=== block 1 ===
File: config.mk
export PLATFORM = sky130hd
export DESIGN_NAME = oled_spi_sink_flat
export DESIGN_NICKNAME = d
export VERILOG_FILES = /design/src/rtl/oled_pkg.sv /design/src/rtl/oled_spi_sink_if.sv /design/src/rtl/spi_rx_byte.sv /design/src/rtl/oled_spi_sink.sv /design/src/flat_wrapper.sv
export SDC_FILE = /design/constraint.sdc
export NUM_CORES = 1
export LEC_CHECK = 0
export CAP_MARGIN = 5
export CORE_ASPECT_RATIO = 0.9
export CORE_UTILIZATION = 55
export CTS_BUF_LIST = sky130_fd_sc_hd__clkbuf_8
export DETAILED_ROUTE_END_ITERATION = 16
export DONT_BUFFER_PORTS = 1
export GPL_TIMING_DRIVEN = 0
export PLACE_DENSITY = 0.8
export SLEW_MARGIN = 25
export SYNTH_ARGS = -nofsm -noshare
export SYNTH_HDL_FRONTEND = slang
export SYNTH_SLANG_ARGS = --single-unit
File: constraint.sdc
create_clock -name clk -period 3.2 [get_ports clk]
set_clock_uncertainty 0.15 [all_clocks]
set_input_delay 0.48 -clock clk [delete_from_list [all_inputs] [get_ports clk]]
set_output_delay 0.48 -clock clk [all_outputs]
set_load 0.05 [all_outputs]
File: src/rtl/oled_pkg.sv
// Shared definitions for the OLED SPI sink: opcodes, framebuffer address width
// and decoder state encoding.
package oled_pkg;

    localparam int unsigned FbAddrW = 10;

    localparam logic [7:0] OpAddrMode    = 8'h20;
    localparam logic [7:0] OpColAddr     = 8'h21;
    localparam logic [7:0] OpPageAddr    = 8'h22;
    localparam logic [7:0] OpSetContrast = 8'h81;
    localparam logic [7:0] OpChargePump  = 8'h8D;
    localparam logic [7:0] OpMuxRatio    = 8'hA8;
    localparam logic [7:0] OpDisplayOff  = 8'hAE;
    localparam logic [7:0] OpDisplayOn   = 8'hAF;
    localparam logic [7:0] OpDispOffset  = 8'hD3;
    localparam logic [7:0] OpClkDiv      = 8'hD5;
    localparam logic [7:0] OpPrecharge   = 8'hD9;
    localparam logic [7:0] OpComPins     = 8'hDA;
    localparam logic [7:0] OpVcomDesel   = 8'hDB;

    typedef enum logic [1:0] {
        StIdle = 2'd0,
        StArg1 = 2'd1,
        StArg2 = 2'd2
    } state_e;

    // Opcodes followed by exactly one argument that the sink consumes.
    function automatic logic is_one_arg_op(input logic [7:0] op);
        return (op == OpAddrMode)   || (op == OpSetContrast) || (op == OpChargePump) ||
               (op == OpMuxRatio)   || (op == OpDispOffset)  || (op == OpClkDiv)     ||
               (op == OpPrecharge)  || (op == OpComPins)     || (op == OpVcomDesel);
    endfunction

    function automatic logic is_two_arg_op(input logic [7:0] op);
        return (op == OpColAddr) || (op == OpPageAddr);
    endfunction

endpackage

File: src/rtl/oled_spi_sink_if.sv
// Pin-level bundle between an OLED write master and the framebuffer sink.
interface oled_spi_sink_if;
    import oled_pkg::*;

    logic               oled_sclk;
    logic               oled_mosi;
    logic               oled_dc;
    logic               oled_rst;
    logic               fb_wren;
    logic [FbAddrW-1:0] fb_wraddress;
    logic [7:0]         fb_data;
    logic               cmd_valid;
    logic [7:0]         cmd_byte;
    logic               display_on;
    logic [7:0]         contrast;

    modport master (
        output oled_sclk, oled_mosi, oled_dc, oled_rst,
        input  fb_wren, fb_wraddress, fb_data, cmd_valid, cmd_byte, display_on, contrast
    );

    modport slave (
        input  oled_sclk, oled_mosi, oled_dc, oled_rst,
        output fb_wren, fb_wraddress, fb_data, cmd_valid, cmd_byte, display_on, contrast
    );

endinterface

File: src/rtl/spi_rx_byte.sv
// SPI mode-0 byte receiver: synchronizes the async pins into clk, detects SCLK
// rising edges and assembles MSB-first bytes with the DC bit sampled on bit 8.
module spi_rx_byte (
    input  logic       clk,
    input  logic       rst,
    input  logic       sclk_i,
    input  logic       mosi_i,
    input  logic       dc_i,
    input  logic       panel_rst_ni,
    output logic [7:0] data_o,
    output logic       dc_o,
    output logic       valid_o,
    output logic       link_up_o
);

    logic [2:0] sclk_q;
    logic [1:0] mosi_q;
    logic [1:0] dc_q;
    logic [2:0] prst_q;
    logic [7:0] shift_q;
    logic [2:0] cnt_q;
    logic [7:0] data_q;
    logic       dc_out_q;
    logic       valid_q;
    logic       rise;
    logic [7:0] shift_next;

    // prst_q[2] is last cycle's synchronized reset, so an edge landing on the
    // release cycle is rejected.
    assign rise       = sclk_q[1] & ~sclk_q[2] & prst_q[1] & prst_q[2];
    assign shift_next = {shift_q[6:0], mosi_q[1]};

    always_ff @(posedge clk) begin
        if (rst) begin
            sclk_q   <= '0;
            mosi_q   <= '0;
            dc_q     <= '0;
            prst_q   <= '1;
            shift_q  <= '0;
            cnt_q    <= '0;
            data_q   <= '0;
            dc_out_q <= 1'b0;
            valid_q  <= 1'b0;
        end else begin
            sclk_q  <= {sclk_q[1:0], sclk_i};
            mosi_q  <= {mosi_q[0], mosi_i};
            dc_q    <= {dc_q[0], dc_i};
            prst_q  <= {prst_q[1:0], panel_rst_ni};
            valid_q <= 1'b0;
            if (!prst_q[1]) begin
                cnt_q <= '0;
            end else if (rise) begin
                shift_q <= shift_next;
                cnt_q   <= cnt_q + 3'd1;
                if (cnt_q == 3'd7) begin
                    data_q   <= shift_next;
                    dc_out_q <= dc_q[1];
                    valid_q  <= 1'b1;
                end
            end
        end
    end

    assign data_o    = data_q;
    assign dc_o      = dc_out_q;
    assign valid_o   = valid_q;
    assign link_up_o = prst_q[1];

endmodule

File: src/rtl/oled_spi_sink.sv
// SSD1306-style command decoder and framebuffer writer fed by an SPI byte receiver.
// Define OLED_SINK_HADDR_EN to honour horizontal addressing selected via 0x20.
module oled_spi_sink
    import oled_pkg::*;
(
    input logic            clk,
    input logic            rst,
    oled_spi_sink_if.slave bus
);

    logic [7:0]         rx_data;
    logic               rx_dc;
    logic               rx_valid;
    logic               link_up;

    state_e             state_q;
    logic [7:0]         op_q;
    logic [2:0]         page_q;
    logic [6:0]         col_q;
    logic               fb_wren_q;
    logic [FbAddrW-1:0] fb_wraddress_q;
    logic [7:0]         fb_data_q;
    logic               cmd_valid_q;
    logic [7:0]         cmd_byte_q;
    logic               display_on_q;
    logic [7:0]         contrast_q;
`ifdef OLED_SINK_HADDR_EN
    logic               hmode_q;
`endif

    spi_rx_byte u_rx (
        .clk          (clk),
        .rst          (rst),
        .sclk_i       (bus.oled_sclk),
        .mosi_i       (bus.oled_mosi),
        .dc_i         (bus.oled_dc),
        .panel_rst_ni (bus.oled_rst),
        .data_o       (rx_data),
        .dc_o         (rx_dc),
        .valid_o      (rx_valid),
        .link_up_o    (link_up)
    );

    always_ff @(posedge clk) begin
        if (rst) begin
            state_q        <= StIdle;
            op_q           <= '0;
            page_q         <= '0;
            col_q          <= '0;
            fb_wren_q      <= 1'b0;
            fb_wraddress_q <= '0;
            fb_data_q      <= '0;
            cmd_valid_q    <= 1'b0;
            cmd_byte_q     <= '0;
            display_on_q   <= 1'b0;
            contrast_q     <= 8'h7F;
`ifdef OLED_SINK_HADDR_EN
            hmode_q        <= 1'b0;
`endif
        end else begin
            fb_wren_q   <= 1'b0;
            cmd_valid_q <= 1'b0;
            if (!link_up) begin
                state_q <= StIdle;
                page_q  <= '0;
                col_q   <= '0;
            end else if (rx_valid && rx_dc) begin
                fb_wren_q      <= 1'b1;
                fb_data_q      <= rx_data;
                fb_wraddress_q <= {page_q, col_q};
                col_q          <= col_q + 7'd1;
                state_q        <= StIdle;
`ifdef OLED_SINK_HADDR_EN
                if (hmode_q && col_q == 7'h7F) page_q <= page_q + 3'd1;
`endif
            end else if (rx_valid) begin
                cmd_valid_q <= 1'b1;
                cmd_byte_q  <= rx_data;
                unique case (state_q)
                    StIdle: begin
                        op_q <= rx_data;
                        if (rx_data[7:3] == 5'b10110) begin
                            page_q <= rx_data[2:0];
                        end else if (rx_data[7:4] == 4'h0) begin
                            col_q[3:0] <= rx_data[3:0];
                        end else if (rx_data[7:3] == 5'b00010) begin
                            col_q[6:4] <= rx_data[2:0];
                        end else if (rx_data == OpDisplayOff) begin
                            display_on_q <= 1'b0;
                        end else if (rx_data == OpDisplayOn) begin
                            display_on_q <= 1'b1;
                        end else if (is_one_arg_op(rx_data) || is_two_arg_op(rx_data)) begin
                            state_q <= StArg1;
                        end
                    end
                    StArg1: begin
                        if (op_q == OpSetContrast) contrast_q <= rx_data;
`ifdef OLED_SINK_HADDR_EN
                        if (op_q == OpAddrMode) begin
                            if (rx_data == 8'h00) hmode_q <= 1'b1;
                            else if (rx_data == 8'h01 || rx_data == 8'h02) hmode_q <= 1'b0;
                        end
`endif
                        state_q <= is_two_arg_op(op_q) ? StArg2 : StIdle;
                    end
                    StArg2:  state_q <= StIdle;
                    default: state_q <= StIdle;
                endcase
            end
        end
    end

    assign bus.fb_wren      = fb_wren_q;
    assign bus.fb_wraddress = fb_wraddress_q;
    assign bus.fb_data      = fb_data_q;
    assign bus.cmd_valid    = cmd_valid_q;
    assign bus.cmd_byte     = cmd_byte_q;
    assign bus.display_on   = display_on_q;
    assign bus.contrast     = contrast_q;

endmodule

File: src/flat_wrapper.sv
// flat-port wrapper written by rule: the top's interface ports become plain ports
module oled_spi_sink_flat import oled_pkg::*;
  (clk, rst, bus_oled_sclk, bus_oled_mosi, bus_oled_dc, bus_oled_rst, bus_fb_wren, bus_fb_wraddress, bus_fb_data, bus_cmd_valid, bus_cmd_byte, bus_display_on, bus_contrast);
  oled_spi_sink_if bus_i ();
  input logic clk;
  input logic rst;
  input wire logic [$bits(bus_i.oled_sclk)-1:0] bus_oled_sclk;
  input wire logic [$bits(bus_i.oled_mosi)-1:0] bus_oled_mosi;
  input wire logic [$bits(bus_i.oled_dc)-1:0] bus_oled_dc;
  input wire logic [$bits(bus_i.oled_rst)-1:0] bus_oled_rst;
  output wire logic [$bits(bus_i.fb_wren)-1:0] bus_fb_wren;
  output wire logic [$bits(bus_i.fb_wraddress)-1:0] bus_fb_wraddress;
  output wire logic [$bits(bus_i.fb_data)-1:0] bus_fb_data;
  output wire logic [$bits(bus_i.cmd_valid)-1:0] bus_cmd_valid;
  output wire logic [$bits(bus_i.cmd_byte)-1:0] bus_cmd_byte;
  output wire logic [$bits(bus_i.display_on)-1:0] bus_display_on;
  output wire logic [$bits(bus_i.contrast)-1:0] bus_contrast;
  assign bus_i.oled_sclk = bus_oled_sclk;
  assign bus_i.oled_mosi = bus_oled_mosi;
  assign bus_i.oled_dc = bus_oled_dc;
  assign bus_i.oled_rst = bus_oled_rst;
  assign bus_fb_wren = bus_i.fb_wren;
  assign bus_fb_wraddress = bus_i.fb_wraddress;
  assign bus_fb_data = bus_i.fb_data;
  assign bus_cmd_valid = bus_i.cmd_valid;
  assign bus_cmd_byte = bus_i.cmd_byte;
  assign bus_display_on = bus_i.display_on;
  assign bus_contrast = bus_i.contrast;
  oled_spi_sink u_core (.clk(clk), .rst(rst), .bus(bus_i));
endmodule
### M2 wires, block 1

Cells faint in the background.
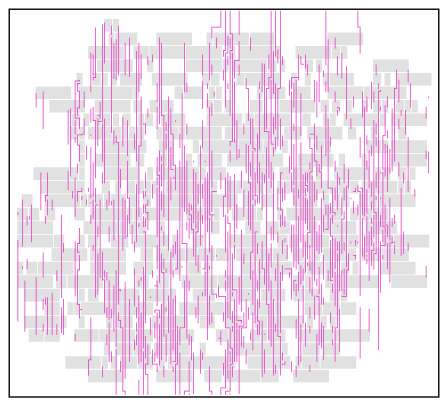
wire length on this layer	3820 um
share of all routed wire	49%
nets with wire on the layer	340
M2 GR Usage: 0.418
Vias: 2819
Routed WL: 7750 um

### M3 wires, block 1

Bar = 20 um. Cells faint in the background.
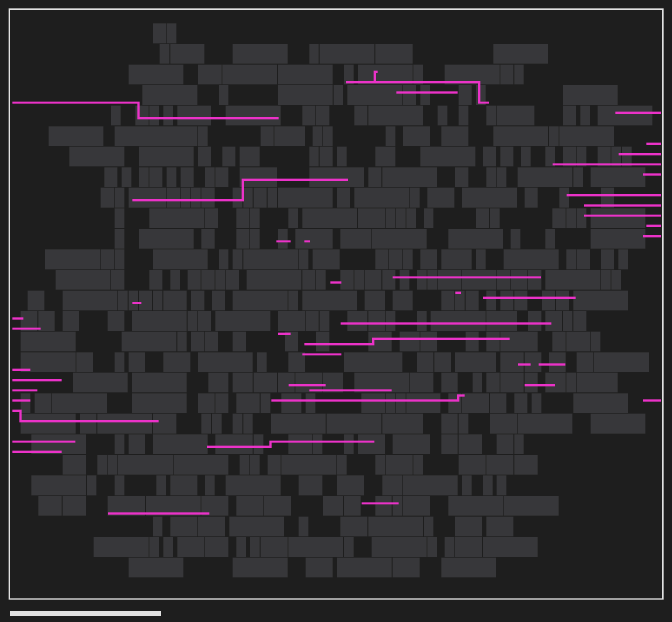
main direction	horizontal
longest straight run	27.6 um
nets with wire on the layer	36
met3 usage: 0.0734

### Signal wires by layer, block 1

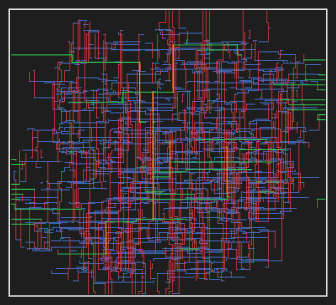
layer	colour	wire length
met3	green	404 um
met4	orange	95.9 um
met1	blue	3430 um
met2	red	3820 um
wire per inst: 15.4 um
Overall Global Routing Usage: 0.248

==> run summary <==
run metrics: status finished, final reports clean, vias in the first global route ~2700, FF-to-FF path depth 5, Worst Path Buf+Inv 1, Placement Rows 27, largest net degree at the start of global routing 16, XOR-XNOR Cells, Area Fraction 0.00747, area leader, netlist dfxtp_1, tool warnings 26, most frequent logic cells in the routed design 87 x dfxtp_1, 71 x nand2_1, 45 x a21oi_1, Worst Hold Endpoint u_core.u_rx.prst_q[0]$_SDFF_PP1_, # setup viols final 0, fmax 521 MHz, crit path capture u_core.page_q[1]$_SDFFE_PP0P_, CTS tree yes, antenna viol nets, final 0, reg-to-reg critical path endpoint u_core.page_q[1]$_SDFFE_PP0P_, Levels on crit path 5, diodes inserted 0, Core ar. 6150 sq um, cts hold-fix bufs 0, clk root buf clkbuf_8, layout cell share with drive strength beyond 1 0.111, fin cells 502, mux share 0.0597, Hold Violations, Final 0, MaxCap Viol Count 0, r2r startpoint u_core.u_rx.data_o[4]$_SDFFE_PP0P_, CTS max path bufs 2, Die Height 77.9 um, Initial DRC Count 167, Setup crit end kind flop, crit path DAT 2.00 ns, top post-synthesis cells by area dfxtp_1 49%, nand2_1 7.6%, a21oi_1 6.4%, mux2i_1 6.0%, nor2_1 4.1%, Initial Util 0.572, Post-synth seq share 0.495, Cell Type Count 53, CP cell instances buf_2 > nor3b_1 > nand4_1 > mux2i_1 > nor2_1, Top Family by Delay on Critical Path simple AND/OR/NAND/NOR gates, Synthesis Warnings 0, FF-to-FF setup slack between 1 and 1.5 ns, Cells after DPL 486, cts repair resizes 0, Setup TNS 0 ns, post-layout period usage of the worst path 0.600, CTS Sinks 87, Crit Path Max Fanout 10, final worst slack 1.28 ns, max reg flops 10, clock-pin slew on the worst setup and hold paths 0.08 ns, H-tree Lvls 3, GP Congestion just over 0.8, Pins Over Slew Limit 0, actual slew at the worst max-slew pin approximately 0.61 ns, area fraction in compound gates 0.138, # Cells Yosys 399, yosys stat area ~3500 sq um, Num CTS Buffers 9, first-pass GRT wire length 12900 um, Hold Slack 0.0647 ns, Power per Cell Area 493 nW/um^2
-- metrics by stage --
step                      utilization  area [sq um]
after floorplan                     -          3520
after global placement          0.590          3630
after detailed placement        0.590          3630
after CTS                       0.622          3830
after global routing            0.622          3830
final                           0.622          3830
-- power by group --
| group | internal [mW] | switching [mW] |
|---|---|---|
| clock | 0.361 | 0.397 |
| combinational | 0.00946 | 0.0291 |
| sequential | 1.09 | 0.00232 |
-- metal layers --
layer,up-vias,global-route usage,share of wire
met5,-,0,0
met4,0,0.0883,0.012
met3,14,0.0734,0.052
met2,62,0.418,0.49
met1,1355,0.300,0.44
li1,1388,-,-
-- area by class of cell --
cell class	count	area [sq um]	share of cell area
Multi-Input combinational cell	274	1600	0.418
Tap cell	87	109	0.0284
Clock buffer	9	124	0.0324
Sequential cell	87	1740	0.455
Clock inverter	7	73.8	0.0193
Inverter	8	30.0	0.00785
Buffer	30	148	0.0386
-- kinds of logic after synthesis --
logic type	after synthesis
AOI/OAI and AO/OA	76
xor gates and xnor gates	3
adders and majority gates	3
buffers and inverters	38
DFF	87
muxes	21
and+or+nand+nor	171

=== block 2 ===
### Routed clock nets over the placement, block 2

Bar = 20 um.
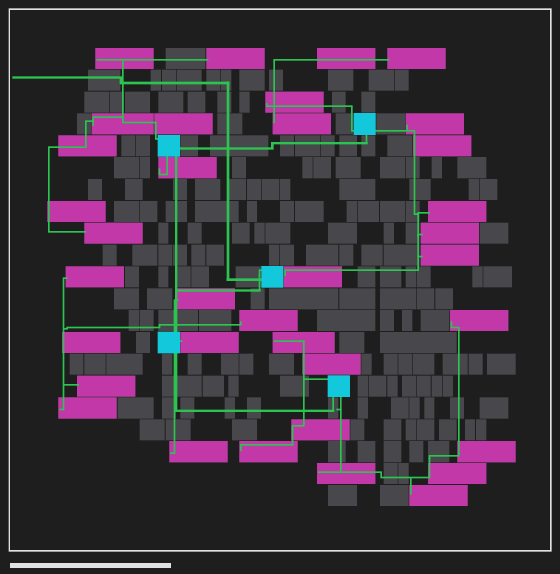
### M3 wires, block 2

Bar = 20 um. Cells faint in the background.
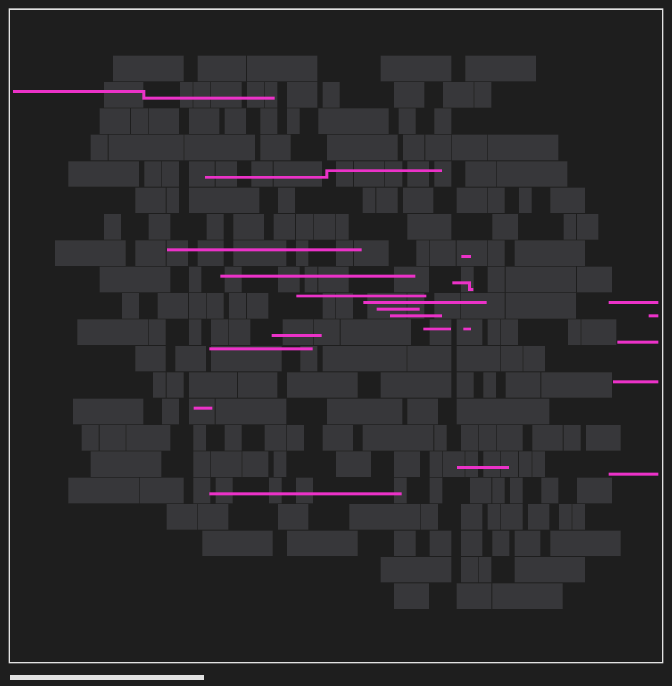
### Signal wires by layer, block 2

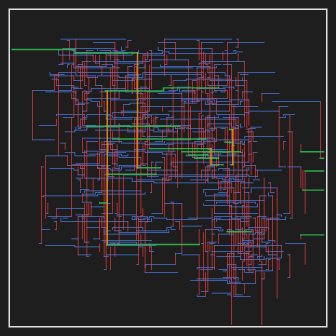
<file path="src/rtl/key_event_classifier.sv">
// Key event classifier: turns the debounced key level into single-cycle
// short-press, double-click, long-press and auto-repeat pulses.
module key_event_classifier #(
  parameter int LONG_CNT   = 50_000_000,
  parameter int DCLICK_CNT = 15_000_000,
  parameter int REPEAT_CNT = 10_000_000,
  parameter int CNT_W      = 26
) (
  input  logic clk,
  input  logic rst,
  input  logic key_level,
  output logic short_pulse,
  output logic double_pulse,
  output logic long_pulse,
  output logic repeat_pulse,
  output logic busy
);

  typedef enum logic [2:0] {
    IDLE      = 3'd0,
    PRESS1    = 3'd1,
    WAIT2     = 3'd2,
    PRESS2    = 3'd3,
    LONG_HOLD = 3'd4
  } state_t;

  localparam logic [CNT_W-1:0] LONG_TC   = CNT_W'(LONG_CNT - 1);
  localparam logic [CNT_W-1:0] DCLICK_TC = CNT_W'(DCLICK_CNT - 1);
  localparam logic [CNT_W-1:0] REPEAT_TC = CNT_W'(REPEAT_CNT - 1);

  state_t           state_q;
  logic [CNT_W-1:0] cnt_q;
  logic [CNT_W-1:0] cnt_inc_d;
  logic             key_q;
  logic             short_q;
  logic             double_q;
  logic             long_q;
  logic             repeat_q;
  logic             busy_q;
  logic             rise;
  logic             fall;

  assign rise      = key_level & ~key_q;
  assign fall      = ~key_level & key_q;
  assign cnt_inc_d = cnt_q + CNT_W'(1);

  // NOTE: every register here uses <= so all branches see the pre-edge
  // values of state_q, cnt_q and key_q, regardless of statement order.
  always_ff @(posedge clk) begin
    if (rst) begin
      state_q  <= IDLE;
      cnt_q    <= '0;
      // key_q resets high so a key held through reset must be released and
      // pressed again before it can produce a rise.
      key_q    <= 1'b1;
      short_q  <= 1'b0;
      double_q <= 1'b0;
      long_q   <= 1'b0;
      repeat_q <= 1'b0;
      busy_q   <= 1'b0;
    end else begin
      key_q    <= key_level;
      busy_q   <= (state_q != IDLE);
      short_q  <= 1'b0;
      double_q <= 1'b0;
      long_q   <= 1'b0;
      repeat_q <= 1'b0;

      case (state_q)
        IDLE: begin
          cnt_q <= '0;
          if (rise) begin
            state_q <= PRESS1;
          end
        end

        PRESS1: begin
          // A release on the terminal-count edge wins over the long press.
          if (fall) begin
            state_q <= WAIT2;
            cnt_q   <= '0;
          end else if (cnt_q == LONG_TC) begin
            state_q <= LONG_HOLD;
            cnt_q   <= '0;
            long_q  <= 1'b1;
          end else begin
            cnt_q <= cnt_inc_d;
          end
        end

        WAIT2: begin
          if (rise) begin
            state_q <= PRESS2;
            cnt_q   <= '0;
          end else if (cnt_q == DCLICK_TC) begin
            state_q <= IDLE;
            cnt_q   <= '0;
            short_q <= 1'b1;
          end else begin
            cnt_q <= cnt_inc_d;
          end
        end

        PRESS2: begin
          cnt_q <= '0;
          if (fall) begin
            state_q  <= IDLE;
            double_q <= 1'b1;
          end
        end

        LONG_HOLD: begin
          if (fall) begin
            state_q <= IDLE;
            cnt_q   <= '0;
          end else if (cnt_q == REPEAT_TC) begin
            cnt_q    <= '0;
            repeat_q <= 1'b1;
          end else begin
            cnt_q <= cnt_inc_d;
          end
        end

        default: begin
          state_q <= IDLE;
          cnt_q   <= '0;
        end
      endcase
    end
  end

  assign short_pulse  = short_q;
  assign double_pulse = double_q;
  assign long_pulse   = long_q;
  assign repeat_pulse = repeat_q;
  assign busy         = busy_q;

endmodule

</file>
<file path="config.mk">
export PLATFORM = sky130hd
export DESIGN_NAME = key_event_classifier
export DESIGN_NICKNAME = d
export VERILOG_FILES = /design/src/rtl/key_event_classifier.sv
export SDC_FILE = /design/constraint.sdc
export NUM_CORES = 1
export LEC_CHECK = 0
export CORE_MARGIN = 4
export CORE_UTILIZATION = 50
export DETAILED_ROUTE_END_ITERATION = 6
export GPL_TIMING_DRIVEN = 0
export PLACE_DENSITY = 0.76
export SYNTH_ARGS = -nofsm -noshare
export SYNTH_HDL_FRONTEND = slang
export SYNTH_SLANG_ARGS = --single-unit
</file>
<file path="constraint.sdc">
create_clock -name clk -period 2.3 [get_ports clk]
set_input_delay 0.46 -clock clk [delete_from_list [all_inputs] [get_ports clk]]
set_output_delay 0.46 -clock clk [all_outputs]
set_load 0.03 [all_outputs]
</file>
==> run summary <==
run metrics: reg-to-reg critical path endpoint cnt_q[13]$_SDFF_PP0_, Die Height 67.2 um, Syn Std Cell Area 1750 sq um, Max-area cell share 0.399, status finished, final reports clean, gr ovfl total 0, CP max stage cell or4b_4, register area roughly 700 sq um, Setup TNS 0 ns, I/O pins 8, leakage about 0.60 nW, yosys stat area between 1500 and 2000 sq um, unrepaired setup endpoints after global routing false, cell depth of the worst hold path 2, first-pass detailed-route iteration total 4, Max-slew headroom 0.446, layout cell share with drive strength beyond 1 0.128, clock-pin slew on the worst setup and hold paths 0.11 ns, dpl cell area about 1900 sq um, crit path DAT 2.44 ns, CTS max path bufs 2, Final Instance Area roughly 2000 sq um, # Cells Yosys 199, Post-Syn Nets between 200 and 250, CTS tree yes, Crit Path Max Fanout 10, post-layout period usage of the worst path 0.966, n_taps 46, Top Family by Delay on Critical Path simple AND/OR/NAND/NOR gates, MaxCap Viol Count 0, Yosys reg bits 35, Cell Type Count 38, fin cells around 260, dpl hpwl 2650 um, # setup viols final 0, Setup crit end kind flop, number of enable flip-flop cells 0, area grow syn2layout 15.2%, Levels on crit path 7, Gate Count Post-Synth 199, dominant kind of combinational cell simple AND/OR/NAND/NOR gates, mux share 0.00571, Leading cell kind logic gates, vias per cell 5.67
Notes on 'Routed clock nets over the placement' of block 2 above:
[flip-flops] magenta | count: 35
[cells driving clock nets] cyan | count: 5
[clock wires] green | length: 447 um
routed clock nets	6
flops lie	spread over the die
clock latency (worst-skew pair): 0.35 ns
final worst clock skew: 0.0107 ns
clock network power share: 0.259
Power Clock: 0.381 mW

Notes on 'M3 wires' of block 2 above:
longest straight run	19.8 um
wire length on this layer	192 um
main direction	horizontal
nets with wire on the layer	16
share of all routed wire	5.2%
Routed WL: 3710 um
met3 usage: 0.0715
Vias: 1498

Notes on 'Signal wires by layer' of block 2 above:
layer	colour	wire length
met4	orange	68.0 um
met3	green	192 um
met2	red	1700 um
met1	blue	1760 um
Overall Global Routing Usage: 0.193
wire per inst: 14.1 um

cells in the mapped netlist, drive strengths merged (2+ instances only):
| cell type | instances |
|---|---|
| or3 | 4 |
| nor2 | 10 |
| a31oi | 2 |
| nand2b | 4 |
| clkbuf | 8 |
| xor2 | 10 |
| or4b | 2 |
| nand2 | 15 |
| inv | 2 |
| nand3b | 3 |
| and4 | 2 |
| xnor2 | 15 |
| nor3 | 35 |
| and3 | 4 |
| ha | 2 |
| nor4 | 6 |
| dfxtp | 35 |
| nor4b | 2 |
| nand4 | 6 |
| o21ai | 4 |
| nand3 | 13 |
| and2 | 2 |
| buf | 2 |
flip-flops by register name, indices dropped and copies added, names as in the netlist:
signal,count
cnt_q,26
key_q,1
long_pulse,1
repeat_pulse,1
state_q,3
short_pulse,1
busy,1
double_pulse,1
layer usage:
metal	track usage	up-vias	part of all wire	routed length (um)
met5	0	-	0	0
met4	0.0835	0	0.018	68
met3	0.0715	10	0.052	192
met2	0.291	30	0.46	1700
met1	0.247	701	0.47	1760
li1	-	757	-	-
power breakdown:
part | internal, mW | switching (mW)
combinational | 0.177 | 0.277
sequential | 0.628 | 0.00876
clock | 0.180 | 0.202

=== block 3 ===
**src/rtl/xdma_meta_manager_mq_if.sv**
```systemverilog
// Bundle for the metadata queue of the XDMA write path.
// Ports: metadata handshake (meta_valid_i/meta_ready_o/meta_id_i/meta_len_i),
//        beat accounting (write_happening_i/write_ready_o, cur_*, beat_cnt_o),
//        completion handshake (done_valid_o/done_id_o/done_ready_i),
//        flush_i, occupancy_o and err_zero_len_o.
// Signal suffixes are from the manager's point of view; the slave modport is
// the manager, the master modport is the surrounding DMA engine.
interface xdma_meta_manager_mq_if #(
  parameter int unsigned IdWidth  = 8,
  parameter int unsigned LenWidth = 16,
  parameter int unsigned Depth    = 4
);
  localparam int unsigned OccWidth = $clog2(Depth) + 1;

  logic                meta_valid_i;
  logic                meta_ready_o;
  logic [IdWidth-1:0]  meta_id_i;
  logic [LenWidth-1:0] meta_len_i;
  logic                write_happening_i;
  logic                write_ready_o;
  logic                cur_valid_o;
  logic [IdWidth-1:0]  cur_dma_id_o;
  logic [LenWidth-1:0] beat_cnt_o;
  logic                done_valid_o;
  logic [IdWidth-1:0]  done_id_o;
  logic                done_ready_i;
  logic                flush_i;
  logic [OccWidth-1:0] occupancy_o;
  logic                err_zero_len_o;

  modport slave (
    input  meta_valid_i, meta_id_i, meta_len_i, write_happening_i,
           done_ready_i, flush_i,
    output meta_ready_o, write_ready_o, cur_valid_o, cur_dma_id_o,
           beat_cnt_o, done_valid_o, done_id_o, occupancy_o, err_zero_len_o
  );

  modport master (
    output meta_valid_i, meta_id_i, meta_len_i, write_happening_i,
           done_ready_i, flush_i,
    input  meta_ready_o, write_ready_o, cur_valid_o, cur_dma_id_o,
           beat_cnt_o, done_valid_o, done_id_o, occupancy_o, err_zero_len_o
  );
endinterface

```
**src/rtl/xdma_meta_manager_mq.sv**
```systemverilog
// Metadata queue manager for the XDMA write path.
// Holds up to Depth outstanding requests (ID, length in beats), counts write
// beats against the head request, and emits a completion record with the
// head ID once its last beat is counted.
// Ports:
//   clk_i  - sole clock, rising edge
//   rst_i  - asynchronous active-high reset
//   bus    - xdma_meta_manager_mq_if.slave: metadata in, beat accounting,
//            completion out, flush, occupancy and zero-length error pulse
module xdma_meta_manager_mq #(
  parameter int unsigned IdWidth  = 8,
  parameter int unsigned LenWidth = 16,
  parameter int unsigned Depth    = 4
) (
  input  logic                  clk_i,
  input  logic                  rst_i,
  xdma_meta_manager_mq_if.slave bus
);

  localparam int unsigned PtrWidth = $clog2(Depth);
  localparam int unsigned OccWidth = PtrWidth + 1;
  localparam int unsigned CntWidth = LenWidth + 1;

  typedef enum logic {
    IDLE,
    ACTIVE
  } state_e;

  state_e              state_q,    state_n;
  logic [PtrWidth-1:0] rd_ptr_q,   rd_ptr_n;
  logic [PtrWidth-1:0] wr_ptr_q,   wr_ptr_n;
  logic [OccWidth-1:0] occ_q,      occ_n;
  logic [IdWidth-1:0]  head_id_q,  head_id_n;
  logic [LenWidth-1:0] head_len_q, head_len_n;
  logic [LenWidth-1:0] beat_cnt_q, beat_cnt_n;
  logic                cur_valid_q;
  logic                done_valid_q, done_valid_n;
  logic [IdWidth-1:0]  done_id_q,    done_id_n;
  logic                err_q;

  logic [IdWidth-1:0]  mem_id  [Depth];
  logic [LenWidth-1:0] mem_len [Depth];

  logic                meta_ready;
  logic                write_ready;
  logic                accept;
  logic                enq;
  logic                zero_drop;
  logic                beat;
  logic                last_beat;
  logic                pop;
  logic [OccWidth-1:0] remaining;

  // Handshake qualifiers; flush blocks both enqueue and beat counting.
  assign meta_ready  = (occ_q < OccWidth'(Depth)) && !bus.flush_i;
  assign write_ready = cur_valid_q && !(done_valid_q && !bus.done_ready_i);
  assign accept      = bus.meta_valid_i && meta_ready;
  assign enq         = accept && (bus.meta_len_i != '0);
  assign zero_drop   = accept && (bus.meta_len_i == '0);
  assign beat        = bus.write_happening_i && write_ready && !bus.flush_i;
  // One extra bit keeps the compare exact even for a full-range length.
  assign last_beat   = ({1'b0, beat_cnt_q} + CntWidth'(1)) == {1'b0, head_len_q};
  assign pop         = beat && last_beat;

  // Next-state for pointers, occupancy, head cache, beat counter, completion.
  always_comb begin
    rd_ptr_n     = rd_ptr_q;
    wr_ptr_n     = wr_ptr_q;
    occ_n        = occ_q;
    head_id_n    = head_id_q;
    head_len_n   = head_len_q;
    beat_cnt_n   = beat_cnt_q;
    done_valid_n = done_valid_q;
    done_id_n    = done_id_q;
    remaining    = occ_q - OccWidth'(pop);

    if (bus.flush_i) begin
      rd_ptr_n   = '0;
      wr_ptr_n   = '0;
      occ_n      = '0;
      beat_cnt_n = '0;
    end else begin
      if (pop) begin
        rd_ptr_n   = rd_ptr_q + PtrWidth'(1);
        beat_cnt_n = '0;
      end else if (beat) begin
        beat_cnt_n = beat_cnt_q + LenWidth'(1);
      end
      if (enq) begin
        wr_ptr_n = wr_ptr_q + PtrWidth'(1);
      end
      occ_n = occ_q + OccWidth'(enq) - OccWidth'(pop);
    end

    // Head cache: empty -> zeros; entry being written this cycle becomes the
    // head when nothing older survives, otherwise read it from storage.
    if (occ_n == '0) begin
      head_id_n  = '0;
      head_len_n = '0;
    end else if (remaining == '0) begin
      head_id_n  = bus.meta_id_i;
      head_len_n = bus.meta_len_i;
    end else begin
      head_id_n  = mem_id[rd_ptr_n];
      head_len_n = mem_len[rd_ptr_n];
    end

    // A new completion wins over retiring the previous one.
    if (pop) begin
      done_valid_n = 1'b1;
      done_id_n    = head_id_q;
    end else if (done_valid_q && bus.done_ready_i) begin
      done_valid_n = 1'b0;
    end

    state_n = (occ_n != '0) ? ACTIVE : IDLE;
  end

  // Control state and registered outputs.
  always_ff @(posedge clk_i or posedge rst_i) begin
    if (rst_i) begin
      state_q      <= IDLE;
      rd_ptr_q     <= '0;
      wr_ptr_q     <= '0;
      occ_q        <= '0;
      head_id_q    <= '0;
      head_len_q   <= '0;
      beat_cnt_q   <= '0;
      cur_valid_q  <= 1'b0;
      done_valid_q <= 1'b0;
      done_id_q    <= '0;
      err_q        <= 1'b0;
    end else begin
      state_q      <= state_n;
      rd_ptr_q     <= rd_ptr_n;
      wr_ptr_q     <= wr_ptr_n;
      occ_q        <= occ_n;
      head_id_q    <= head_id_n;
      head_len_q   <= head_len_n;
      beat_cnt_q   <= beat_cnt_n;
      cur_valid_q  <= (state_n == ACTIVE);
      done_valid_q <= done_valid_n;
      done_id_q    <= done_id_n;
      err_q        <= zero_drop;
    end
  end

  // Entry storage; contents are only meaningful between the pointers.
  always_ff @(posedge clk_i) begin
    if (enq) begin
      mem_id[wr_ptr_q]  <= bus.meta_id_i;
      mem_len[wr_ptr_q] <= bus.meta_len_i;
    end
  end

  assign bus.meta_ready_o   = meta_ready;
  assign bus.write_ready_o  = write_ready;
  assign bus.cur_valid_o    = cur_valid_q;
  assign bus.cur_dma_id_o   = head_id_q;
  assign bus.beat_cnt_o     = beat_cnt_q;
  assign bus.done_valid_o   = done_valid_q;
  assign bus.done_id_o      = done_id_q;
  assign bus.occupancy_o    = occ_q;
  assign bus.err_zero_len_o = err_q;

endmodule

```
**src/flat_wrapper.sv**
```systemverilog
// flat-port wrapper written by rule: the top's interface ports become plain ports
module xdma_meta_manager_mq_flat 
#(
  parameter int unsigned IdWidth  = 8,
  parameter int unsigned LenWidth = 16,
  parameter int unsigned Depth    = 4
)
  (clk_i, rst_i, bus_meta_valid_i, bus_meta_id_i, bus_meta_len_i, bus_write_happening_i, bus_done_ready_i, bus_flush_i, bus_meta_ready_o, bus_write_ready_o, bus_cur_valid_o, bus_cur_dma_id_o, bus_beat_cnt_o, bus_done_valid_o, bus_done_id_o, bus_occupancy_o, bus_err_zero_len_o);
  xdma_meta_manager_mq_if #(.IdWidth(IdWidth), .LenWidth(LenWidth), .Depth(Depth)) bus_i ();
  input  logic clk_i;
  input  logic rst_i;
  input wire logic [$bits(bus_i.meta_valid_i)-1:0] bus_meta_valid_i;
  input wire logic [$bits(bus_i.meta_id_i)-1:0] bus_meta_id_i;
  input wire logic [$bits(bus_i.meta_len_i)-1:0] bus_meta_len_i;
  input wire logic [$bits(bus_i.write_happening_i)-1:0] bus_write_happening_i;
  input wire logic [$bits(bus_i.done_ready_i)-1:0] bus_done_ready_i;
  input wire logic [$bits(bus_i.flush_i)-1:0] bus_flush_i;
  output wire logic [$bits(bus_i.meta_ready_o)-1:0] bus_meta_ready_o;
  output wire logic [$bits(bus_i.write_ready_o)-1:0] bus_write_ready_o;
  output wire logic [$bits(bus_i.cur_valid_o)-1:0] bus_cur_valid_o;
  output wire logic [$bits(bus_i.cur_dma_id_o)-1:0] bus_cur_dma_id_o;
  output wire logic [$bits(bus_i.beat_cnt_o)-1:0] bus_beat_cnt_o;
  output wire logic [$bits(bus_i.done_valid_o)-1:0] bus_done_valid_o;
  output wire logic [$bits(bus_i.done_id_o)-1:0] bus_done_id_o;
  output wire logic [$bits(bus_i.occupancy_o)-1:0] bus_occupancy_o;
  output wire logic [$bits(bus_i.err_zero_len_o)-1:0] bus_err_zero_len_o;
  assign bus_i.meta_valid_i = bus_meta_valid_i;
  assign bus_i.meta_id_i = bus_meta_id_i;
  assign bus_i.meta_len_i = bus_meta_len_i;
  assign bus_i.write_happening_i = bus_write_happening_i;
  assign bus_i.done_ready_i = bus_done_ready_i;
  assign bus_i.flush_i = bus_flush_i;
  assign bus_meta_ready_o = bus_i.meta_ready_o;
  assign bus_write_ready_o = bus_i.write_ready_o;
  assign bus_cur_valid_o = bus_i.cur_valid_o;
  assign bus_cur_dma_id_o = bus_i.cur_dma_id_o;
  assign bus_beat_cnt_o = bus_i.beat_cnt_o;
  assign bus_done_valid_o = bus_i.done_valid_o;
  assign bus_done_id_o = bus_i.done_id_o;
  assign bus_occupancy_o = bus_i.occupancy_o;
  assign bus_err_zero_len_o = bus_i.err_zero_len_o;
  xdma_meta_manager_mq #(.IdWidth(IdWidth), .LenWidth(LenWidth), .Depth(Depth)) u_core (.clk_i(clk_i), .rst_i(rst_i), .bus(bus_i));
endmodule
```
**config.mk**
```make
export PLATFORM = sky130hd
export DESIGN_NAME = xdma_meta_manager_mq_flat
export DESIGN_NICKNAME = d
export VERILOG_FILES = /design/src/rtl/xdma_meta_manager_mq_if.sv /design/src/rtl/xdma_meta_manager_mq.sv /design/src/flat_wrapper.sv
export SDC_FILE = /design/constraint.sdc
export NUM_CORES = 1
export LEC_CHECK = 0
export ABC_CLOCK_PERIOD_IN_PS = 6200
export CORE_MARGIN = 2
export CORE_UTILIZATION = 45
export DETAILED_ROUTE_END_ITERATION = 10
export GPL_TIMING_DRIVEN = 1
export PLACE_DENSITY_LB_ADDON = 0.08
export REMOVE_ABC_BUFFERS = 1
export SYNTH_ARGS = -nofsm -noshare
export SYNTH_HDL_FRONTEND = slang
export SYNTH_SLANG_ARGS = --single-unit
```
**constraint.sdc**
```tcl
create_clock -name clk_i -period 6.2 [get_ports clk_i]
set_input_delay 1.24 -clock clk_i [delete_from_list [all_inputs] [get_ports clk_i]]
set_output_delay 1.24 -clock clk_i [all_outputs]
set_load 0.1 [all_outputs]
```
### Routed clock nets over the placement, block 3

Bar = 50 um.
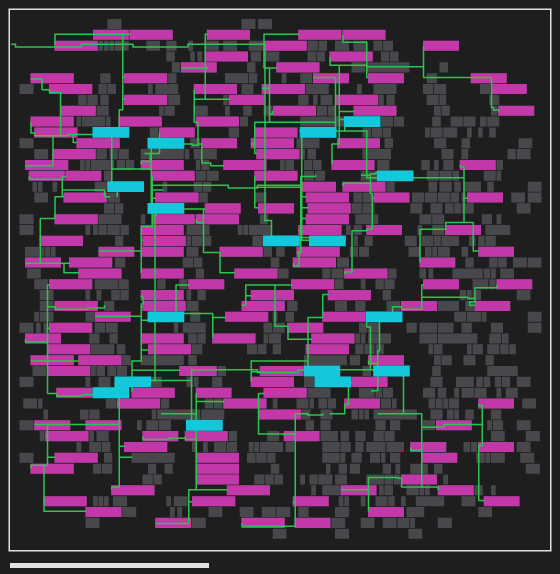
[flip-flops] magenta | count: 154
[cells driving clock nets] cyan | count: 17
[clock wires] green | length: 1880 um
routed clock nets	18
flops lie	spread over the die
Power Clock: 1.26 mW
clock network power share: 0.424
clock latency (worst-skew pair): 0.42 ns

==> run summary <==
run metrics: Synthesis Warnings 0, tool warnings 29, Comb/total area 0.338, Non-clk bufs 84, top layer in use met4, largest reg by FF count u_core.mem_len, Pins Over Slew Limit 0, Die Height approximately 140 um, share of async-settable or async-resettable flops after synthesis 0.377, Switch Pwr 0.817 mW, Flops ~150, Hold Violations, Final 0, # setup viols final 0, max reg flops 64, Seq group between 1 and 1.5 mW, part of the power in combinational logic 0.172, cts repair resizes 0, yosys stat area 7770 sq um, Top Family by Delay on Critical Path simple AND/OR/NAND/NOR gates, Post CTS Setup Buffer Count 0, wire per inst 21.3 um, Regs by FF count u_core.mem_len x64, u_core.mem_id x32, FF-to-FF setup slack between 1 and 1.5 ns, Data buffer area share 0.0860, Mean Syn Cell Area 11.7 sq um, internal power 2.16 mW, CTS Sinks 154, CP cell instances ha_1 > and3_1 > nand3_1 > a2111oi_0 > nand4b_1 > nor4_2 > ha_1 > inv_1 > ha_1 > fa_1 > nor2b_1 > nor3_1 > nor2b_1 > buf_4 > o221ai_1 > o41ai_2, Max-slew headroom 0.347, largest net degree at the start of global routing 59, ClkCell Share 0.0771, crit path DAT 5.15 ns, routed wl met3 747 um, area grow syn2layout 20.2%, status finished, final reports clean, post-layout period usage of the worst path 0.781, Final nets 756, met1 GRT Util 0.302, crit path capture u_core.head_len_q[2]$_DFF_PP0_, met2 WL 10300 um, vias in the first global route 5744, M1 wire length 8960 um, CP max stage delay between 0.5 and 0.6 ns, Placement Rows 48, post-layout total power 2.97 mW, Multi-input gate area 3160 sq um, vias per cell 6.04, Top cell excl fill/tap edfxtp_1, clk root buf clkbuf_16, reg-to-reg critical path endpoint u_core.head_len_q[2]$_DFF_PP0_, ys flop type edfxtp_1, Syn Std Cell Area around 7800 sq um
### M3 wires, block 3

Bar = 50 um. Cells faint in the background.
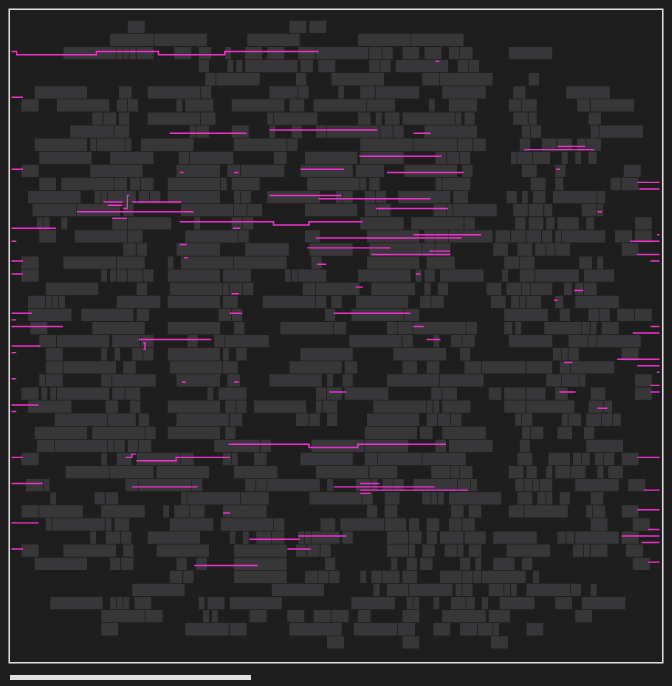
longest straight run	29.9 um
nets with wire on the layer	74
share of all routed wire	3.7%
main direction	horizontal
Vias: 5760
Routed WL: 20300 um
met3 usage: 0.0370

logic make-up after synthesis:
group,count (synthesis),share of synthesized area
fa+ha+maj,10,0.0171
buf+inv,64,0.0377
mux,5,0.00644
xor+xnor,27,0.0304
compound gates,137,0.153
simple gates,269,0.197
flops,154,0.558
synthesized netlist by cell type (all sizes together), types with 3 or more instances:
master / n
nor4: 12
xnor2: 17
o221ai: 24
buf: 21
o21ai: 17
or3: 54
o41ai: 23
clkbuf: 32
a31oi: 24
nor3: 6
a21oi: 5
nand2b: 3
a21o: 5
nor2: 39
xor2: 10
nand2: 64
and2: 29
and3: 4
dfrtp: 58
nor2b: 5
nand3: 10
mux2i: 5
ha: 9
nand4: 8
a211oi: 23
and4: 4
edfxtp: 96
nand3b: 25
inv: 11
o21a: 3
nor3b: 3
a22o: 6
through the flow:
stage / std cells / utilization / TNS, ns / worst slack [ns] / area (sq um)
after global routing: 954 / 0.546 / 0 / 1.06 / 9350
after CTS: 954 / 0.546 / 0 / 1.32 / 9350
after floorplan: 613 / - / -8.28 / -0.351 / 7520
after detailed placement: 922 / 0.504 / 0 / 1.05 / 8620
final: 954 / 0.546 / 0 / 1.36 / 9350
after global placement: 922 / 0.504 / 0 / 1.21 / 8620

=== block 4 ===
$ cat config.mk
export PLATFORM = sky130hd
export DESIGN_NAME = sc_level_tick_scheduler_flat
export DESIGN_NICKNAME = d
export VERILOG_FILES = /design/src/rtl/sc_level_tick_scheduler_if.sv /design/src/rtl/sc_level_tick_scheduler.sv /design/src/flat_wrapper.sv
export SDC_FILE = /design/constraint.sdc
export NUM_CORES = 1
export LEC_CHECK = 0
export ABC_AREA = 0
export CAP_MARGIN = 20
export CORE_ASPECT_RATIO = 1.2
export CORE_MARGIN = 2
export CORE_UTILIZATION = 25
export DETAILED_ROUTE_END_ITERATION = 10
export PLACE_DENSITY = 0.39
export SLEW_MARGIN = 20
export SYNTH_ARGS = -nofsm -noshare
export SYNTH_HDL_FRONTEND = slang
export SYNTH_SLANG_ARGS = --single-unit
$ cat constraint.sdc
create_clock -name SC_LEVELTICKSCHEDULER_CLOCK_50 -period 5.31 [get_ports SC_LEVELTICKSCHEDULER_CLOCK_50]
set_input_delay 1.3275 -clock SC_LEVELTICKSCHEDULER_CLOCK_50 [delete_from_list [all_inputs] [get_ports SC_LEVELTICKSCHEDULER_CLOCK_50]]
set_output_delay 1.3275 -clock SC_LEVELTICKSCHEDULER_CLOCK_50 [all_outputs]
set_load 0.1 [all_outputs]
$ cat src/rtl/sc_level_tick_scheduler_if.sv
// Level/run inputs and tick/banner/period outputs between the progress counter,
// the tick scheduler and the lane movers/HUD.
interface sc_level_tick_scheduler_if #(
    parameter int unsigned LEVEL_DATAWIDTH = 5,
    parameter int unsigned PERIOD_WIDTH    = 26
);
    logic [LEVEL_DATAWIDTH-1:0] SC_LEVELTICKSCHEDULER_Level_InBus;
    logic                       SC_LEVELTICKSCHEDULER_Run_in;
    logic                       SC_LEVELTICKSCHEDULER_MoveTick_out;
    logic                       SC_LEVELTICKSCHEDULER_LevelUp_out;
    logic                       SC_LEVELTICKSCHEDULER_Banner_out;
    logic [PERIOD_WIDTH-1:0]    SC_LEVELTICKSCHEDULER_Period_OutBus;

    modport master (
        output SC_LEVELTICKSCHEDULER_Level_InBus,
        output SC_LEVELTICKSCHEDULER_Run_in,
        input  SC_LEVELTICKSCHEDULER_MoveTick_out,
        input  SC_LEVELTICKSCHEDULER_LevelUp_out,
        input  SC_LEVELTICKSCHEDULER_Banner_out,
        input  SC_LEVELTICKSCHEDULER_Period_OutBus
    );

    modport slave (
        input  SC_LEVELTICKSCHEDULER_Level_InBus,
        input  SC_LEVELTICKSCHEDULER_Run_in,
        output SC_LEVELTICKSCHEDULER_MoveTick_out,
        output SC_LEVELTICKSCHEDULER_LevelUp_out,
        output SC_LEVELTICKSCHEDULER_Banner_out,
        output SC_LEVELTICKSCHEDULER_Period_OutBus
    );
endinterface

$ cat src/rtl/sc_level_tick_scheduler.sv
// Level-driven move-tick generator: period shrinks with level down to a floor,
// level increases raise a one-cycle pulse and a banner held for BANNER_TICKS ticks.
module sc_level_tick_scheduler #(
    parameter int unsigned LEVEL_DATAWIDTH = 5,
    parameter int unsigned PERIOD_WIDTH    = 26,
    parameter int unsigned BASE_PERIOD     = 25000000,
    parameter int unsigned STEP_PERIOD     = 1000000,
    parameter int unsigned MIN_PERIOD      = 2000000,
    parameter int unsigned BANNER_TICKS    = 3
) (
    input logic                    SC_LEVELTICKSCHEDULER_CLOCK_50,
    input logic                    SC_LEVELTICKSCHEDULER_RESET_InHigh,
    sc_level_tick_scheduler_if.slave bus
);

    localparam int unsigned PROD_W = PERIOD_WIDTH + LEVEL_DATAWIDTH;
    localparam int unsigned BAN_W  = $clog2(BANNER_TICKS + 1);

    typedef enum logic [1:0] {
        ST_IDLE,
        ST_RUN,
        ST_BANNER
    } state_t;

    state_t                     state_q;
    logic [PERIOD_WIDTH-1:0]    cnt_q;
    logic [PERIOD_WIDTH-1:0]    period_q;
    logic [LEVEL_DATAWIDTH-1:0] level_q;
    logic [BAN_W-1:0]           banner_cnt_q;
    logic                       move_tick_q;
    logic                       level_up_q;
    logic                       banner_q;

    logic [PROD_W-1:0]          prod_c;
    logic [PERIOD_WIDTH-1:0]    target_d;
    logic                       level_up_c;
    logic                       level_dn_c;
    logic                       wrap_c;

    // Compare against the headroom before subtracting so high levels never underflow.
    always_comb begin
        prod_c = PROD_W'(bus.SC_LEVELTICKSCHEDULER_Level_InBus) * PROD_W'(STEP_PERIOD);
        if (prod_c >= PROD_W'(BASE_PERIOD - MIN_PERIOD)) begin
            target_d = PERIOD_WIDTH'(MIN_PERIOD);
        end else begin
            target_d = PERIOD_WIDTH'(PROD_W'(BASE_PERIOD) - prod_c);
        end
        level_up_c = bus.SC_LEVELTICKSCHEDULER_Run_in &&
                     (bus.SC_LEVELTICKSCHEDULER_Level_InBus > level_q);
        level_dn_c = bus.SC_LEVELTICKSCHEDULER_Level_InBus < level_q;
        wrap_c     = (cnt_q == period_q - PERIOD_WIDTH'(1));
    end

    always_ff @(posedge SC_LEVELTICKSCHEDULER_CLOCK_50) begin
        if (SC_LEVELTICKSCHEDULER_RESET_InHigh) begin
            state_q      <= ST_IDLE;
            cnt_q        <= '0;
            period_q     <= PERIOD_WIDTH'(BASE_PERIOD);
            level_q      <= '0;
            banner_cnt_q <= '0;
            move_tick_q  <= 1'b0;
            level_up_q   <= 1'b0;
            banner_q     <= 1'b0;
        end else begin
            level_q     <= bus.SC_LEVELTICKSCHEDULER_Level_InBus;
            level_up_q  <= level_up_c;
            move_tick_q <= 1'b0;

            if (!bus.SC_LEVELTICKSCHEDULER_Run_in) begin
                state_q      <= ST_IDLE;
                cnt_q        <= '0;
                banner_cnt_q <= '0;
                banner_q     <= 1'b0;
                if (state_q == ST_IDLE) begin
                    period_q <= target_d;
                end
            end else begin
                case (state_q)
                    ST_IDLE: begin
                        cnt_q    <= '0;
                        period_q <= target_d;
                        if (level_up_c) begin
                            state_q      <= ST_BANNER;
                            banner_cnt_q <= BAN_W'(BANNER_TICKS);
                            banner_q     <= 1'b1;
                        end else begin
                            state_q      <= ST_RUN;
                            banner_cnt_q <= '0;
                            banner_q     <= 1'b0;
                        end
                    end

                    ST_RUN, ST_BANNER: begin
                        // New period is only picked up at the wrap, never mid-period.
                        if (wrap_c) begin
                            cnt_q       <= '0;
                            move_tick_q <= 1'b1;
                            period_q    <= target_d;
                        end else begin
                            cnt_q <= cnt_q + PERIOD_WIDTH'(1);
                        end

                        // A reload on the wrap cycle takes priority over the decrement.
                        if (level_up_c) begin
                            state_q      <= ST_BANNER;
                            banner_cnt_q <= BAN_W'(BANNER_TICKS);
                            banner_q     <= 1'b1;
                        end else if (level_dn_c) begin
                            state_q      <= ST_RUN;
                            banner_cnt_q <= '0;
                            banner_q     <= 1'b0;
                        end else if ((state_q == ST_BANNER) && wrap_c) begin
                            if (banner_cnt_q <= BAN_W'(1)) begin
                                state_q      <= ST_RUN;
                                banner_cnt_q <= '0;
                                banner_q     <= 1'b0;
                            end else begin
                                banner_cnt_q <= banner_cnt_q - BAN_W'(1);
                            end
                        end
                    end

                    default: begin
                        state_q      <= ST_IDLE;
                        cnt_q        <= '0;
                        banner_cnt_q <= '0;
                        banner_q     <= 1'b0;
                    end
                endcase
            end
        end
    end

    assign bus.SC_LEVELTICKSCHEDULER_MoveTick_out  = move_tick_q;
    assign bus.SC_LEVELTICKSCHEDULER_LevelUp_out   = level_up_q;
    assign bus.SC_LEVELTICKSCHEDULER_Banner_out    = banner_q;
    assign bus.SC_LEVELTICKSCHEDULER_Period_OutBus = period_q;

endmodule

$ cat src/flat_wrapper.sv
// flat-port wrapper written by rule: the top's interface ports become plain ports
module sc_level_tick_scheduler_flat 
#(
    parameter int unsigned LEVEL_DATAWIDTH = 5,
    parameter int unsigned PERIOD_WIDTH    = 26,
    parameter int unsigned BASE_PERIOD     = 25000000,
    parameter int unsigned STEP_PERIOD     = 1000000,
    parameter int unsigned MIN_PERIOD      = 2000000,
    parameter int unsigned BANNER_TICKS    = 3
)
  (SC_LEVELTICKSCHEDULER_CLOCK_50, SC_LEVELTICKSCHEDULER_RESET_InHigh, bus_SC_LEVELTICKSCHEDULER_Level_InBus, bus_SC_LEVELTICKSCHEDULER_Run_in, bus_SC_LEVELTICKSCHEDULER_MoveTick_out, bus_SC_LEVELTICKSCHEDULER_LevelUp_out, bus_SC_LEVELTICKSCHEDULER_Banner_out, bus_SC_LEVELTICKSCHEDULER_Period_OutBus);
  sc_level_tick_scheduler_if #(.LEVEL_DATAWIDTH(LEVEL_DATAWIDTH), .PERIOD_WIDTH(PERIOD_WIDTH)) bus_i ();
  input logic SC_LEVELTICKSCHEDULER_CLOCK_50;
  input logic SC_LEVELTICKSCHEDULER_RESET_InHigh;
  input wire logic [$bits(bus_i.SC_LEVELTICKSCHEDULER_Level_InBus)-1:0] bus_SC_LEVELTICKSCHEDULER_Level_InBus;
  input wire logic [$bits(bus_i.SC_LEVELTICKSCHEDULER_Run_in)-1:0] bus_SC_LEVELTICKSCHEDULER_Run_in;
  output wire logic [$bits(bus_i.SC_LEVELTICKSCHEDULER_MoveTick_out)-1:0] bus_SC_LEVELTICKSCHEDULER_MoveTick_out;
  output wire logic [$bits(bus_i.SC_LEVELTICKSCHEDULER_LevelUp_out)-1:0] bus_SC_LEVELTICKSCHEDULER_LevelUp_out;
  output wire logic [$bits(bus_i.SC_LEVELTICKSCHEDULER_Banner_out)-1:0] bus_SC_LEVELTICKSCHEDULER_Banner_out;
  output wire logic [$bits(bus_i.SC_LEVELTICKSCHEDULER_Period_OutBus)-1:0] bus_SC_LEVELTICKSCHEDULER_Period_OutBus;
  assign bus_i.SC_LEVELTICKSCHEDULER_Level_InBus = bus_SC_LEVELTICKSCHEDULER_Level_InBus;
  assign bus_i.SC_LEVELTICKSCHEDULER_Run_in = bus_SC_LEVELTICKSCHEDULER_Run_in;
  assign bus_SC_LEVELTICKSCHEDULER_MoveTick_out = bus_i.SC_LEVELTICKSCHEDULER_MoveTick_out;
  assign bus_SC_LEVELTICKSCHEDULER_LevelUp_out = bus_i.SC_LEVELTICKSCHEDULER_LevelUp_out;
  assign bus_SC_LEVELTICKSCHEDULER_Banner_out = bus_i.SC_LEVELTICKSCHEDULER_Banner_out;
  assign bus_SC_LEVELTICKSCHEDULER_Period_OutBus = bus_i.SC_LEVELTICKSCHEDULER_Period_OutBus;
  sc_level_tick_scheduler #(.LEVEL_DATAWIDTH(LEVEL_DATAWIDTH), .PERIOD_WIDTH(PERIOD_WIDTH), .BASE_PERIOD(BASE_PERIOD), .STEP_PERIOD(STEP_PERIOD), .MIN_PERIOD(MIN_PERIOD), .BANNER_TICKS(BANNER_TICKS)) u_core (.SC_LEVELTICKSCHEDULER_CLOCK_50(SC_LEVELTICKSCHEDULER_CLOCK_50), .SC_LEVELTICKSCHEDULER_RESET_InHigh(SC_LEVELTICKSCHEDULER_RESET_InHigh), .bus(bus_i));
endmodule
### Routed clock nets over the placement, block 4

Bar = 50 um.
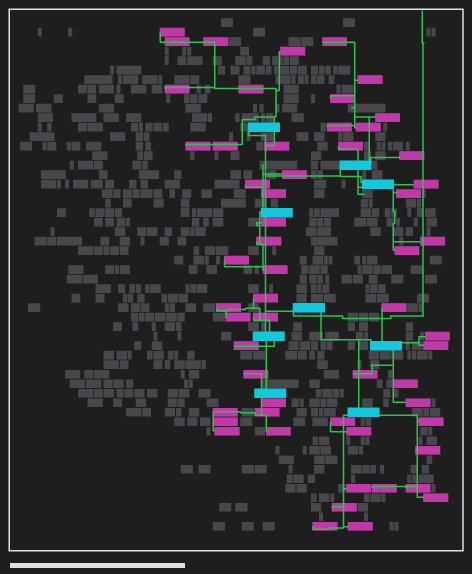
[flip-flops] magenta | count: 57
[clock wires] green | length: 933 um
[cells driving clock nets] cyan | count: 9
routed clock nets	10
clock network power share: 0.280
Power Clock: 0.681 mW
final worst clock skew: 0.00990 ns
clock latency (worst-skew pair): 0.33 ns

==> run summary <==
run metrics: Top Family by Delay on Critical Path adder cells, Num CTS Buffers 9, post-layout period usage of the worst path 0.960, GRT busiest layer met2, area grow syn2layout 25.3%, vias per cell roughly 5, Overall Global Routing Usage 0.134, Final Instance Area 5920 sq um, final core occ 0.316, layout cell share with drive strength beyond 1 0.134, ys flop type dfxtp_1, share of async-settable or async-resettable flops after synthesis 0, Power per Cell Area 411 nW/um^2, internal power 1.38 mW, Initial DRC Count 258, gr ovfl total 0, post-layout total power between 2 and 2.5 mW, Pwr top combinational logic, CTS tree yes, routed wl met3 368 um, Initial Util 0.252, CP Class in2reg, fmax between 150 and 200 MHz, Hold Crit Start u_core.cnt_q[0]$_SDFF_PP0_, number of enable flip-flop cells 0, largest reg by FF count u_core.cnt_q, GP Congestion 0.793, crit path from bus_SC_LEVELTICKSCHEDULER_Level_InBus[3], Comb. pwr 1.17 mW, max reg flops 26, CP max stage delay around 0.52 ns, Switching Fraction 0.431, antenna viol nets, final 0, CP max stage cell fa_1, CP cell instances clkdlybuf4s50_1 > ha_1 > inv_1 > fa_1 > fa_1 > inv_1 > ha_1 > a2111oi_1 > buf_4 > o31ai_1 > and3_1 > o32a_1 > a21oi_1 > a22oi_2 > a2111oi_0 > buf_4 > a211oi_1, M2 GR Usage 0.231, M1 wire length 5840 um, Sequential Power Share 0.240, top layer in use met4, Setup crit end kind flop, # setup viols final 0, I/O pins 37, Seq group 0.584 mW, Synthesis Warnings 0, fin cells roughly 880, Syn Std Cell Area about 4700 sq um, cts hold-fix bufs 0, final worst slack between 0.2 and 0.25 ns, status finished, final reports clean, antenna violations before repair 0
### M3 wires, block 4

Bar = 50 um. Cells faint in the background.
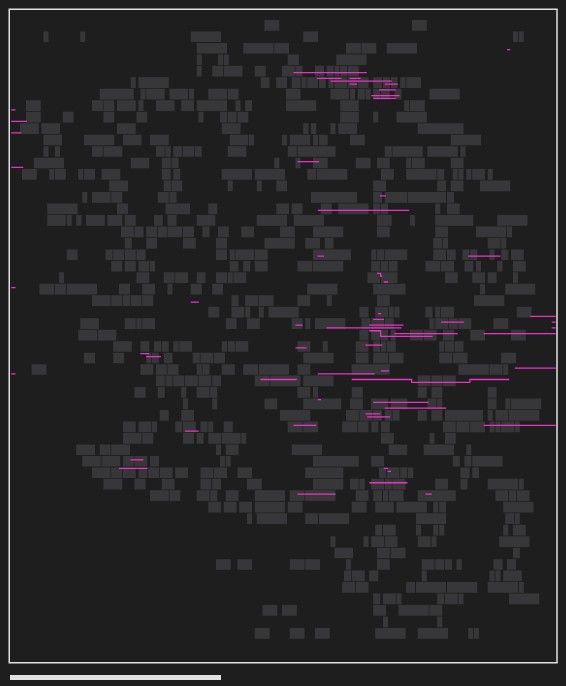
wire length on this layer	369 um
share of all routed wire	2.8%
main direction	horizontal
longest straight run	21.4 um
Vias: 4361
met3 usage: 0.0190
Routed WL: 13100 um

## area by class of cell
class	instances	area, sq um
Tap cell	256	320
Clock buffer	10	239
Sequential cell	57	1140
Inverter	30	113
Fill cell	1982	12800
Multi-Input combinational cell	449	3340
Clock inverter	6	115
Timing Repair Buffer	75	653
## cells by family (layout without fill, tap and decap cells)
kind of cell / Yosys count / count (layout) / share of synthesized area
muxes: 3 / 3 / 0.00636
adders and majority gates: 46 / 46 / 0.131
DFF: 57 / 57 / 0.242
xor gates and xnor gates: 65 / 65 / 0.120
AOI/OAI and AO/OA: 124 / 124 / 0.205
and+or+nand+nor: 205 / 205 / 0.234
buffers and inverters: 61 / 121 / 0.0606
other: 1 / 6 / 0.000794
## Yosys cell counts (12+ instances only)
cell,instances,area [sq um]
xor2_1,34,298
xnor2_1,31,272
nand3_1,24,120
nand2_1,24,90.1
clkbuf_1,13,48.8
nor3_1,13,65.1
ha_1,40,500
o21ai_0,13,65.1
inv_1,30,113
a21oi_1,15,75.1
dfxtp_1,57,1140
nor2_1,64,240
nand4_1,12,75.1
and3_1,13,81.3

=== block 5 ===
### Routed clock nets over the placement, block 5

Bar = 50 um.
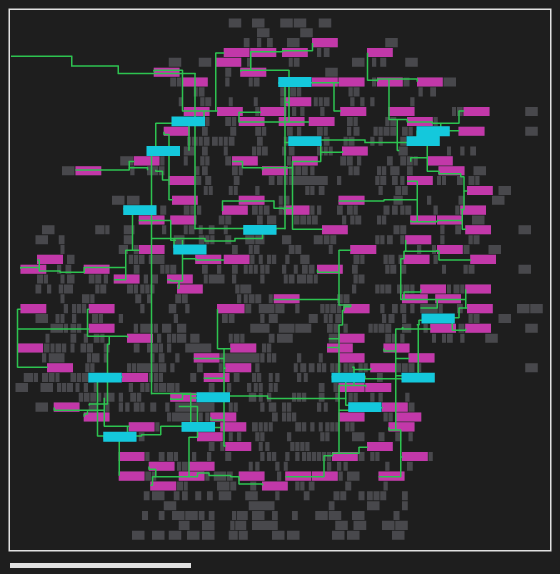
### Routing congestion, block 5

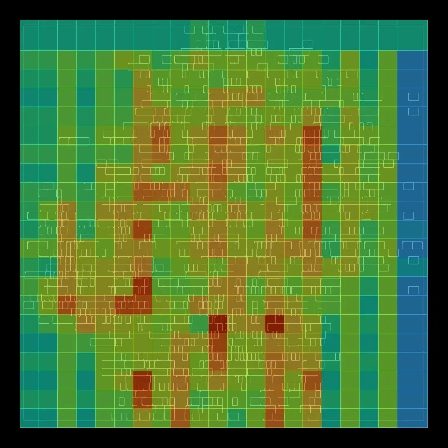
### M2 wires, block 5

Cells faint in the background.
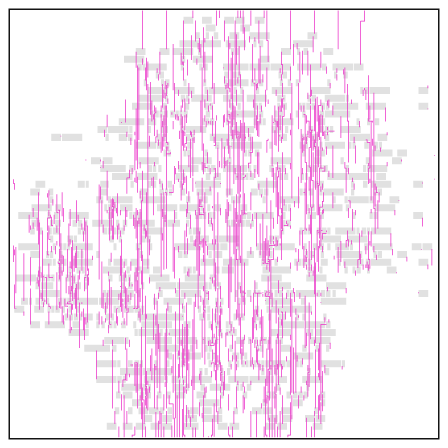
<file path="src/rtl/scan_cfg_loader.sv">
// scan_cfg_loader: serializes host config words into the CLB and connection scan chains and packs chain readback.
module scan_cfg_loader #(
  parameter int CLB_CHAIN_LEN = 2048,
  parameter int CONN_CHAIN_LEN = 3072,
  parameter int WORD_W = 32
) (
  input  logic              clk,
  input  logic              rst,
  input  logic              start,
  input  logic [WORD_W-1:0] cfg_data,
  input  logic              cfg_valid,
  output logic              cfg_ready,
  output logic              scan_clk,
  output logic              clb_scan_en,
  output logic              clb_scan_in,
  input  logic              clb_scan_out,
  output logic              conn_scan_en,
  output logic              conn_scan_in,
  input  logic              conn_scan_out,
  output logic [WORD_W-1:0] rb_data,
  output logic              rb_valid,
  output logic              busy,
  output logic              done
);
  localparam int TOTAL = CLB_CHAIN_LEN + CONN_CHAIN_LEN;
  localparam int BW = $clog2(TOTAL + 1);
  localparam int IW = WORD_W > 1 ? $clog2(WORD_W) : 1;
  localparam logic [2:0] IDLE = 3'd0, FETCH = 3'd1, SHIFT_LO = 3'd2, SHIFT_HI = 3'd3, DONE = 3'd4;
  logic [2:0] state;
  logic [BW-1:0] bit_cnt;
  logic [IW-1:0] idx;
  logic [WORD_W-1:0] word, rb_buf;
  logic shifting, in_clb, last, word_end, bit_val;
  always_comb begin
    shifting = state == SHIFT_LO || state == SHIFT_HI;
    in_clb = bit_cnt < BW'(CLB_CHAIN_LEN);
    last = bit_cnt == BW'(TOTAL - 1);
    word_end = idx == IW'(WORD_W - 1);
    bit_val = word[idx];
    cfg_ready = state == FETCH;
    busy = state == FETCH || shifting;
    done = state == DONE;
    clb_scan_en = shifting && in_clb;
    conn_scan_en = shifting && !in_clb;
    clb_scan_in = clb_scan_en && bit_val;
    conn_scan_in = conn_scan_en && bit_val;
  end
  // scan_clk is a flop mirroring SHIFT_HI so the chains see a glitch-free clock
  always_ff @(posedge clk) begin
    if (rst) begin
      state <= IDLE;
      scan_clk <= 1'b0;
      rb_valid <= 1'b0;
      rb_data <= '0;
      rb_buf <= '0;
      word <= '0;
      bit_cnt <= '0;
      idx <= '0;
    end else begin
      scan_clk <= state == SHIFT_LO;
      rb_valid <= 1'b0;
      case (state)
        IDLE: if (start) begin
          state <= FETCH;
          bit_cnt <= '0;
          idx <= '0;
          rb_buf <= '0;
        end
        FETCH: if (cfg_valid) begin
          word <= cfg_data;
          state <= SHIFT_LO;
        end
        SHIFT_LO: begin
          rb_buf[idx] <= in_clb ? clb_scan_out : conn_scan_out;
          state <= SHIFT_HI;
        end
        SHIFT_HI: begin
          bit_cnt <= bit_cnt + 1'b1;
          idx <= word_end ? '0 : idx + 1'b1;
          if (word_end || last) begin
            rb_valid <= 1'b1;
            rb_data <= rb_buf;
            rb_buf <= '0;
          end
          state <= last ? DONE : word_end ? FETCH : SHIFT_LO;
        end
        DONE: state <= IDLE;
        default: state <= IDLE;
      endcase
    end
  end
endmodule
</file>
<file path="config.mk">
export PLATFORM = sky130hd
export DESIGN_NAME = scan_cfg_loader
export DESIGN_NICKNAME = d
export VERILOG_FILES = /design/src/rtl/scan_cfg_loader.sv
export SDC_FILE = /design/constraint.sdc
export NUM_CORES = 1
export LEC_CHECK = 0
export ABC_AREA = 1
export CORE_UTILIZATION = 25
export CTS_CLUSTER_SIZE = 16
export DETAILED_ROUTE_END_ITERATION = 16
export HOLD_SLACK_MARGIN = 0.1
export PLACE_DENSITY = 0.5
export SYNTH_ARGS = -nofsm -noshare
export SYNTH_HDL_FRONTEND = slang
export SYNTH_SLANG_ARGS = --single-unit
</file>
<file path="constraint.sdc">
create_clock -name clk -period 2.7 [get_ports clk]
set_clock_uncertainty 0.15 [all_clocks]
set_input_delay 0.54 -clock clk [delete_from_list [all_inputs] [get_ports clk]]
set_output_delay 0.54 -clock clk [all_outputs]
set_load 0.05 [all_outputs]
</file>
==> run summary <==
run metrics: Filler Cells Inserted roughly 2300, Mean Syn Cell Area 6.68 sq um, Seq group 1.83 mW, crit path from idx[1]$_SDFFE_PP0P_, Initial DRC Count 251, area grow syn2layout 32.1%, Max-area cell share 0.440, Cell Type Count 25, r2r startpoint idx[1]$_SDFFE_PP0P_, status finished, final reports clean, # Cells Yosys 810, MaxCap Viol Count 0, Worst VDD drop 420 uV, Post-Syn Nets 854, CTS max path bufs 2, Cells after DPL 1134, tool warnings 29, clock buf count 18, yosys simple share 0.323, clock-pin slew on the worst setup and hold paths 0.05 ns, post-layout total power 4.63 mW, Multi-input gate area between 2000 and 3000 sq um, Gate Count Post-Synth slightly above 800, CTS tree yes, Syn Std Cell Area ~5400 sq um, fmax approximately 390 MHz, area fraction in compound gates 0.144, Req. time, crit path 2.01 ns
About 'Routed clock nets over the placement' of block 5:
[clock wires] green | length: 1690 um
[cells driving clock nets] cyan | count: 17
[flip-flops] magenta | count: 119
routed clock nets	18
clock latency (worst-skew pair): 0.42 ns
clock network power share: 0.504
Power Clock: 2.34 mW

About 'Routing congestion' of block 5:
Overall Global Routing Usage: 0.146
met1 GRT Util: 0.196
wire per inst: 13.1 um
final core occ: 0.339

About 'M2 wires' of block 5:
longest straight run	64.3 um
main direction	vertical
Vias: 5177
Routed WL: 15300 um
M2 GR Usage: 0.225

==> metal layers <==
layer,vias to the layer above,track usage,share of wire
met5,-,0,0
met4,0,0.0490,0.012
met3,13,0.0410,0.044
met2,97,0.225,0.45
met1,2316,0.196,0.49
li1,2751,-,-
==> layout by cell type (no fill, tap or decap) <==
cell type          n
a21oi_1           67
a21oi_2            2
a31oi_1            1
buf_12             4
buf_4             22
buf_8              1
bufinv_16          3
clkbuf_16         17
clkbuf_8           1
clkdlybuf4s50_1   71
clkinv_2           3
clkinv_4           2
clkinvlp_4         4
dfxtp_1          118
dfxtp_2            1
dlygate4sd2_1      1
dlymetal6s2s_1     1
ha_1               6
inv_1             40
inv_2              9
inv_6              3
nand2_1          191
nand2_2            1
nand3_1           78
nand3b_1           1
nand4_1            3
nor2_1           145
nor2_2             5
nor3_1             2
nor3_2             1
nor3_4             1
o21ai_0           25
o21ai_1           59
o21ai_2            1
xor2_1             1
==> timing repair <==
item / 4_1_cts / 5_1_grt
buffers inserted: 0 / 0
pin swaps: 0 / 0
setup endpoints to repair: 3 / 3
hold endpoints to repair: 0 / 0
cloned: 0 / 0
resized: 3 / 5

=== block 6 ===
### config.mk
export PLATFORM = sky130hd
export DESIGN_NAME = mem_port_arbiter
export DESIGN_NICKNAME = d
export VERILOG_FILES = /design/src/rtl/mem_port_arbiter.sv
export SDC_FILE = /design/constraint.sdc
export NUM_CORES = 1
export LEC_CHECK = 0
export CORE_UTILIZATION = 42
export CTS_CLUSTER_DIAMETER = 40
export DETAILED_ROUTE_END_ITERATION = 6
export MAX_ROUTING_LAYER = met4
export PLACE_DENSITY = 0.9
export SETUP_SLACK_MARGIN = 0.02
export SLEW_MARGIN = 30
export SYNTH_ARGS = -nofsm -noshare
export SYNTH_HDL_FRONTEND = slang
export SYNTH_SLANG_ARGS = --single-unit
### constraint.sdc
create_clock -name clk -period 1.6 [get_ports clk]
set_input_delay 0.32 -clock clk [delete_from_list [all_inputs] [get_ports clk]]
set_output_delay 0.32 -clock clk [all_outputs]
set_load 0.01 [all_outputs]
### src/rtl/mem_port_arbiter.sv
// Two-requester (CPU / IO) arbiter for block RAM port A; returns registered read data with a valid pulse.
// Optional build macro ARB_CPU_PRIORITY_EN: fixed CPU priority with a 15-loss IO starvation escape.
module mem_port_arbiter #(
    parameter int AW       = 16,
    parameter int DW       = 16,
    parameter int READ_LAT = 2
) (
    input  logic          clk,
    input  logic          reset,
    input  logic          cpu_req,
    input  logic          cpu_we,
    input  logic [AW-1:0] cpu_addr,
    input  logic [DW-1:0] cpu_wdata,
    output logic          cpu_gnt,
    output logic          cpu_rvalid,
    output logic [DW-1:0] cpu_rdata,
    input  logic          io_req,
    input  logic          io_we,
    input  logic [AW-1:0] io_addr,
    input  logic [DW-1:0] io_wdata,
    output logic          io_gnt,
    output logic          io_rvalid,
    output logic [DW-1:0] io_rdata,
    output logic [AW-1:0] mem_addr,
    output logic [DW-1:0] mem_wdata,
    output logic          mem_wren,
    input  logic [DW-1:0] mem_rdata,
    output logic          busy
);

    if (READ_LAT < 1 || READ_LAT > 7) begin : g_bad_read_lat
        $error("mem_port_arbiter: READ_LAT must be in 1..7");
    end

    localparam logic [2:0] RL3     = 3'(READ_LAT);
    localparam logic       OWN_CPU = 1'b0;
    localparam logic       OWN_IO  = 1'b1;

    typedef enum logic [1:0] {IDLE, ISSUE, WAIT, RESP} state_t;

    state_t        state_q, state_d;
    logic [2:0]    cnt_q, cnt_d;
    logic          we_q, we_d;
    // Owner of the access in flight; doubles as last_owner for the next tie.
    logic          owner_q, owner_d;
    logic [AW-1:0] mem_addr_q, mem_addr_d;
    logic [DW-1:0] mem_wdata_q, mem_wdata_d;
    logic [DW-1:0] cpu_rdata_q, cpu_rdata_d;
    logic [DW-1:0] io_rdata_q, io_rdata_d;
    logic          pick_io;
`ifdef ARB_CPU_PRIORITY_EN
    logic [3:0]    starve_q, starve_d;
`endif

    always_comb begin
        state_d     = state_q;
        cnt_d       = cnt_q;
        we_d        = we_q;
        owner_d     = owner_q;
        mem_addr_d  = mem_addr_q;
        mem_wdata_d = mem_wdata_q;
        cpu_rdata_d = cpu_rdata_q;
        io_rdata_d  = io_rdata_q;
        pick_io     = 1'b0;
        cpu_gnt     = 1'b0;
        io_gnt      = 1'b0;
        cpu_rvalid  = 1'b0;
        io_rvalid   = 1'b0;
        mem_wren    = 1'b0;
`ifdef ARB_CPU_PRIORITY_EN
        starve_d    = starve_q;
`endif
        case (state_q)
            IDLE: begin
                if (cpu_req || io_req) begin
`ifdef ARB_CPU_PRIORITY_EN
                    // IO only breaks a tie once it has lost fifteen in a row.
                    pick_io = io_req && (!cpu_req || starve_q == 4'hF);
                    if (pick_io) begin
                        starve_d = 4'h0;
                    end else if (io_req) begin
                        starve_d = starve_q + 4'h1;
                    end
`else
                    pick_io = io_req && (!cpu_req || owner_q == OWN_CPU);
`endif
                    owner_d     = pick_io;
                    we_d        = pick_io ? io_we    : cpu_we;
                    mem_addr_d  = pick_io ? io_addr  : cpu_addr;
                    mem_wdata_d = pick_io ? io_wdata : cpu_wdata;
                    state_d     = ISSUE;
                end
            end
            ISSUE: begin
                cpu_gnt  = (owner_q == OWN_CPU);
                io_gnt   = (owner_q == OWN_IO);
                mem_wren = we_q;
                if (we_q) begin
                    state_d = IDLE;
                end else begin
                    cnt_d   = RL3;
                    state_d = WAIT;
                end
            end
            WAIT: begin
                cnt_d = cnt_q - 3'h1;
                // Last wait cycle: memory output is valid now.
                if (cnt_q == 3'h1) begin
                    if (owner_q == OWN_IO) begin
                        io_rdata_d = mem_rdata;
                    end else begin
                        cpu_rdata_d = mem_rdata;
                    end
                    state_d = RESP;
                end
            end
            RESP: begin
                cpu_rvalid = (owner_q == OWN_CPU);
                io_rvalid  = (owner_q == OWN_IO);
                state_d    = IDLE;
            end
            default: state_d = IDLE;
        endcase
    end

    always_ff @(posedge clk) begin
        if (reset) begin
            state_q     <= IDLE;
            cnt_q       <= 3'h0;
            we_q        <= 1'b0;
            owner_q     <= OWN_IO;
            mem_addr_q  <= '0;
            mem_wdata_q <= '0;
            cpu_rdata_q <= '0;
            io_rdata_q  <= '0;
`ifdef ARB_CPU_PRIORITY_EN
            starve_q    <= 4'h0;
`endif
        end else begin
            state_q     <= state_d;
            cnt_q       <= cnt_d;
            we_q        <= we_d;
            owner_q     <= owner_d;
            mem_addr_q  <= mem_addr_d;
            mem_wdata_q <= mem_wdata_d;
            cpu_rdata_q <= cpu_rdata_d;
            io_rdata_q  <= io_rdata_d;
`ifdef ARB_CPU_PRIORITY_EN
            starve_q    <= starve_d;
`endif
        end
    end

    assign mem_addr  = mem_addr_q;
    assign mem_wdata = mem_wdata_q;
    assign cpu_rdata = cpu_rdata_q;
    assign io_rdata  = io_rdata_q;
    assign busy      = (state_q != IDLE);

endmodule

### Signal wires by layer, block 6

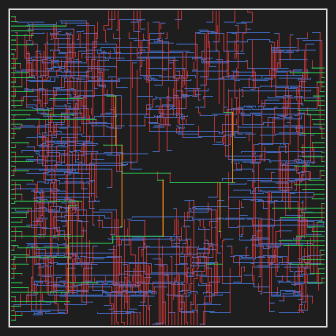
layer	colour	wire length
met2	red	4420 um
met1	blue	3940 um
met4	orange	114 um
met3	green	657 um
Vias: 3187
Overall Global Routing Usage: 0.223
Routed WL: 9130 um

### M3 wires, block 6

Bar = 20 um. Cells faint in the background.
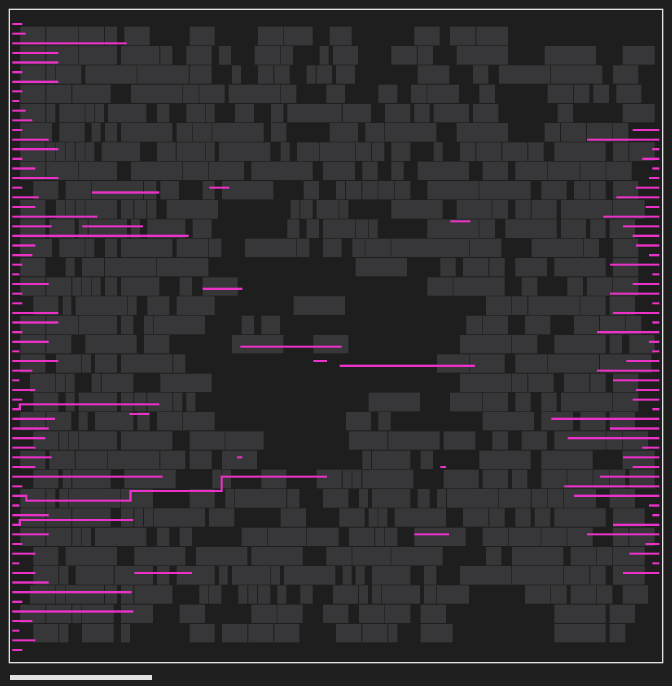
nets with wire on the layer	118
longest straight run	24.6 um
main direction	horizontal
wire length on this layer	657 um
share of all routed wire	7.2%
met3 usage: 0.0556

==> run summary <==
run metrics: status finished, final reports clean, wire per inst roughly 15 um, fmax between 600 and 700 MHz, GRT busiest layer met2, yosys stat area 3410 sq um, area fraction in compound gates 0.212, Req. time, crit path 1.28 ns, CTS max path bufs 2, Core ar. 7810 sq um, PortBufs 155, GP Congestion 0.806, Power Clock ~1.4 mW, Worst Path Buf+Inv 1, mux share 0.0969, Adder Area Share 0.00734, diodes inserted 0, Setup crit end kind output pin, post-layout period usage of the worst path 0.964, antenna viol nets, final 0, CP Class reg2out, clock-pin slew on the worst setup and hold paths 0.07 ns, Sequential Power Share 0.423, Yosys reg bits 71, area grow syn2layout 58.9%, Max-area cell share 0.417, Worst VDD drop around 450 uV, largest net degree at the start of global routing 88, Switching Fraction 0.285, Pins Over Slew Limit 0, Initial Util 0.437, Power per Cell Area between 800 and 900 nW/um^2, Top cell excl fill/tap clkdlybuf4s50_1, crit path from mem_addr[2]$_SDFFE_PP0P_, dpl hpwl 6530 um, unrepaired setup endpoints after global routing false, leakage approximately 2.7 nW, full die area between 8000 and 9000 sq um, ys flop type dfxtp_1, # setup viols final 0, yosys simple share 0.207, vias per cell 5.14, I/O pins about 160, Die Height 92.1 um, Post-synth seq share 0.417, cell depth of the worst hold path 2, FF-to-FF path depth 6, CTS tree yes, Seq group 2.02 mW, Comb. pwr between 1 and 1.5 mW, met1 GRT Util 0.255, tool warnings 27, clk root buf clkbuf_8, Num CTS Buffers 9, Top Family by Delay on Critical Path buffers and inverters, Max-slew headroom 0.741, CP max stage cell clkdlybuf4s50_1, internal power about 3.4 mW, # Cells Yosys roughly 360, Pwr top registers, Switch Pwr 1.36 mW, antenna violations before repair 0, Crit Path Max Fanout 2, FF-to-FF setup slack 0.12 ns, Levels on crit path 1, vias in the first global route 3237, min cycle time layout between 1.5 and 2 ns
==> routing by layer <==
metal | part of all wire | routed length [um]
met2 | 0.48 | 4420
met3 | 0.072 | 657
met5 | 0 | 0
met1 | 0.43 | 3940
met4 | 0.012 | 114
==> per-stage QoR <==
step	setup slack [ns]	instances	total power [mW]	util	area (sq um)
5_1_grt	0.0207	620	5.01	0.694	5420
6_report	0.0583	620	4.77	0.694	5420
3_5_place_dp	-0.208	603	3.47	0.655	5110
2_1_floorplan	0.202	362	2.80	-	3410
3_3_place_gp	-0.126	603	3.43	0.655	5110
4_1_cts	0.0206	619	4.84	0.680	5310
==> repair_timing <==
action / 4_1_cts / 5_1_grt
setup buffers: 0 / 1
gates resized: 15 / 47
endpoints found under the setup margin: 7 / 46
cloned: 0 / 0
==> worst min-delay path, stage by stage (launching register included) <==
cell      delay (ns)
dfxtp_1         0.31
nand2b_1        0.06
mux2i_1         0.06
==> layout make-up <==
cell class              count  area, sq um
flip-flops and latches     71         1430
multi-input cells         254         1800
fillers                   583         2390
well taps                 102          128
inverters                   3         11.3
repair buffers            174         1870
clock buffers              13          139
clock inverters             3         43.8

=== block 7 ===
### Routed clock nets over the placement, block 7

Bar = 20 um.
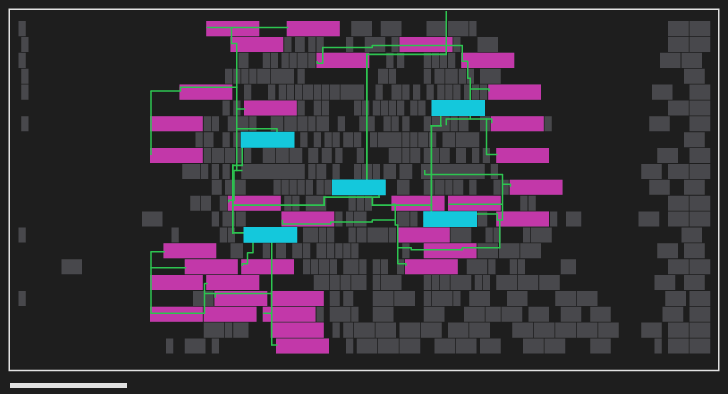
### M2 wires, block 7

Cells faint in the background.
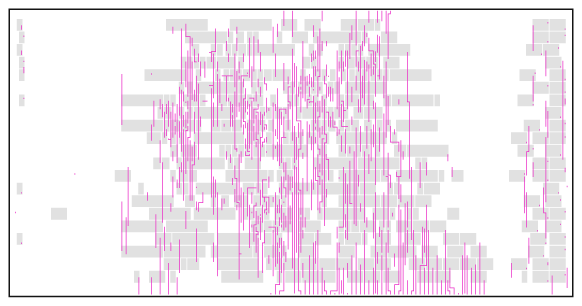
File: src/rtl/homing_sequencer_if.sv
`timescale 1ns/1ps
`default_nettype none
// ============================================================================
// Module      : homing_sequencer_if
// Description : Start/finish request and motion-block move signals of the
//               G28 homing sequencer.
// Revision    : 1.0 - initial release
// ============================================================================
interface homing_sequencer_if;
    logic               start;
    logic [0:2]         axis_mask;
    logic [0:2]         endstop;
    logic               finish_driving;
    logic signed [31:0] new_command_x;
    logic signed [31:0] new_command_y;
    logic signed [31:0] new_command_z;
    logic               start_move;
    logic               slow_mode;
    logic               abort_move;
    logic [0:2]         set_zero;
    logic               busy;
    logic               finish;
    logic               error;

    // Sequencer side: takes the homing request, drives the motion block.
    modport slave (
        input  start, axis_mask, endstop, finish_driving,
        output new_command_x, new_command_y, new_command_z,
        output start_move, slow_mode, abort_move, set_zero,
        output busy, finish, error
    );

    // Environment side: control unit plus motion block.
    modport master (
        output start, axis_mask, endstop, finish_driving,
        input  new_command_x, new_command_y, new_command_z,
        input  start_move, slow_mode, abort_move, set_zero,
        input  busy, finish, error
    );
endinterface
`default_nettype wire

File: src/rtl/homing_sequencer.sv
`timescale 1ns/1ps
`default_nettype none
// ============================================================================
// Module      : homing_sequencer
// Description : G28 homing: per axis fast seek, back-off, slow re-seek and
//               position zero, axes taken in X, Y, Z order.
// Revision    : 1.0 - initial release
// ============================================================================
module homing_sequencer #(
    parameter logic signed [31:0] MAX_TRAVEL    = 32'sd200000,
    parameter logic signed [31:0] BACKOFF_STEPS = 32'sd400
) (
    input  wire logic         clk,
    input  wire logic         reset,
    homing_sequencer_if.slave bus
);
    localparam logic signed [31:0] C_FAST_CMD = -MAX_TRAVEL;
    localparam logic signed [31:0] C_BACK_CMD = BACKOFF_STEPS;
    localparam logic signed [31:0] C_SLOW_CMD = -(BACKOFF_STEPS * 32'sd2);

    if (BACKOFF_STEPS * 32'sd2 > MAX_TRAVEL) begin : g_param_check
        $error("homing_sequencer: 2*BACKOFF_STEPS exceeds MAX_TRAVEL");
    end

    typedef enum logic [3:0] {
        S_IDLE      = 4'd0,
        S_SELECT    = 4'd1,
        S_FAST_SEEK = 4'd2,
        S_BACKOFF   = 4'd3,
        S_SLOW_SEEK = 4'd4,
        S_ZERO      = 4'd5,
        S_MOVE_END  = 4'd6,
        S_DONE      = 4'd7,
        S_FAIL      = 4'd8
    } state_t;

    state_t             state_q, state_d, after_q, after_d;
    logic [0:2]         sync_q, sync_d, es_q, es_d, pending_q, pending_d;
    logic [0:2]         set_zero_q, set_zero_d;
    logic [1:0]         axis_q, axis_d, first_axis;
    logic signed [31:0] cmd_q, cmd_d;
    logic               start_move_q, start_move_d, slow_q, slow_d, abort_q, abort_d;
    logic               busy_q, busy_d, finish_q, finish_d, error_q, error_d;
    logic               hit_q, hit_d, es_act, es_first, seek;

    function automatic logic sel3(input logic [0:2] v, input logic [1:0] i);
        case (i)
            2'd0:    sel3 = v[0];
            2'd1:    sel3 = v[1];
            default: sel3 = v[2];
        endcase
    endfunction

    assign first_axis = pending_q[0] ? 2'd0 : (pending_q[1] ? 2'd1 : 2'd2);
    assign es_act     = sel3(es_q, axis_q);
    assign es_first   = sel3(es_q, first_axis);
    assign seek       = (state_q == S_FAST_SEEK) || (state_q == S_SLOW_SEEK);

    always_comb begin
        state_d      = state_q;
        after_d      = after_q;
        sync_d       = bus.endstop;
        es_d         = sync_q;
        pending_d    = pending_q;
        axis_d       = axis_q;
        cmd_d        = cmd_q;
        start_move_d = start_move_q;
        slow_d       = slow_q;
        abort_d      = abort_q;
        set_zero_d   = 3'b000;
        busy_d       = busy_q;
        finish_d     = finish_q;
        error_d      = error_q;
        hit_d        = hit_q;
        case (state_q)
            S_IDLE: begin
                if (bus.start && !finish_q) begin
                    pending_d = (bus.axis_mask == 3'b000) ? 3'b111 : bus.axis_mask;
                    busy_d    = 1'b1;
                    state_d   = S_SELECT;
                end
            end
            S_SELECT: begin
                if (!bus.start) begin
                    busy_d  = 1'b0;
                    state_d = S_IDLE;
                end else if (pending_q == 3'b000) begin
                    busy_d   = 1'b0;
                    finish_d = 1'b1;
                    error_d  = 1'b0;
                    state_d  = S_DONE;
                end else begin
                    // An endstop already pressed skips the fast seek entirely.
                    axis_d       = first_axis;
                    hit_d        = 1'b0;
                    start_move_d = 1'b1;
                    slow_d       = 1'b0;
                    cmd_d        = es_first ? C_BACK_CMD : C_FAST_CMD;
                    state_d      = es_first ? S_BACKOFF : S_FAST_SEEK;
                end
            end
            S_FAST_SEEK, S_BACKOFF, S_SLOW_SEEK: begin
                if (seek && es_act) hit_d = 1'b1;
                if (!bus.start || (seek && es_act)) abort_d = 1'b1;
                if (bus.finish_driving) begin
                    start_move_d = 1'b0;
                    abort_d      = 1'b0;
                    state_d      = S_MOVE_END;
                    if (!bus.start)                 after_d = S_IDLE;
                    else if (state_q == S_BACKOFF)  after_d = es_act ? S_FAIL : S_SLOW_SEEK;
                    else if (!(hit_q || es_act))    after_d = S_FAIL;
                    else if (state_q == S_FAST_SEEK) after_d = S_BACKOFF;
                    else                            after_d = S_ZERO;
                end
            end
            S_MOVE_END: begin
                if (!bus.finish_driving) begin
                    slow_d = 1'b0;
                    cmd_d  = '0;
                    if (!bus.start || after_q == S_IDLE) begin
                        busy_d  = 1'b0;
                        state_d = S_IDLE;
                    end else begin
                        case (after_q)
                            S_BACKOFF: begin
                                cmd_d        = C_BACK_CMD;
                                start_move_d = 1'b1;
                                state_d      = S_BACKOFF;
                            end
                            S_SLOW_SEEK: begin
                                cmd_d        = C_SLOW_CMD;
                                slow_d       = 1'b1;
                                start_move_d = 1'b1;
                                hit_d        = 1'b0;
                                state_d      = S_SLOW_SEEK;
                            end
                            S_ZERO: begin
                                set_zero_d[axis_q] = 1'b1;
                                state_d            = S_ZERO;
                            end
                            default: begin
                                busy_d   = 1'b0;
                                finish_d = 1'b1;
                                error_d  = 1'b1;
                                state_d  = S_FAIL;
                            end
                        endcase
                    end
                end
            end
            S_ZERO: begin
                pending_d[axis_q] = 1'b0;
                if (!bus.start) begin
                    busy_d  = 1'b0;
                    state_d = S_IDLE;
                end else begin
                    state_d = S_SELECT;
                end
            end
            S_DONE, S_FAIL: begin
                if (!bus.start) begin
                    finish_d = 1'b0;
                    error_d  = 1'b0;
                    state_d  = S_IDLE;
                end
            end
            default: state_d = S_IDLE;
        endcase
    end

    always_ff @(posedge clk or posedge reset) begin
        if (reset) begin
            state_q      <= S_IDLE;
            after_q      <= S_IDLE;
            sync_q       <= 3'b000;
            es_q         <= 3'b000;
            pending_q    <= 3'b000;
            axis_q       <= 2'd0;
            cmd_q        <= '0;
            start_move_q <= 1'b0;
            slow_q       <= 1'b0;
            abort_q      <= 1'b0;
            set_zero_q   <= 3'b000;
            busy_q       <= 1'b0;
            finish_q     <= 1'b0;
            error_q      <= 1'b0;
            hit_q        <= 1'b0;
        end else begin
            state_q      <= state_d;
            after_q      <= after_d;
            sync_q       <= sync_d;
            es_q         <= es_d;
            pending_q    <= pending_d;
            axis_q       <= axis_d;
            cmd_q        <= cmd_d;
            start_move_q <= start_move_d;
            slow_q       <= slow_d;
            abort_q      <= abort_d;
            set_zero_q   <= set_zero_d;
            busy_q       <= busy_d;
            finish_q     <= finish_d;
            error_q      <= error_d;
            hit_q        <= hit_d;
        end
    end

    assign bus.new_command_x = (axis_q == 2'd0) ? cmd_q : '0;
    assign bus.new_command_y = (axis_q == 2'd1) ? cmd_q : '0;
    assign bus.new_command_z = (axis_q == 2'd2) ? cmd_q : '0;
    assign bus.start_move    = start_move_q;
    assign bus.slow_mode     = slow_q;
    assign bus.abort_move    = abort_q;
    assign bus.set_zero      = set_zero_q;
    assign bus.busy          = busy_q;
    assign bus.finish        = finish_q;
    assign bus.error         = error_q;
endmodule
`default_nettype wire

File: src/flat_wrapper.sv
// flat-port wrapper written by rule: the top's interface ports become plain ports
module homing_sequencer_flat 
#(
    parameter logic signed [31:0] MAX_TRAVEL    = 32'sd200000,
    parameter logic signed [31:0] BACKOFF_STEPS = 32'sd400
)
  (clk, reset, bus_start, bus_axis_mask, bus_endstop, bus_finish_driving, bus_new_command_x, bus_new_command_y, bus_new_command_z, bus_start_move, bus_slow_mode, bus_abort_move, bus_set_zero, bus_busy, bus_finish, bus_error);
  homing_sequencer_if bus_i ();
  input  wire logic clk;
  input  wire logic reset;
  input wire logic [$bits(bus_i.start)-1:0] bus_start;
  input wire logic [$bits(bus_i.axis_mask)-1:0] bus_axis_mask;
  input wire logic [$bits(bus_i.endstop)-1:0] bus_endstop;
  input wire logic [$bits(bus_i.finish_driving)-1:0] bus_finish_driving;
  output wire logic [$bits(bus_i.new_command_x)-1:0] bus_new_command_x;
  output wire logic [$bits(bus_i.new_command_y)-1:0] bus_new_command_y;
  output wire logic [$bits(bus_i.new_command_z)-1:0] bus_new_command_z;
  output wire logic [$bits(bus_i.start_move)-1:0] bus_start_move;
  output wire logic [$bits(bus_i.slow_mode)-1:0] bus_slow_mode;
  output wire logic [$bits(bus_i.abort_move)-1:0] bus_abort_move;
  output wire logic [$bits(bus_i.set_zero)-1:0] bus_set_zero;
  output wire logic [$bits(bus_i.busy)-1:0] bus_busy;
  output wire logic [$bits(bus_i.finish)-1:0] bus_finish;
  output wire logic [$bits(bus_i.error)-1:0] bus_error;
  assign bus_i.start = bus_start;
  assign bus_i.axis_mask = bus_axis_mask;
  assign bus_i.endstop = bus_endstop;
  assign bus_i.finish_driving = bus_finish_driving;
  assign bus_new_command_x = bus_i.new_command_x;
  assign bus_new_command_y = bus_i.new_command_y;
  assign bus_new_command_z = bus_i.new_command_z;
  assign bus_start_move = bus_i.start_move;
  assign bus_slow_mode = bus_i.slow_mode;
  assign bus_abort_move = bus_i.abort_move;
  assign bus_set_zero = bus_i.set_zero;
  assign bus_busy = bus_i.busy;
  assign bus_finish = bus_i.finish;
  assign bus_error = bus_i.error;
  homing_sequencer #(.MAX_TRAVEL(MAX_TRAVEL), .BACKOFF_STEPS(BACKOFF_STEPS)) u_core (.clk(clk), .reset(reset), .bus(bus_i));
endmodule
File: config.mk
export PLATFORM = sky130hd
export DESIGN_NAME = homing_sequencer_flat
export DESIGN_NICKNAME = d
export VERILOG_FILES = /design/src/rtl/homing_sequencer_if.sv /design/src/rtl/homing_sequencer.sv /design/src/flat_wrapper.sv
export SDC_FILE = /design/constraint.sdc
export NUM_CORES = 1
export LEC_CHECK = 0
export ABC_AREA = 1
export CAP_MARGIN = 40
export CORE_ASPECT_RATIO = 0.5
export CORE_UTILIZATION = 35
export DETAILED_ROUTE_END_ITERATION = 6
export HOLD_SLACK_MARGIN = 0.05
export PLACE_DENSITY = 0.79
export SYNTH_ARGS = -nofsm -noshare
export SYNTH_HDL_FRONTEND = slang
export SYNTH_SLANG_ARGS = --single-unit
File: constraint.sdc
create_clock -name clk -period 3.7 [get_ports clk]
set_input_delay 0.74 -clock clk [delete_from_list [all_inputs] [get_ports clk]]
set_output_delay 0.74 -clock clk [all_outputs]
set_load 0.005 [all_outputs]
==> run summary <==
run metrics: yosys stat area 2490 sq um, Worst Path Buf+Inv 2, tool warnings 26, post-layout period usage of the worst path 0.717, MaxCap Viol Count 0, CTS Sinks 34, drt drc 0, final worst slack ~1.0 ns, max reg flops 5, Pins Over Slew Limit 0, Top cell by count, worst path nor2_1, top post-synthesis cells by area dfrtp_1 34%, buf_4 24%, nand2_1 12%, nor2_1 6.6%, inv_1 5.4%, layout cell share with drive strength beyond 1 0.0814, Final nets 402, CP cell instances nor2_1 > inv_1 > nor2_1 > clkdlybuf4s50_1, Overall Global Routing Usage 0.154, Power per Cell Area 779 nW/um^2, unrepaired setup endpoints after global routing false, clock-pin slew on the worst setup and hold paths around 0.060 ns, XOR-XNOR Cells, Area Fraction 0, CTS max path bufs 2, Num CTS Buffers 5, Initial DRC Count 118, number of enable flip-flop cells 0, status finished, final reports clean, vias per cell around 4.5, first-pass GRT wire length approximately 9000 um, Hold Slack 0.348 ns, Core ar. 6780 sq um, dominant kind of combinational cell buffers and inverters, Die Height 61.7 um, Hold Violations, Final 0, clk root buf clkbuf_16, fmax about 380 MHz, Routed WL 5730 um, CP Class reg2out, met2 WL 2650 um, min-delay worst type reg2reg, H-tree Lvls 2, Regs by FF count u_core.cmd_q x5, u_core.after_q x4, u_core.state_q x4, Worst Setup Start Kind flop, full die area 7480 sq um, Initial Util 0.368, leakage 1.56 nW, Synthesis Warnings 0, antenna violations before repair 0, Setup crit end kind output pin, routed wl met3 448 um, gr ovfl total 0, dpl hpwl 4440 um
About 'Routed clock nets over the placement' of block 7:
[cells driving clock nets] cyan | count: 5
[clock wires] green | length: 455 um
[flip-flops] magenta | count: 34
routed clock nets	6
final worst clock skew: 0.00462 ns
Power Clock: 0.547 mW
clock network power share: 0.213

About 'M2 wires' of block 7:
wire length on this layer	2650 um
main direction	vertical
nets with wire on the layer	349
M2 GR Usage: 0.276
Vias: 2191

-- layer usage --
layer	up-vias	global-route usage
li1	1080	-
met2	109	0.276
met1	994	0.195
met5	-	0
met4	0	0.0511
met3	8	0.0222
-- path summary, 6_finish.rpt --
kind	slack, ns	from	endpoint
worst max-delay path	1.05	u_core.axis_q[1]$_DFFE_PP0P_	bus_new_command_x[16]
worst min-delay path	0.35	u_core.es_d[1]$_DFF_PP0_	u_core.es_q[1]$_DFF_PP0_
worst max register to register	2.11	u_core.state_q[0]$_DFFE_PP0P_	u_core.bus.error$_DFFE_PP0P_
worst min register to register	0.35	u_core.es_d[1]$_DFF_PP0_	u_core.es_q[1]$_DFF_PP0_
max in group asynchronous	2.54	reset	u_core.bus.slow_mode$_DFFE_PP0P_
min in group asynchronous	0.85	reset	u_core.es_d[0]$_DFF_PP0_
-- power breakdown --
group	internal (mW)	switching, mW	total [mW]
logic	0.668	0.770	1.44
registers	0.491	0.0846	0.576
clock network	0.387	0.160	0.547
total	1.55	1.01	2.56
-- area by class of cell --
class	instances	area, sq um
clock inverters	3	68.8
multi-input cells	204	921
repair buffers	106	1050
fillers	629	3490
well taps	92	115
clock buffers	5	125
inverters	41	154
flip-flops and latches	34	851

=== block 8 ===
===== config.mk =====
export PLATFORM = sky130hd
export DESIGN_NAME = rmw_counter_arbiter
export DESIGN_NICKNAME = d
export VERILOG_FILES = /design/src/rtl/rmw_counter_arbiter_pkg.sv /design/src/rtl/rmw_counter_arbiter_rr_arbiter.sv /design/src/rtl/rmw_counter_arbiter.sv
export SDC_FILE = /design/constraint.sdc
export NUM_CORES = 1
export LEC_CHECK = 0
export CAP_MARGIN = 0
export CELL_PAD_IN_SITES_DETAIL_PLACEMENT = 2
export CELL_PAD_IN_SITES_GLOBAL_PLACEMENT = 2
export CORE_UTILIZATION = 43
export CTS_CLUSTER_DIAMETER = 200
export DETAILED_ROUTE_END_ITERATION = 8
export DONT_BUFFER_PORTS = 1
export PLACE_DENSITY = 0.81
export SYNTH_ARGS = -nofsm -noshare
export SYNTH_HDL_FRONTEND = slang
export SYNTH_SLANG_ARGS = --single-unit

===== constraint.sdc =====
create_clock -name clk -period 4.1 [get_ports clk]
set_clock_uncertainty 0.1 [all_clocks]
set_input_delay 1.025 -clock clk [delete_from_list [all_inputs] [get_ports clk]]
set_output_delay 1.025 -clock clk [all_outputs]
set_load 0.02 [all_outputs]

===== src/rtl/rmw_counter_arbiter_pkg.sv =====
// ---------------------------------------------------------------------------
// rmw_pkg
// Shared types and helpers for the read-modify-write counter arbiter.
//   rmw_state_e : controller state (INIT zeroes the memory, RUN serves ops)
//   rmw_req_t   : stage-1 request record {id, addr, delta}, sized for the
//                 widest legal configuration; users take the low bits
//   clog2       : ceil(log2(n)) for sizing the requester index
// ---------------------------------------------------------------------------
package rmw_pkg;

  localparam int RMW_ID_W_MAX   = 3;   // up to 8 requesters
  localparam int RMW_AW_MAX     = 16;
  localparam int RMW_DELW_MAX   = 32;

  typedef enum logic [0:0] {
    INIT = 1'b0,
    RUN  = 1'b1
  } rmw_state_e;

  typedef struct packed {
    logic [RMW_ID_W_MAX-1:0] id;
    logic [RMW_AW_MAX-1:0]   addr;
    logic [RMW_DELW_MAX-1:0] delta;
  } rmw_req_t;

  function automatic int clog2(input int n);
    int r;
    r = 0;
    for (int v = n - 1; v > 0; v = v >> 1) begin
      r = r + 1;
    end
    return r;
  endfunction

endpackage


===== src/rtl/rmw_counter_arbiter_rr_arbiter.sv =====
// ---------------------------------------------------------------------------
// rr_arbiter
// NREQ-wide round-robin arbiter. Searches req upward from the pointer
// (modulo NREQ) and grants the first asserted requester. The pointer moves to
// one past the winner whenever a grant is issued, otherwise it holds.
//   clk, reset_n : clock, asynchronous active-low reset
//   en           : arbitration enabled (no grant and no pointer move if low)
//   req          : request vector
//   grant        : one-hot or zero grant vector (combinational)
//   gid          : index of the granted requester (valid when grant != 0)
// ---------------------------------------------------------------------------
module rr_arbiter #(
  parameter int NREQ = 2,
  parameter int IDW  = 1
) (
  input  logic            clk,
  input  logic            reset_n,
  input  logic            en,
  input  logic [NREQ-1:0] req,
  output logic [NREQ-1:0] grant,
  output logic [IDW-1:0]  gid
);

  logic [IDW-1:0] rr_ptr_r;
  logic           found_s;
  logic [IDW-1:0] pick_s;
  logic [IDW-1:0] idx_s;
  int             idx_i;

  // Rotating priority search starting at the pointer.
  always_comb begin
    found_s = 1'b0;
    pick_s  = {IDW{1'b0}};
    idx_i   = 0;
    idx_s   = {IDW{1'b0}};
    for (int k = 0; k < NREQ; k++) begin
      idx_i = int'(rr_ptr_r) + k;
      if (idx_i >= NREQ) begin
        idx_i = idx_i - NREQ;
      end else begin
        idx_i = idx_i;
      end
      idx_s = IDW'(idx_i);
      if (!found_s && req[idx_s]) begin
        found_s = 1'b1;
        pick_s  = idx_s;
      end else begin
        found_s = found_s;
      end
    end
  end

  // One-hot grant for the winner, only while enabled.
  always_comb begin
    grant = {NREQ{1'b0}};
    gid   = pick_s;
    if (en && found_s) begin
      grant[pick_s] = 1'b1;
    end else begin
      grant = {NREQ{1'b0}};
    end
  end

  // Pointer advances to one past the winner after every grant.
  always_ff @(posedge clk or negedge reset_n) begin
    if (!reset_n) begin
      rr_ptr_r <= {IDW{1'b0}};
    end else if (en && found_s) begin
      rr_ptr_r <= (pick_s == IDW'(NREQ - 1)) ? {IDW{1'b0}} : pick_s + IDW'(1'b1);
    end else begin
      rr_ptr_r <= rr_ptr_r;
    end
  end

endmodule


===== src/rtl/rmw_counter_arbiter.sv =====
// ---------------------------------------------------------------------------
// rmw_counter_arbiter
// NREQ requesters share one DEPTH x DW counter memory. Each accepted request
// performs mem[addr] <= mem[addr] + delta and returns the new value two
// cycles after acceptance. An init sequencer zeroes the memory after reset
// and on clr; busy is high while it runs.
//
// Optional build macro: RMW_SATURATE_EN -- sums clamp at all-ones instead of
// wrapping, and the extra output sat_flag marks clamped responses.
//
// Ports:
//   clk, reset_n : clock, asynchronous active-low reset
//   clr          : one-cycle pulse, restarts memory initialisation
//   req_valid    : per-requester valid        req_ready : per-requester grant
//   req_addr     : packed addresses, [i*AW +: AW]
//   req_delta    : packed increments, [i*DELW +: DELW]
//   rsp_valid    : one-cycle response strobe
//   rsp_id       : requester being answered   rsp_data  : post-update value
//   sat_flag     : (RMW_SATURATE_EN only) response was clamped
//   busy         : memory initialisation in progress
// ---------------------------------------------------------------------------
module rmw_counter_arbiter
  import rmw_pkg::*;
#(
  parameter int NREQ  = 2,
  parameter int DEPTH = 8,
  parameter int AW    = 3,
  parameter int DW    = 32,
  parameter int DELW  = 8
) (
  input  logic                    clk,
  input  logic                    reset_n,
  input  logic                    clr,
  input  logic [NREQ-1:0]         req_valid,
  output logic [NREQ-1:0]         req_ready,
  input  logic [NREQ*AW-1:0]      req_addr,
  input  logic [NREQ*DELW-1:0]    req_delta,
  output logic                    rsp_valid,
  output logic [clog2(NREQ)-1:0]  rsp_id,
  output logic [DW-1:0]           rsp_data,
`ifdef RMW_SATURATE_EN
  output logic                    sat_flag,
`endif
  output logic                    busy
);

  localparam int IDW = clog2(NREQ);

  rmw_state_e      state_r;
  logic [AW-1:0]   init_ptr_r;
  logic            arb_en_s;
  logic [NREQ-1:0] grant_s;
  logic [IDW-1:0]  gid_s;
  logic            xfer_s;

  rmw_req_t        st1_r;
  logic            st1_valid_r;
  logic [IDW-1:0]  st1_id_s;
  logic [AW-1:0]   st1_addr_s;
  logic [DELW-1:0] st1_delta_s;
  logic            st1_unused_s;

  logic [DW-1:0]   mem_r [DEPTH];
  logic [DW-1:0]   rd_s;
  logic [DW-1:0]   delta_ext_s;
  logic [DW-1:0]   sum_s;
`ifdef RMW_SATURATE_EN
  logic [DW:0]     sum_ext_s;
  logic            sat_s;
`endif

  // clr blocks acceptance in its own cycle so no new op is lost to the restart.
  assign arb_en_s  = (state_r == RUN) && !clr;
  assign req_ready = grant_s;
  assign xfer_s    = |(req_valid & grant_s);

  rr_arbiter #(
    .NREQ (NREQ),
    .IDW  (IDW)
  ) u_arb (
    .clk     (clk),
    .reset_n (reset_n),
    .en      (arb_en_s),
    .req     (req_valid),
    .grant   (grant_s),
    .gid     (gid_s)
  );

  // Init sequencer / run controller.
  always_ff @(posedge clk or negedge reset_n) begin
    if (!reset_n) begin
      state_r    <= INIT;
      init_ptr_r <= {AW{1'b0}};
      busy       <= 1'b1;
    end else if (clr) begin
      state_r    <= INIT;
      init_ptr_r <= {AW{1'b0}};
      busy       <= 1'b1;
    end else begin
      case (state_r)
        INIT: begin
          init_ptr_r <= init_ptr_r + AW'(1'b1);
          if (init_ptr_r == AW'(DEPTH - 1)) begin
            state_r <= RUN;
            busy    <= 1'b0;
          end else begin
            state_r <= INIT;
            busy    <= 1'b1;
          end
        end
        RUN: begin
          state_r    <= RUN;
          init_ptr_r <= init_ptr_r;
          busy       <= 1'b0;
        end
        default: begin
          state_r    <= INIT;
          init_ptr_r <= {AW{1'b0}};
          busy       <= 1'b1;
        end
      endcase
    end
  end

  // Stage 1 capture of the accepted request.
  always_ff @(posedge clk or negedge reset_n) begin
    if (!reset_n) begin
      st1_valid_r <= 1'b0;
      st1_r       <= '{default: 1'b0};
    end else if (xfer_s) begin
      st1_valid_r <= 1'b1;
      st1_r.id    <= RMW_ID_W_MAX'(gid_s);
      st1_r.addr  <= RMW_AW_MAX'(req_addr[int'(gid_s)*AW +: AW]);
      st1_r.delta <= RMW_DELW_MAX'(req_delta[int'(gid_s)*DELW +: DELW]);
    end else begin
      st1_valid_r <= 1'b0;
      st1_r       <= st1_r;
    end
  end

  assign st1_id_s    = st1_r.id[IDW-1:0];
  assign st1_addr_s  = st1_r.addr[AW-1:0];
  assign st1_delta_s = st1_r.delta[DELW-1:0];
  // The record is sized for the widest configuration; upper bits stay zero.
  assign st1_unused_s = ^st1_r;

  // The previous op's write has landed by now, so this read needs no bypass.
  assign rd_s        = mem_r[st1_addr_s];
  assign delta_ext_s = DW'(st1_delta_s);

`ifdef RMW_SATURATE_EN
  // Clamp at all-ones when the carry out is set.
  always_comb begin
    sum_ext_s = {1'b0, rd_s} + {1'b0, delta_ext_s};
    if (sum_ext_s[DW]) begin
      sum_s = {DW{1'b1}};
      sat_s = 1'b1;
    end else begin
      sum_s = sum_ext_s[DW-1:0];
      sat_s = 1'b0;
    end
  end
`else
  // Modulo 2^DW update.
  always_comb begin
    sum_s = rd_s + delta_ext_s;
  end
`endif

  // Single write port: zeroing during INIT, otherwise the stage-1 update.
  always_ff @(posedge clk) begin
    if (state_r == INIT) begin
      mem_r[init_ptr_r] <= {DW{1'b0}};
    end else if (st1_valid_r) begin
      mem_r[st1_addr_s] <= sum_s;
    end
  end

  // Stage 2 response registers; id/data hold between responses.
  always_ff @(posedge clk or negedge reset_n) begin
    if (!reset_n) begin
      rsp_valid <= 1'b0;
      rsp_id    <= {IDW{1'b0}};
      rsp_data  <= {DW{1'b0}};
`ifdef RMW_SATURATE_EN
      sat_flag  <= 1'b0;
`endif
    end else if (st1_valid_r) begin
      rsp_valid <= 1'b1;
      rsp_id    <= st1_id_s;
      rsp_data  <= sum_s;
`ifdef RMW_SATURATE_EN
      sat_flag  <= sat_s;
`endif
    end else begin
      rsp_valid <= 1'b0;
      rsp_id    <= rsp_id;
      rsp_data  <= rsp_data;
`ifdef RMW_SATURATE_EN
      sat_flag  <= sat_flag;
`endif
    end
  end

endmodule


### Signal wires by layer, block 8

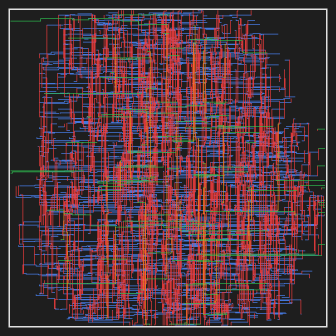
layer	colour	wire length
met3	green	1870 um
met1	blue	14900 um
met4	orange	1270 um
met2	red	19900 um
Routed WL: 37900 um
Overall Global Routing Usage: 0.255

### Routing congestion, block 8

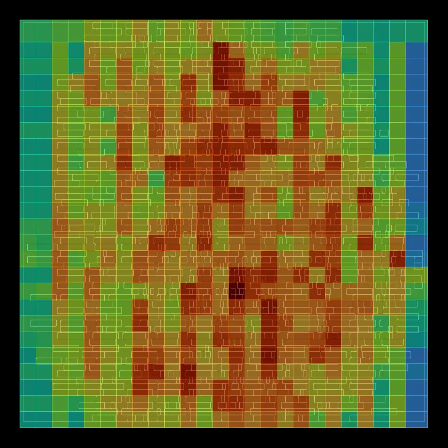
wire per inst: 30.6 um
M2 GR Usage: 0.449
met3 usage: 0.0457
GRT busiest layer: met2

==> run summary <==
run metrics: Top Family by Delay on Critical Path simple AND/OR/NAND/NOR gates, fin cells 1236, routed wl met3 1870 um, crit path capture rsp_data[28]$_DFFE_PN0P_, cts hold-fix bufs 0, CP Class reg2reg, synth cell count leaders 256 x edfxtp_1, 68 x nand2_1, 68 x nor2_1, met1 GRT Util 0.311, H-tree Lvls 2, crit path DAT between 4 and 5 ns, Setup crit end kind flop, Syn Std Cell Area 12900 sq um, Levels on crit path 14, Vias roughly 7400, Filler Cells Inserted 2659, Die Height 175 um, Req. time, crit path 4.41 ns, unrepaired setup endpoints after global routing true, Mean Syn Cell Area 16.6 sq um, post-layout total power 8.72 mW, share of async-settable or async-resettable flops after synthesis 0.172, clock latency (worst-skew pair) 0.52 ns, ys flop type edfxtp_1, CP max stage delay 0.52 ns, yosys stat area 12900 sq um, Final nets 858, cts repair resizes 7, Crit Path Max Fanout 6, layout cell share with drive strength beyond 1 0.229, post-layout period usage of the worst path 0.988, fmax 247 MHz, Top cell excl fill/tap edfxtp_1, actual slew at the worst max-slew pin ~0.86 ns, vias in the first global route 8382, Placement Rows 63, MaxCap Viol Count 0, Worst Setup Start Kind flop, CP cell instances mux4_2 > nand2_1 > nand2_1 > ha_1 > fa_1 > a211oi_2 > nor2_1 > o21ai_2 > nand4b_1 > buf_4 > and4bb_1 > xor2_2 > buf_4 > a21oi_1, Setup TNS 0 ns, CTS max path bufs 3, Yosys reg bits approximately 310, final core occ 0.503, full die area just over 30000 sq um, Power per Cell Area 587 nW/um^2, Synthesis Warnings 0, FF-to-FF setup slack ~0.05 ns, Cells after DPL 1168, status finished, final reports clean, leakage 5.24 nW, Hold Slack about 0.11 ns, Die X 175 um
kinds of logic after synthesis:
group,Yosys count,share of synthesized area
XOR/XNOR,29,0.0203
AND-OR/OR-AND,93,0.0465
flip-flops,309,0.700
adder cells (fa/ha/maj),11,0.0113
multiplexers,92,0.134
buffers and inverters,56,0.0219
AND/OR/NAND/NOR,184,0.0661
cell type report:
cell class | instances | area (sq um) | area share
inverter | 18 | 67.6 | 0.00455
sequential | 309 | 9020 | 0.607
clock inverter | 16 | 134 | 0.00901
timing repair buffer | 47 | 448 | 0.0302
clock buffer | 47 | 993 | 0.0669
multi-input combinational | 409 | 3700 | 0.249
tap | 390 | 488 | 0.0328
registers in the layout, indices dropped and copies added, names as in the netlist:
signal          cells
mem_r             256
rsp_data           32
delta_ext_s         8
init_ptr_r          3
st1_addr_s          3
busy                1
rsp_id              1
rsp_valid           1
st1_id_s            1
st1_valid_r         1
state_r             1
u_arb.rr_ptr_r      1
where the power goes:
part	switching (mW)	leakage, nW	internal (mW)
registers	0.230	2.98	3.62
clock network	1.26	0.550	1.83
logic	1.09	1.71	0.700

=== block 9 ===
[config.mk]
export PLATFORM = sky130hd
export DESIGN_NAME = bcd_display_scan
export DESIGN_NICKNAME = d
export VERILOG_FILES = /design/src/rtl/bcd_display_pkg.sv /design/src/rtl/bcd_to_7seg.sv /design/src/rtl/bcd_display_scan.sv
export SDC_FILE = /design/constraint.sdc
export NUM_CORES = 1
export LEC_CHECK = 0
export CAP_MARGIN = 25
export CORE_MARGIN = 2
export CORE_UTILIZATION = 45
export CTS_CLUSTER_SIZE = 28
export DETAILED_ROUTE_END_ITERATION = 10
export PLACE_DENSITY = 0.62
export SYNTH_ARGS = -nofsm -noshare
export SYNTH_HDL_FRONTEND = slang
export SYNTH_SLANG_ARGS = --single-unit
[constraint.sdc]
create_clock -name clk -period 4.6 [get_ports clk]
set_input_delay 0.46 -clock clk [delete_from_list [all_inputs] [get_ports clk]]
set_output_delay 0.46 -clock clk [all_outputs]
set_load 0.1 [all_outputs]
[src/rtl/bcd_display_pkg.sv]
// Shared types and constants for the two-digit multiplexed seven-segment driver.
package bcd_display_pkg;

  // Scan slots in the order they are visited.
  typedef enum logic [1:0] {
    ST_GAP1 = 2'd0,
    ST_ONES = 2'd1,
    ST_GAP0 = 2'd2,
    ST_TENS = 2'd3
  } scan_state_t;

  // Active-low segment patterns, bit order {g,f,e,d,c,b,a}.
  localparam logic [6:0] SEG_BLANK  = 7'h7F;
  localparam logic [6:0] SEG_DASH   = 7'h3F;

  // Active-low anode patterns; bit 0 is the ones digit, bit 1 the tens digit.
  localparam logic [1:0] ANODE_OFF  = 2'b11;
  localparam logic [1:0] ANODE_ONES = 2'b10;
  localparam logic [1:0] ANODE_TENS = 2'b01;

  // Digit pattern ROM; anything outside 0..9 shows a dash.
  function automatic logic [6:0] digit_pattern(input logic [3:0] d);
    logic [6:0] p;
    case (d)
      4'd0:    p = 7'h40;
      4'd1:    p = 7'h79;
      4'd2:    p = 7'h24;
      4'd3:    p = 7'h30;
      4'd4:    p = 7'h19;
      4'd5:    p = 7'h12;
      4'd6:    p = 7'h02;
      4'd7:    p = 7'h78;
      4'd8:    p = 7'h00;
      4'd9:    p = 7'h10;
      default: p = SEG_DASH;
    endcase
    return p;
  endfunction

  // Successor slot in the scan ring.
  function automatic scan_state_t next_state(input scan_state_t s);
    scan_state_t n;
    case (s)
      ST_GAP1: n = ST_ONES;
      ST_ONES: n = ST_GAP0;
      ST_GAP0: n = ST_TENS;
      ST_TENS: n = ST_GAP1;
      default: n = ST_GAP1;
    endcase
    return n;
  endfunction

endpackage

[src/rtl/bcd_to_7seg.sv]
// Combinational BCD to active-low seven-segment decoder (dash for codes above 9).
module bcd_to_7seg
  import bcd_display_pkg::*;
(
  input  logic [3:0] i_bcd,
  output logic [6:0] o_seg
);

  // Pure table lookup; the ROM default supplies the dash for non-BCD codes.
  always_comb begin
    o_seg = digit_pattern(i_bcd);
  end

endmodule

[src/rtl/bcd_display_scan.sv]
// Two-digit time-multiplexed common-anode display driver with frame-consistent
// input capture, leading-zero blanking, invalid-digit flag and blink on carry.
module bcd_display_scan
  import bcd_display_pkg::*;
#(
  parameter int REFRESH_DIV  = 50000,
  parameter int GAP_CYCLES   = 16,
  parameter int BLINK_FRAMES = 25
) (
  input  logic       clk,
  input  logic       n_clr,
  input  logic [3:0] q1,
  input  logic [3:0] q2,
  input  logic       co,
  input  logic       blank_lz,
  output logic [6:0] seg,
  output logic       dp,
  output logic [1:0] an,
  output logic       err
);

  localparam int CNT_MAX = (REFRESH_DIV > GAP_CYCLES) ? REFRESH_DIV : GAP_CYCLES;
  localparam int CW      = (CNT_MAX > 1) ? $clog2(CNT_MAX) : 1;
  localparam int FW      = (BLINK_FRAMES > 1) ? $clog2(BLINK_FRAMES) : 1;

  localparam logic [CW-1:0] REFRESH_LAST = CW'(REFRESH_DIV - 1);
  localparam logic [CW-1:0] GAP_LAST     = CW'(GAP_CYCLES - 1);
  localparam logic [FW-1:0] FRAME_LAST   = FW'(BLINK_FRAMES - 1);

  scan_state_t   r_state;
  logic [CW-1:0] r_cnt;
  logic [FW-1:0] r_frame;
  logic          r_blink_phase;
  logic          r_blink_hold;
  logic [3:0]    r_h1;
  logic [3:0]    r_h2;
  logic          r_hco;
  logic          r_blz;
  logic          r_err;
  logic [6:0]    r_seg;
  logic          r_dp;
  logic [1:0]    r_an;

  logic          w_slot_done;
  logic          w_capture;
  logic [3:0]    w_dec_in;
  logic [6:0]    w_dec_seg;
  logic [6:0]    w_seg_nx;
  logic          w_dp_nx;
  logic [1:0]    w_an_nx;

  // Detect the last cycle of the current slot; lit slots and gaps differ in length.
  always_comb begin
    w_slot_done = 1'b0;
    case (r_state)
      ST_ONES, ST_TENS: w_slot_done = (r_cnt == REFRESH_LAST);
      ST_GAP0, ST_GAP1: w_slot_done = (r_cnt == GAP_LAST);
      default:          w_slot_done = 1'b1;
    endcase
  end

  assign w_capture = (r_state == ST_GAP1) && w_slot_done;

  // Scan FSM: advance around the slot ring, slot counter restarts on every change.
  always_ff @(posedge clk or negedge n_clr) begin
    if (!n_clr) begin
      r_state <= ST_GAP1;
      r_cnt   <= '0;
    end else if (w_slot_done) begin
      r_state <= next_state(r_state);
      r_cnt   <= '0;
    end else begin
      r_cnt   <= r_cnt + CW'(1);
    end
  end

  // Latch one consistent frame of inputs and advance the blink cadence at capture.
  // The blink phase is held with the frame so a toggle never splits a frame.
  always_ff @(posedge clk or negedge n_clr) begin
    if (!n_clr) begin
      r_h1          <= 4'd0;
      r_h2          <= 4'd0;
      r_hco         <= 1'b0;
      r_blz         <= 1'b0;
      r_err         <= 1'b0;
      r_frame       <= '0;
      r_blink_phase <= 1'b0;
      r_blink_hold  <= 1'b0;
    end else if (w_capture) begin
      r_h1         <= q1;
      r_h2         <= q2;
      r_hco        <= co;
      r_blz        <= blank_lz;
      r_err        <= (q1 > 4'd9) || (q2 > 4'd9);
      r_blink_hold <= r_blink_phase;
      if (r_frame == FRAME_LAST) begin
        r_frame       <= '0;
        r_blink_phase <= ~r_blink_phase;
      end else begin
        r_frame       <= r_frame + FW'(1);
      end
    end
  end

  // A single decoder is shared; it sees the tens digit only during the tens slot.
  assign w_dec_in = (r_state == ST_TENS) ? r_h2 : r_h1;

  bcd_to_7seg u_dec (
    .i_bcd (w_dec_in),
    .o_seg (w_dec_seg)
  );

  // Next display values, highest-priority blanking condition first.
  always_comb begin
    w_an_nx  = ANODE_OFF;
    w_seg_nx = SEG_BLANK;
    w_dp_nx  = 1'b1;
    if ((r_state == ST_GAP0) || (r_state == ST_GAP1)) begin
      w_an_nx  = ANODE_OFF;
      w_seg_nx = SEG_BLANK;
      w_dp_nx  = 1'b1;
    end else if (r_hco && r_blink_hold) begin
      w_an_nx  = ANODE_OFF;
      w_seg_nx = SEG_BLANK;
      w_dp_nx  = 1'b1;
    end else if (r_state == ST_ONES) begin
      w_an_nx  = ANODE_ONES;
      w_seg_nx = w_dec_seg;
      w_dp_nx  = ~r_hco;
    end else if (r_blz && (r_h2 == 4'd0)) begin
      w_an_nx  = ANODE_OFF;
      w_seg_nx = SEG_BLANK;
      w_dp_nx  = 1'b1;
    end else begin
      w_an_nx  = ANODE_TENS;
      w_seg_nx = w_dec_seg;
      w_dp_nx  = 1'b1;
    end
  end

  // Register the display outputs; reset forces the display dark immediately.
  always_ff @(posedge clk or negedge n_clr) begin
    if (!n_clr) begin
      r_an  <= ANODE_OFF;
      r_seg <= SEG_BLANK;
      r_dp  <= 1'b1;
    end else begin
      r_an  <= w_an_nx;
      r_seg <= w_seg_nx;
      r_dp  <= w_dp_nx;
    end
  end

  assign an  = r_an;
  assign seg = r_seg;
  assign dp  = r_dp;
  assign err = r_err;

endmodule

### Routing congestion, block 9

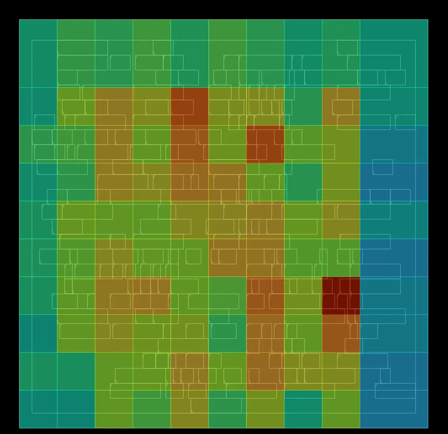
Overall Global Routing Usage: 0.160
wire per inst: 14.3 um
GRT busiest layer: met2
M2 GR Usage: 0.232

==> run summary <==
run metrics: top post-synthesis cells by area dfrtp_1 40%, dfstp_2 12%, mux2_2 5.5%, mux2_4 5.4%, ha_1 4.5%, gr ovfl total 0, fmax approximately 400 MHz, area grow syn2layout 17.6%, Worst Setup Start Kind flop, reg-to-reg critical path endpoint r_frame[3]$_DFFE_PN0P_, status finished, final reports clean, final worst clock skew between 0.005 and 0.006 ns, CTS max path bufs 2, area leader, netlist dfrtp_1, Power per Cell Area 311 nW/um^2, Setup TNS 0 ns, final worst slack ~2.2 ns, dpl cell area 2500 sq um, Die Height roughly 74 um, final core occ 0.553, yosys stat area 2240 sq um, yosys simple share 0.154, Levels on crit path 5, Final nets 237, Placement Rows 25, antenna violations before repair 0, min-delay worst type in2async, FF-to-FF path depth 5, crit path from r_cnt[0]$_DFF_PN0_, most common cell in the synthesized netlist dfrtp_1, Crit Path Max Fanout 16, Filler Cells Inserted roughly 430, crit path capture r_frame[3]$_DFFE_PN0P_, full die area 5550 sq um, met1 GRT Util 0.230, Req. time, crit path around 4.8 ns, Hold Slack 0.0510 ns, diodes inserted 0
worst register-to-register path, cell delays in order, from the launching register on:
cell     delay [ns]
dfrtp_1        0.37
ha_1           0.25
and3_1         0.24
nand3_2        0.15
or4b_1         0.88
o31ai_1        0.43
area by class of cell:
cell class,count,share of cell area
clock buffer,5,0.0262
clock inverter,3,0.0152
inverter,6,0.00857
multi-input combinational,134,0.383
sequential,46,0.443
tap,67,0.0319
timing repair buffer,24,0.0923
metal layers:
metal	part of all wire	vias up	wire, um
met2	0.45	20	1840
li1	-	739	-
met5	0	-	0
met3	0.031	5	127
met4	0.015	0	63
met1	0.50	738	2040
where the power goes:
part	switching, mW	internal, mW	total (mW)
clock network	0.136	0.160	0.295
logic	0.0685	0.0304	0.0989
registers	0.00549	0.419	0.424
total	0.209	0.609	0.818
how the worst min path moves through the flow:
stage / to / slack, ns
2_1_floorplan: err$_DFFE_PN0P_ / 0.16
3_3_place_gp: r_cnt[0]$_DFF_PN0_ / 0.44
3_5_place_dp: r_cnt[0]$_DFF_PN0_ / 0.45
4_1_cts: r_cnt[7]$_DFF_PN0_ / 0.36
5_1_grt: r_cnt[7]$_DFF_PN0_ / 0.06
6_report: r_cnt[7]$_DFF_PN0_ / 0.05


==> layout pictures side by side <==
Routed clock nets over the placement.
(a)
Bar = 20 um.
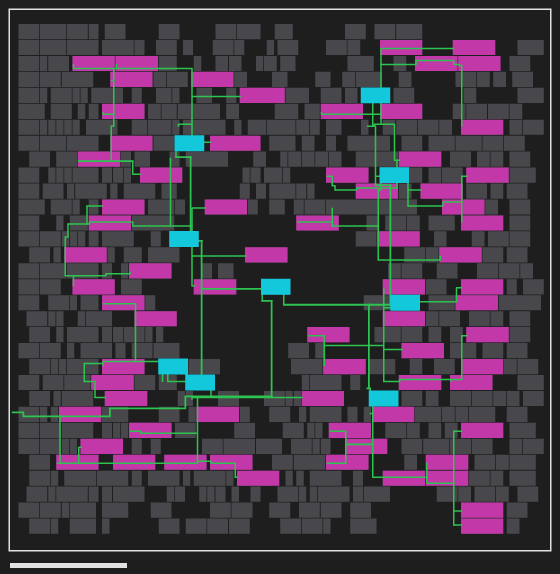
(b)
Bar = 20 um.
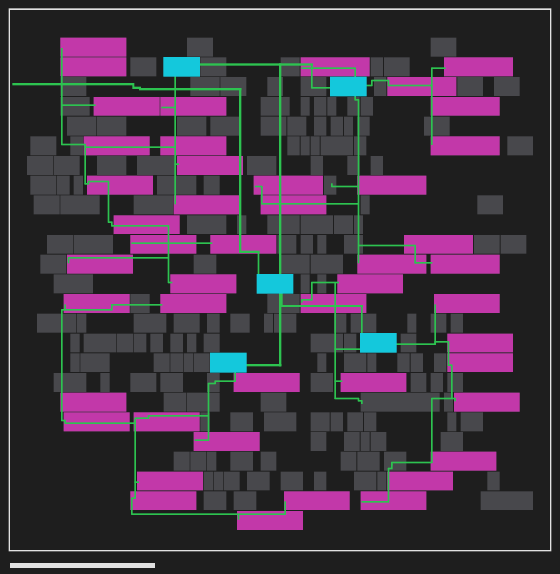
(c)
Bar = 50 um.
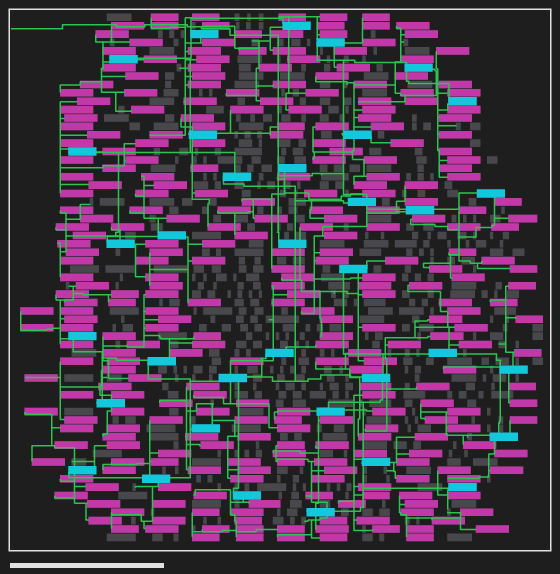
(d)
Bar = 20 um.
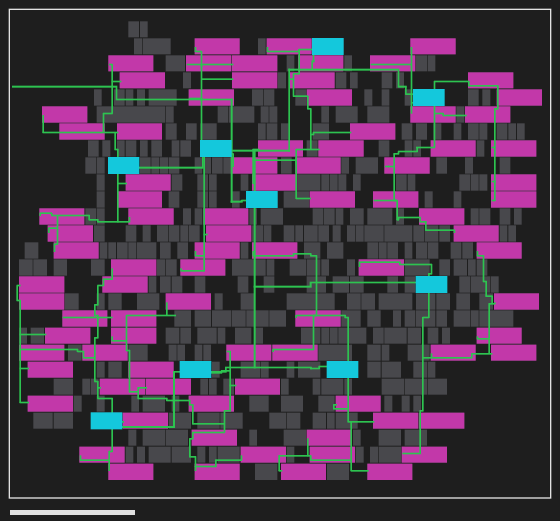
(b) -> block 9
(c) -> block 8
(d) -> block 1
(a) -> block 6
- smallest die: (b)
- most sequential cells: (c)


==> layout pictures side by side <==
M2 wires.
Cells faint in the background.
picture 1
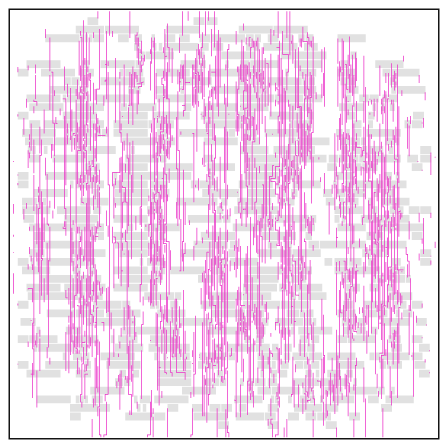
picture 2
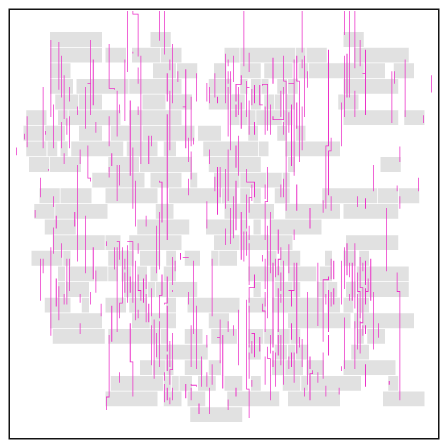
picture 3
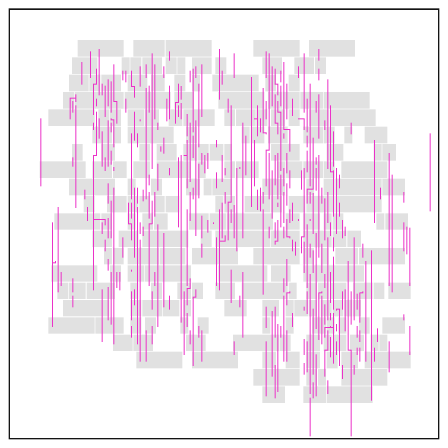
picture 4
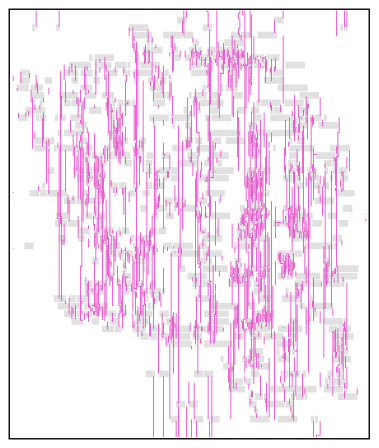
picture 5
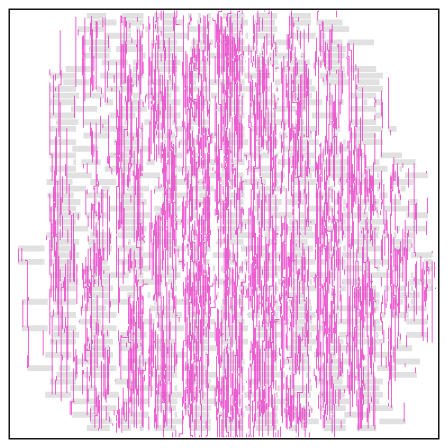
picture 6
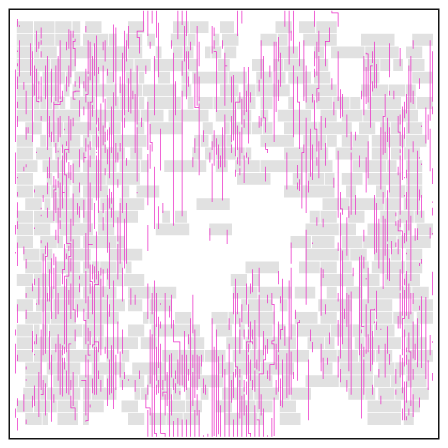
For block 8, see picture 5.
For block 9, see picture 2.
For block 3, see picture 1.
For block 6, see picture 6.
For block 4, see picture 4.
For block 2, see picture 3.

Key to picture 3:
share of all routed wire	46%
main direction	vertical
longest straight run	26.2 um
nets with wire on the layer	187
wire length on this layer	1700 um

Power figures rest on the tool's default switching activity, not on a simulated workload.
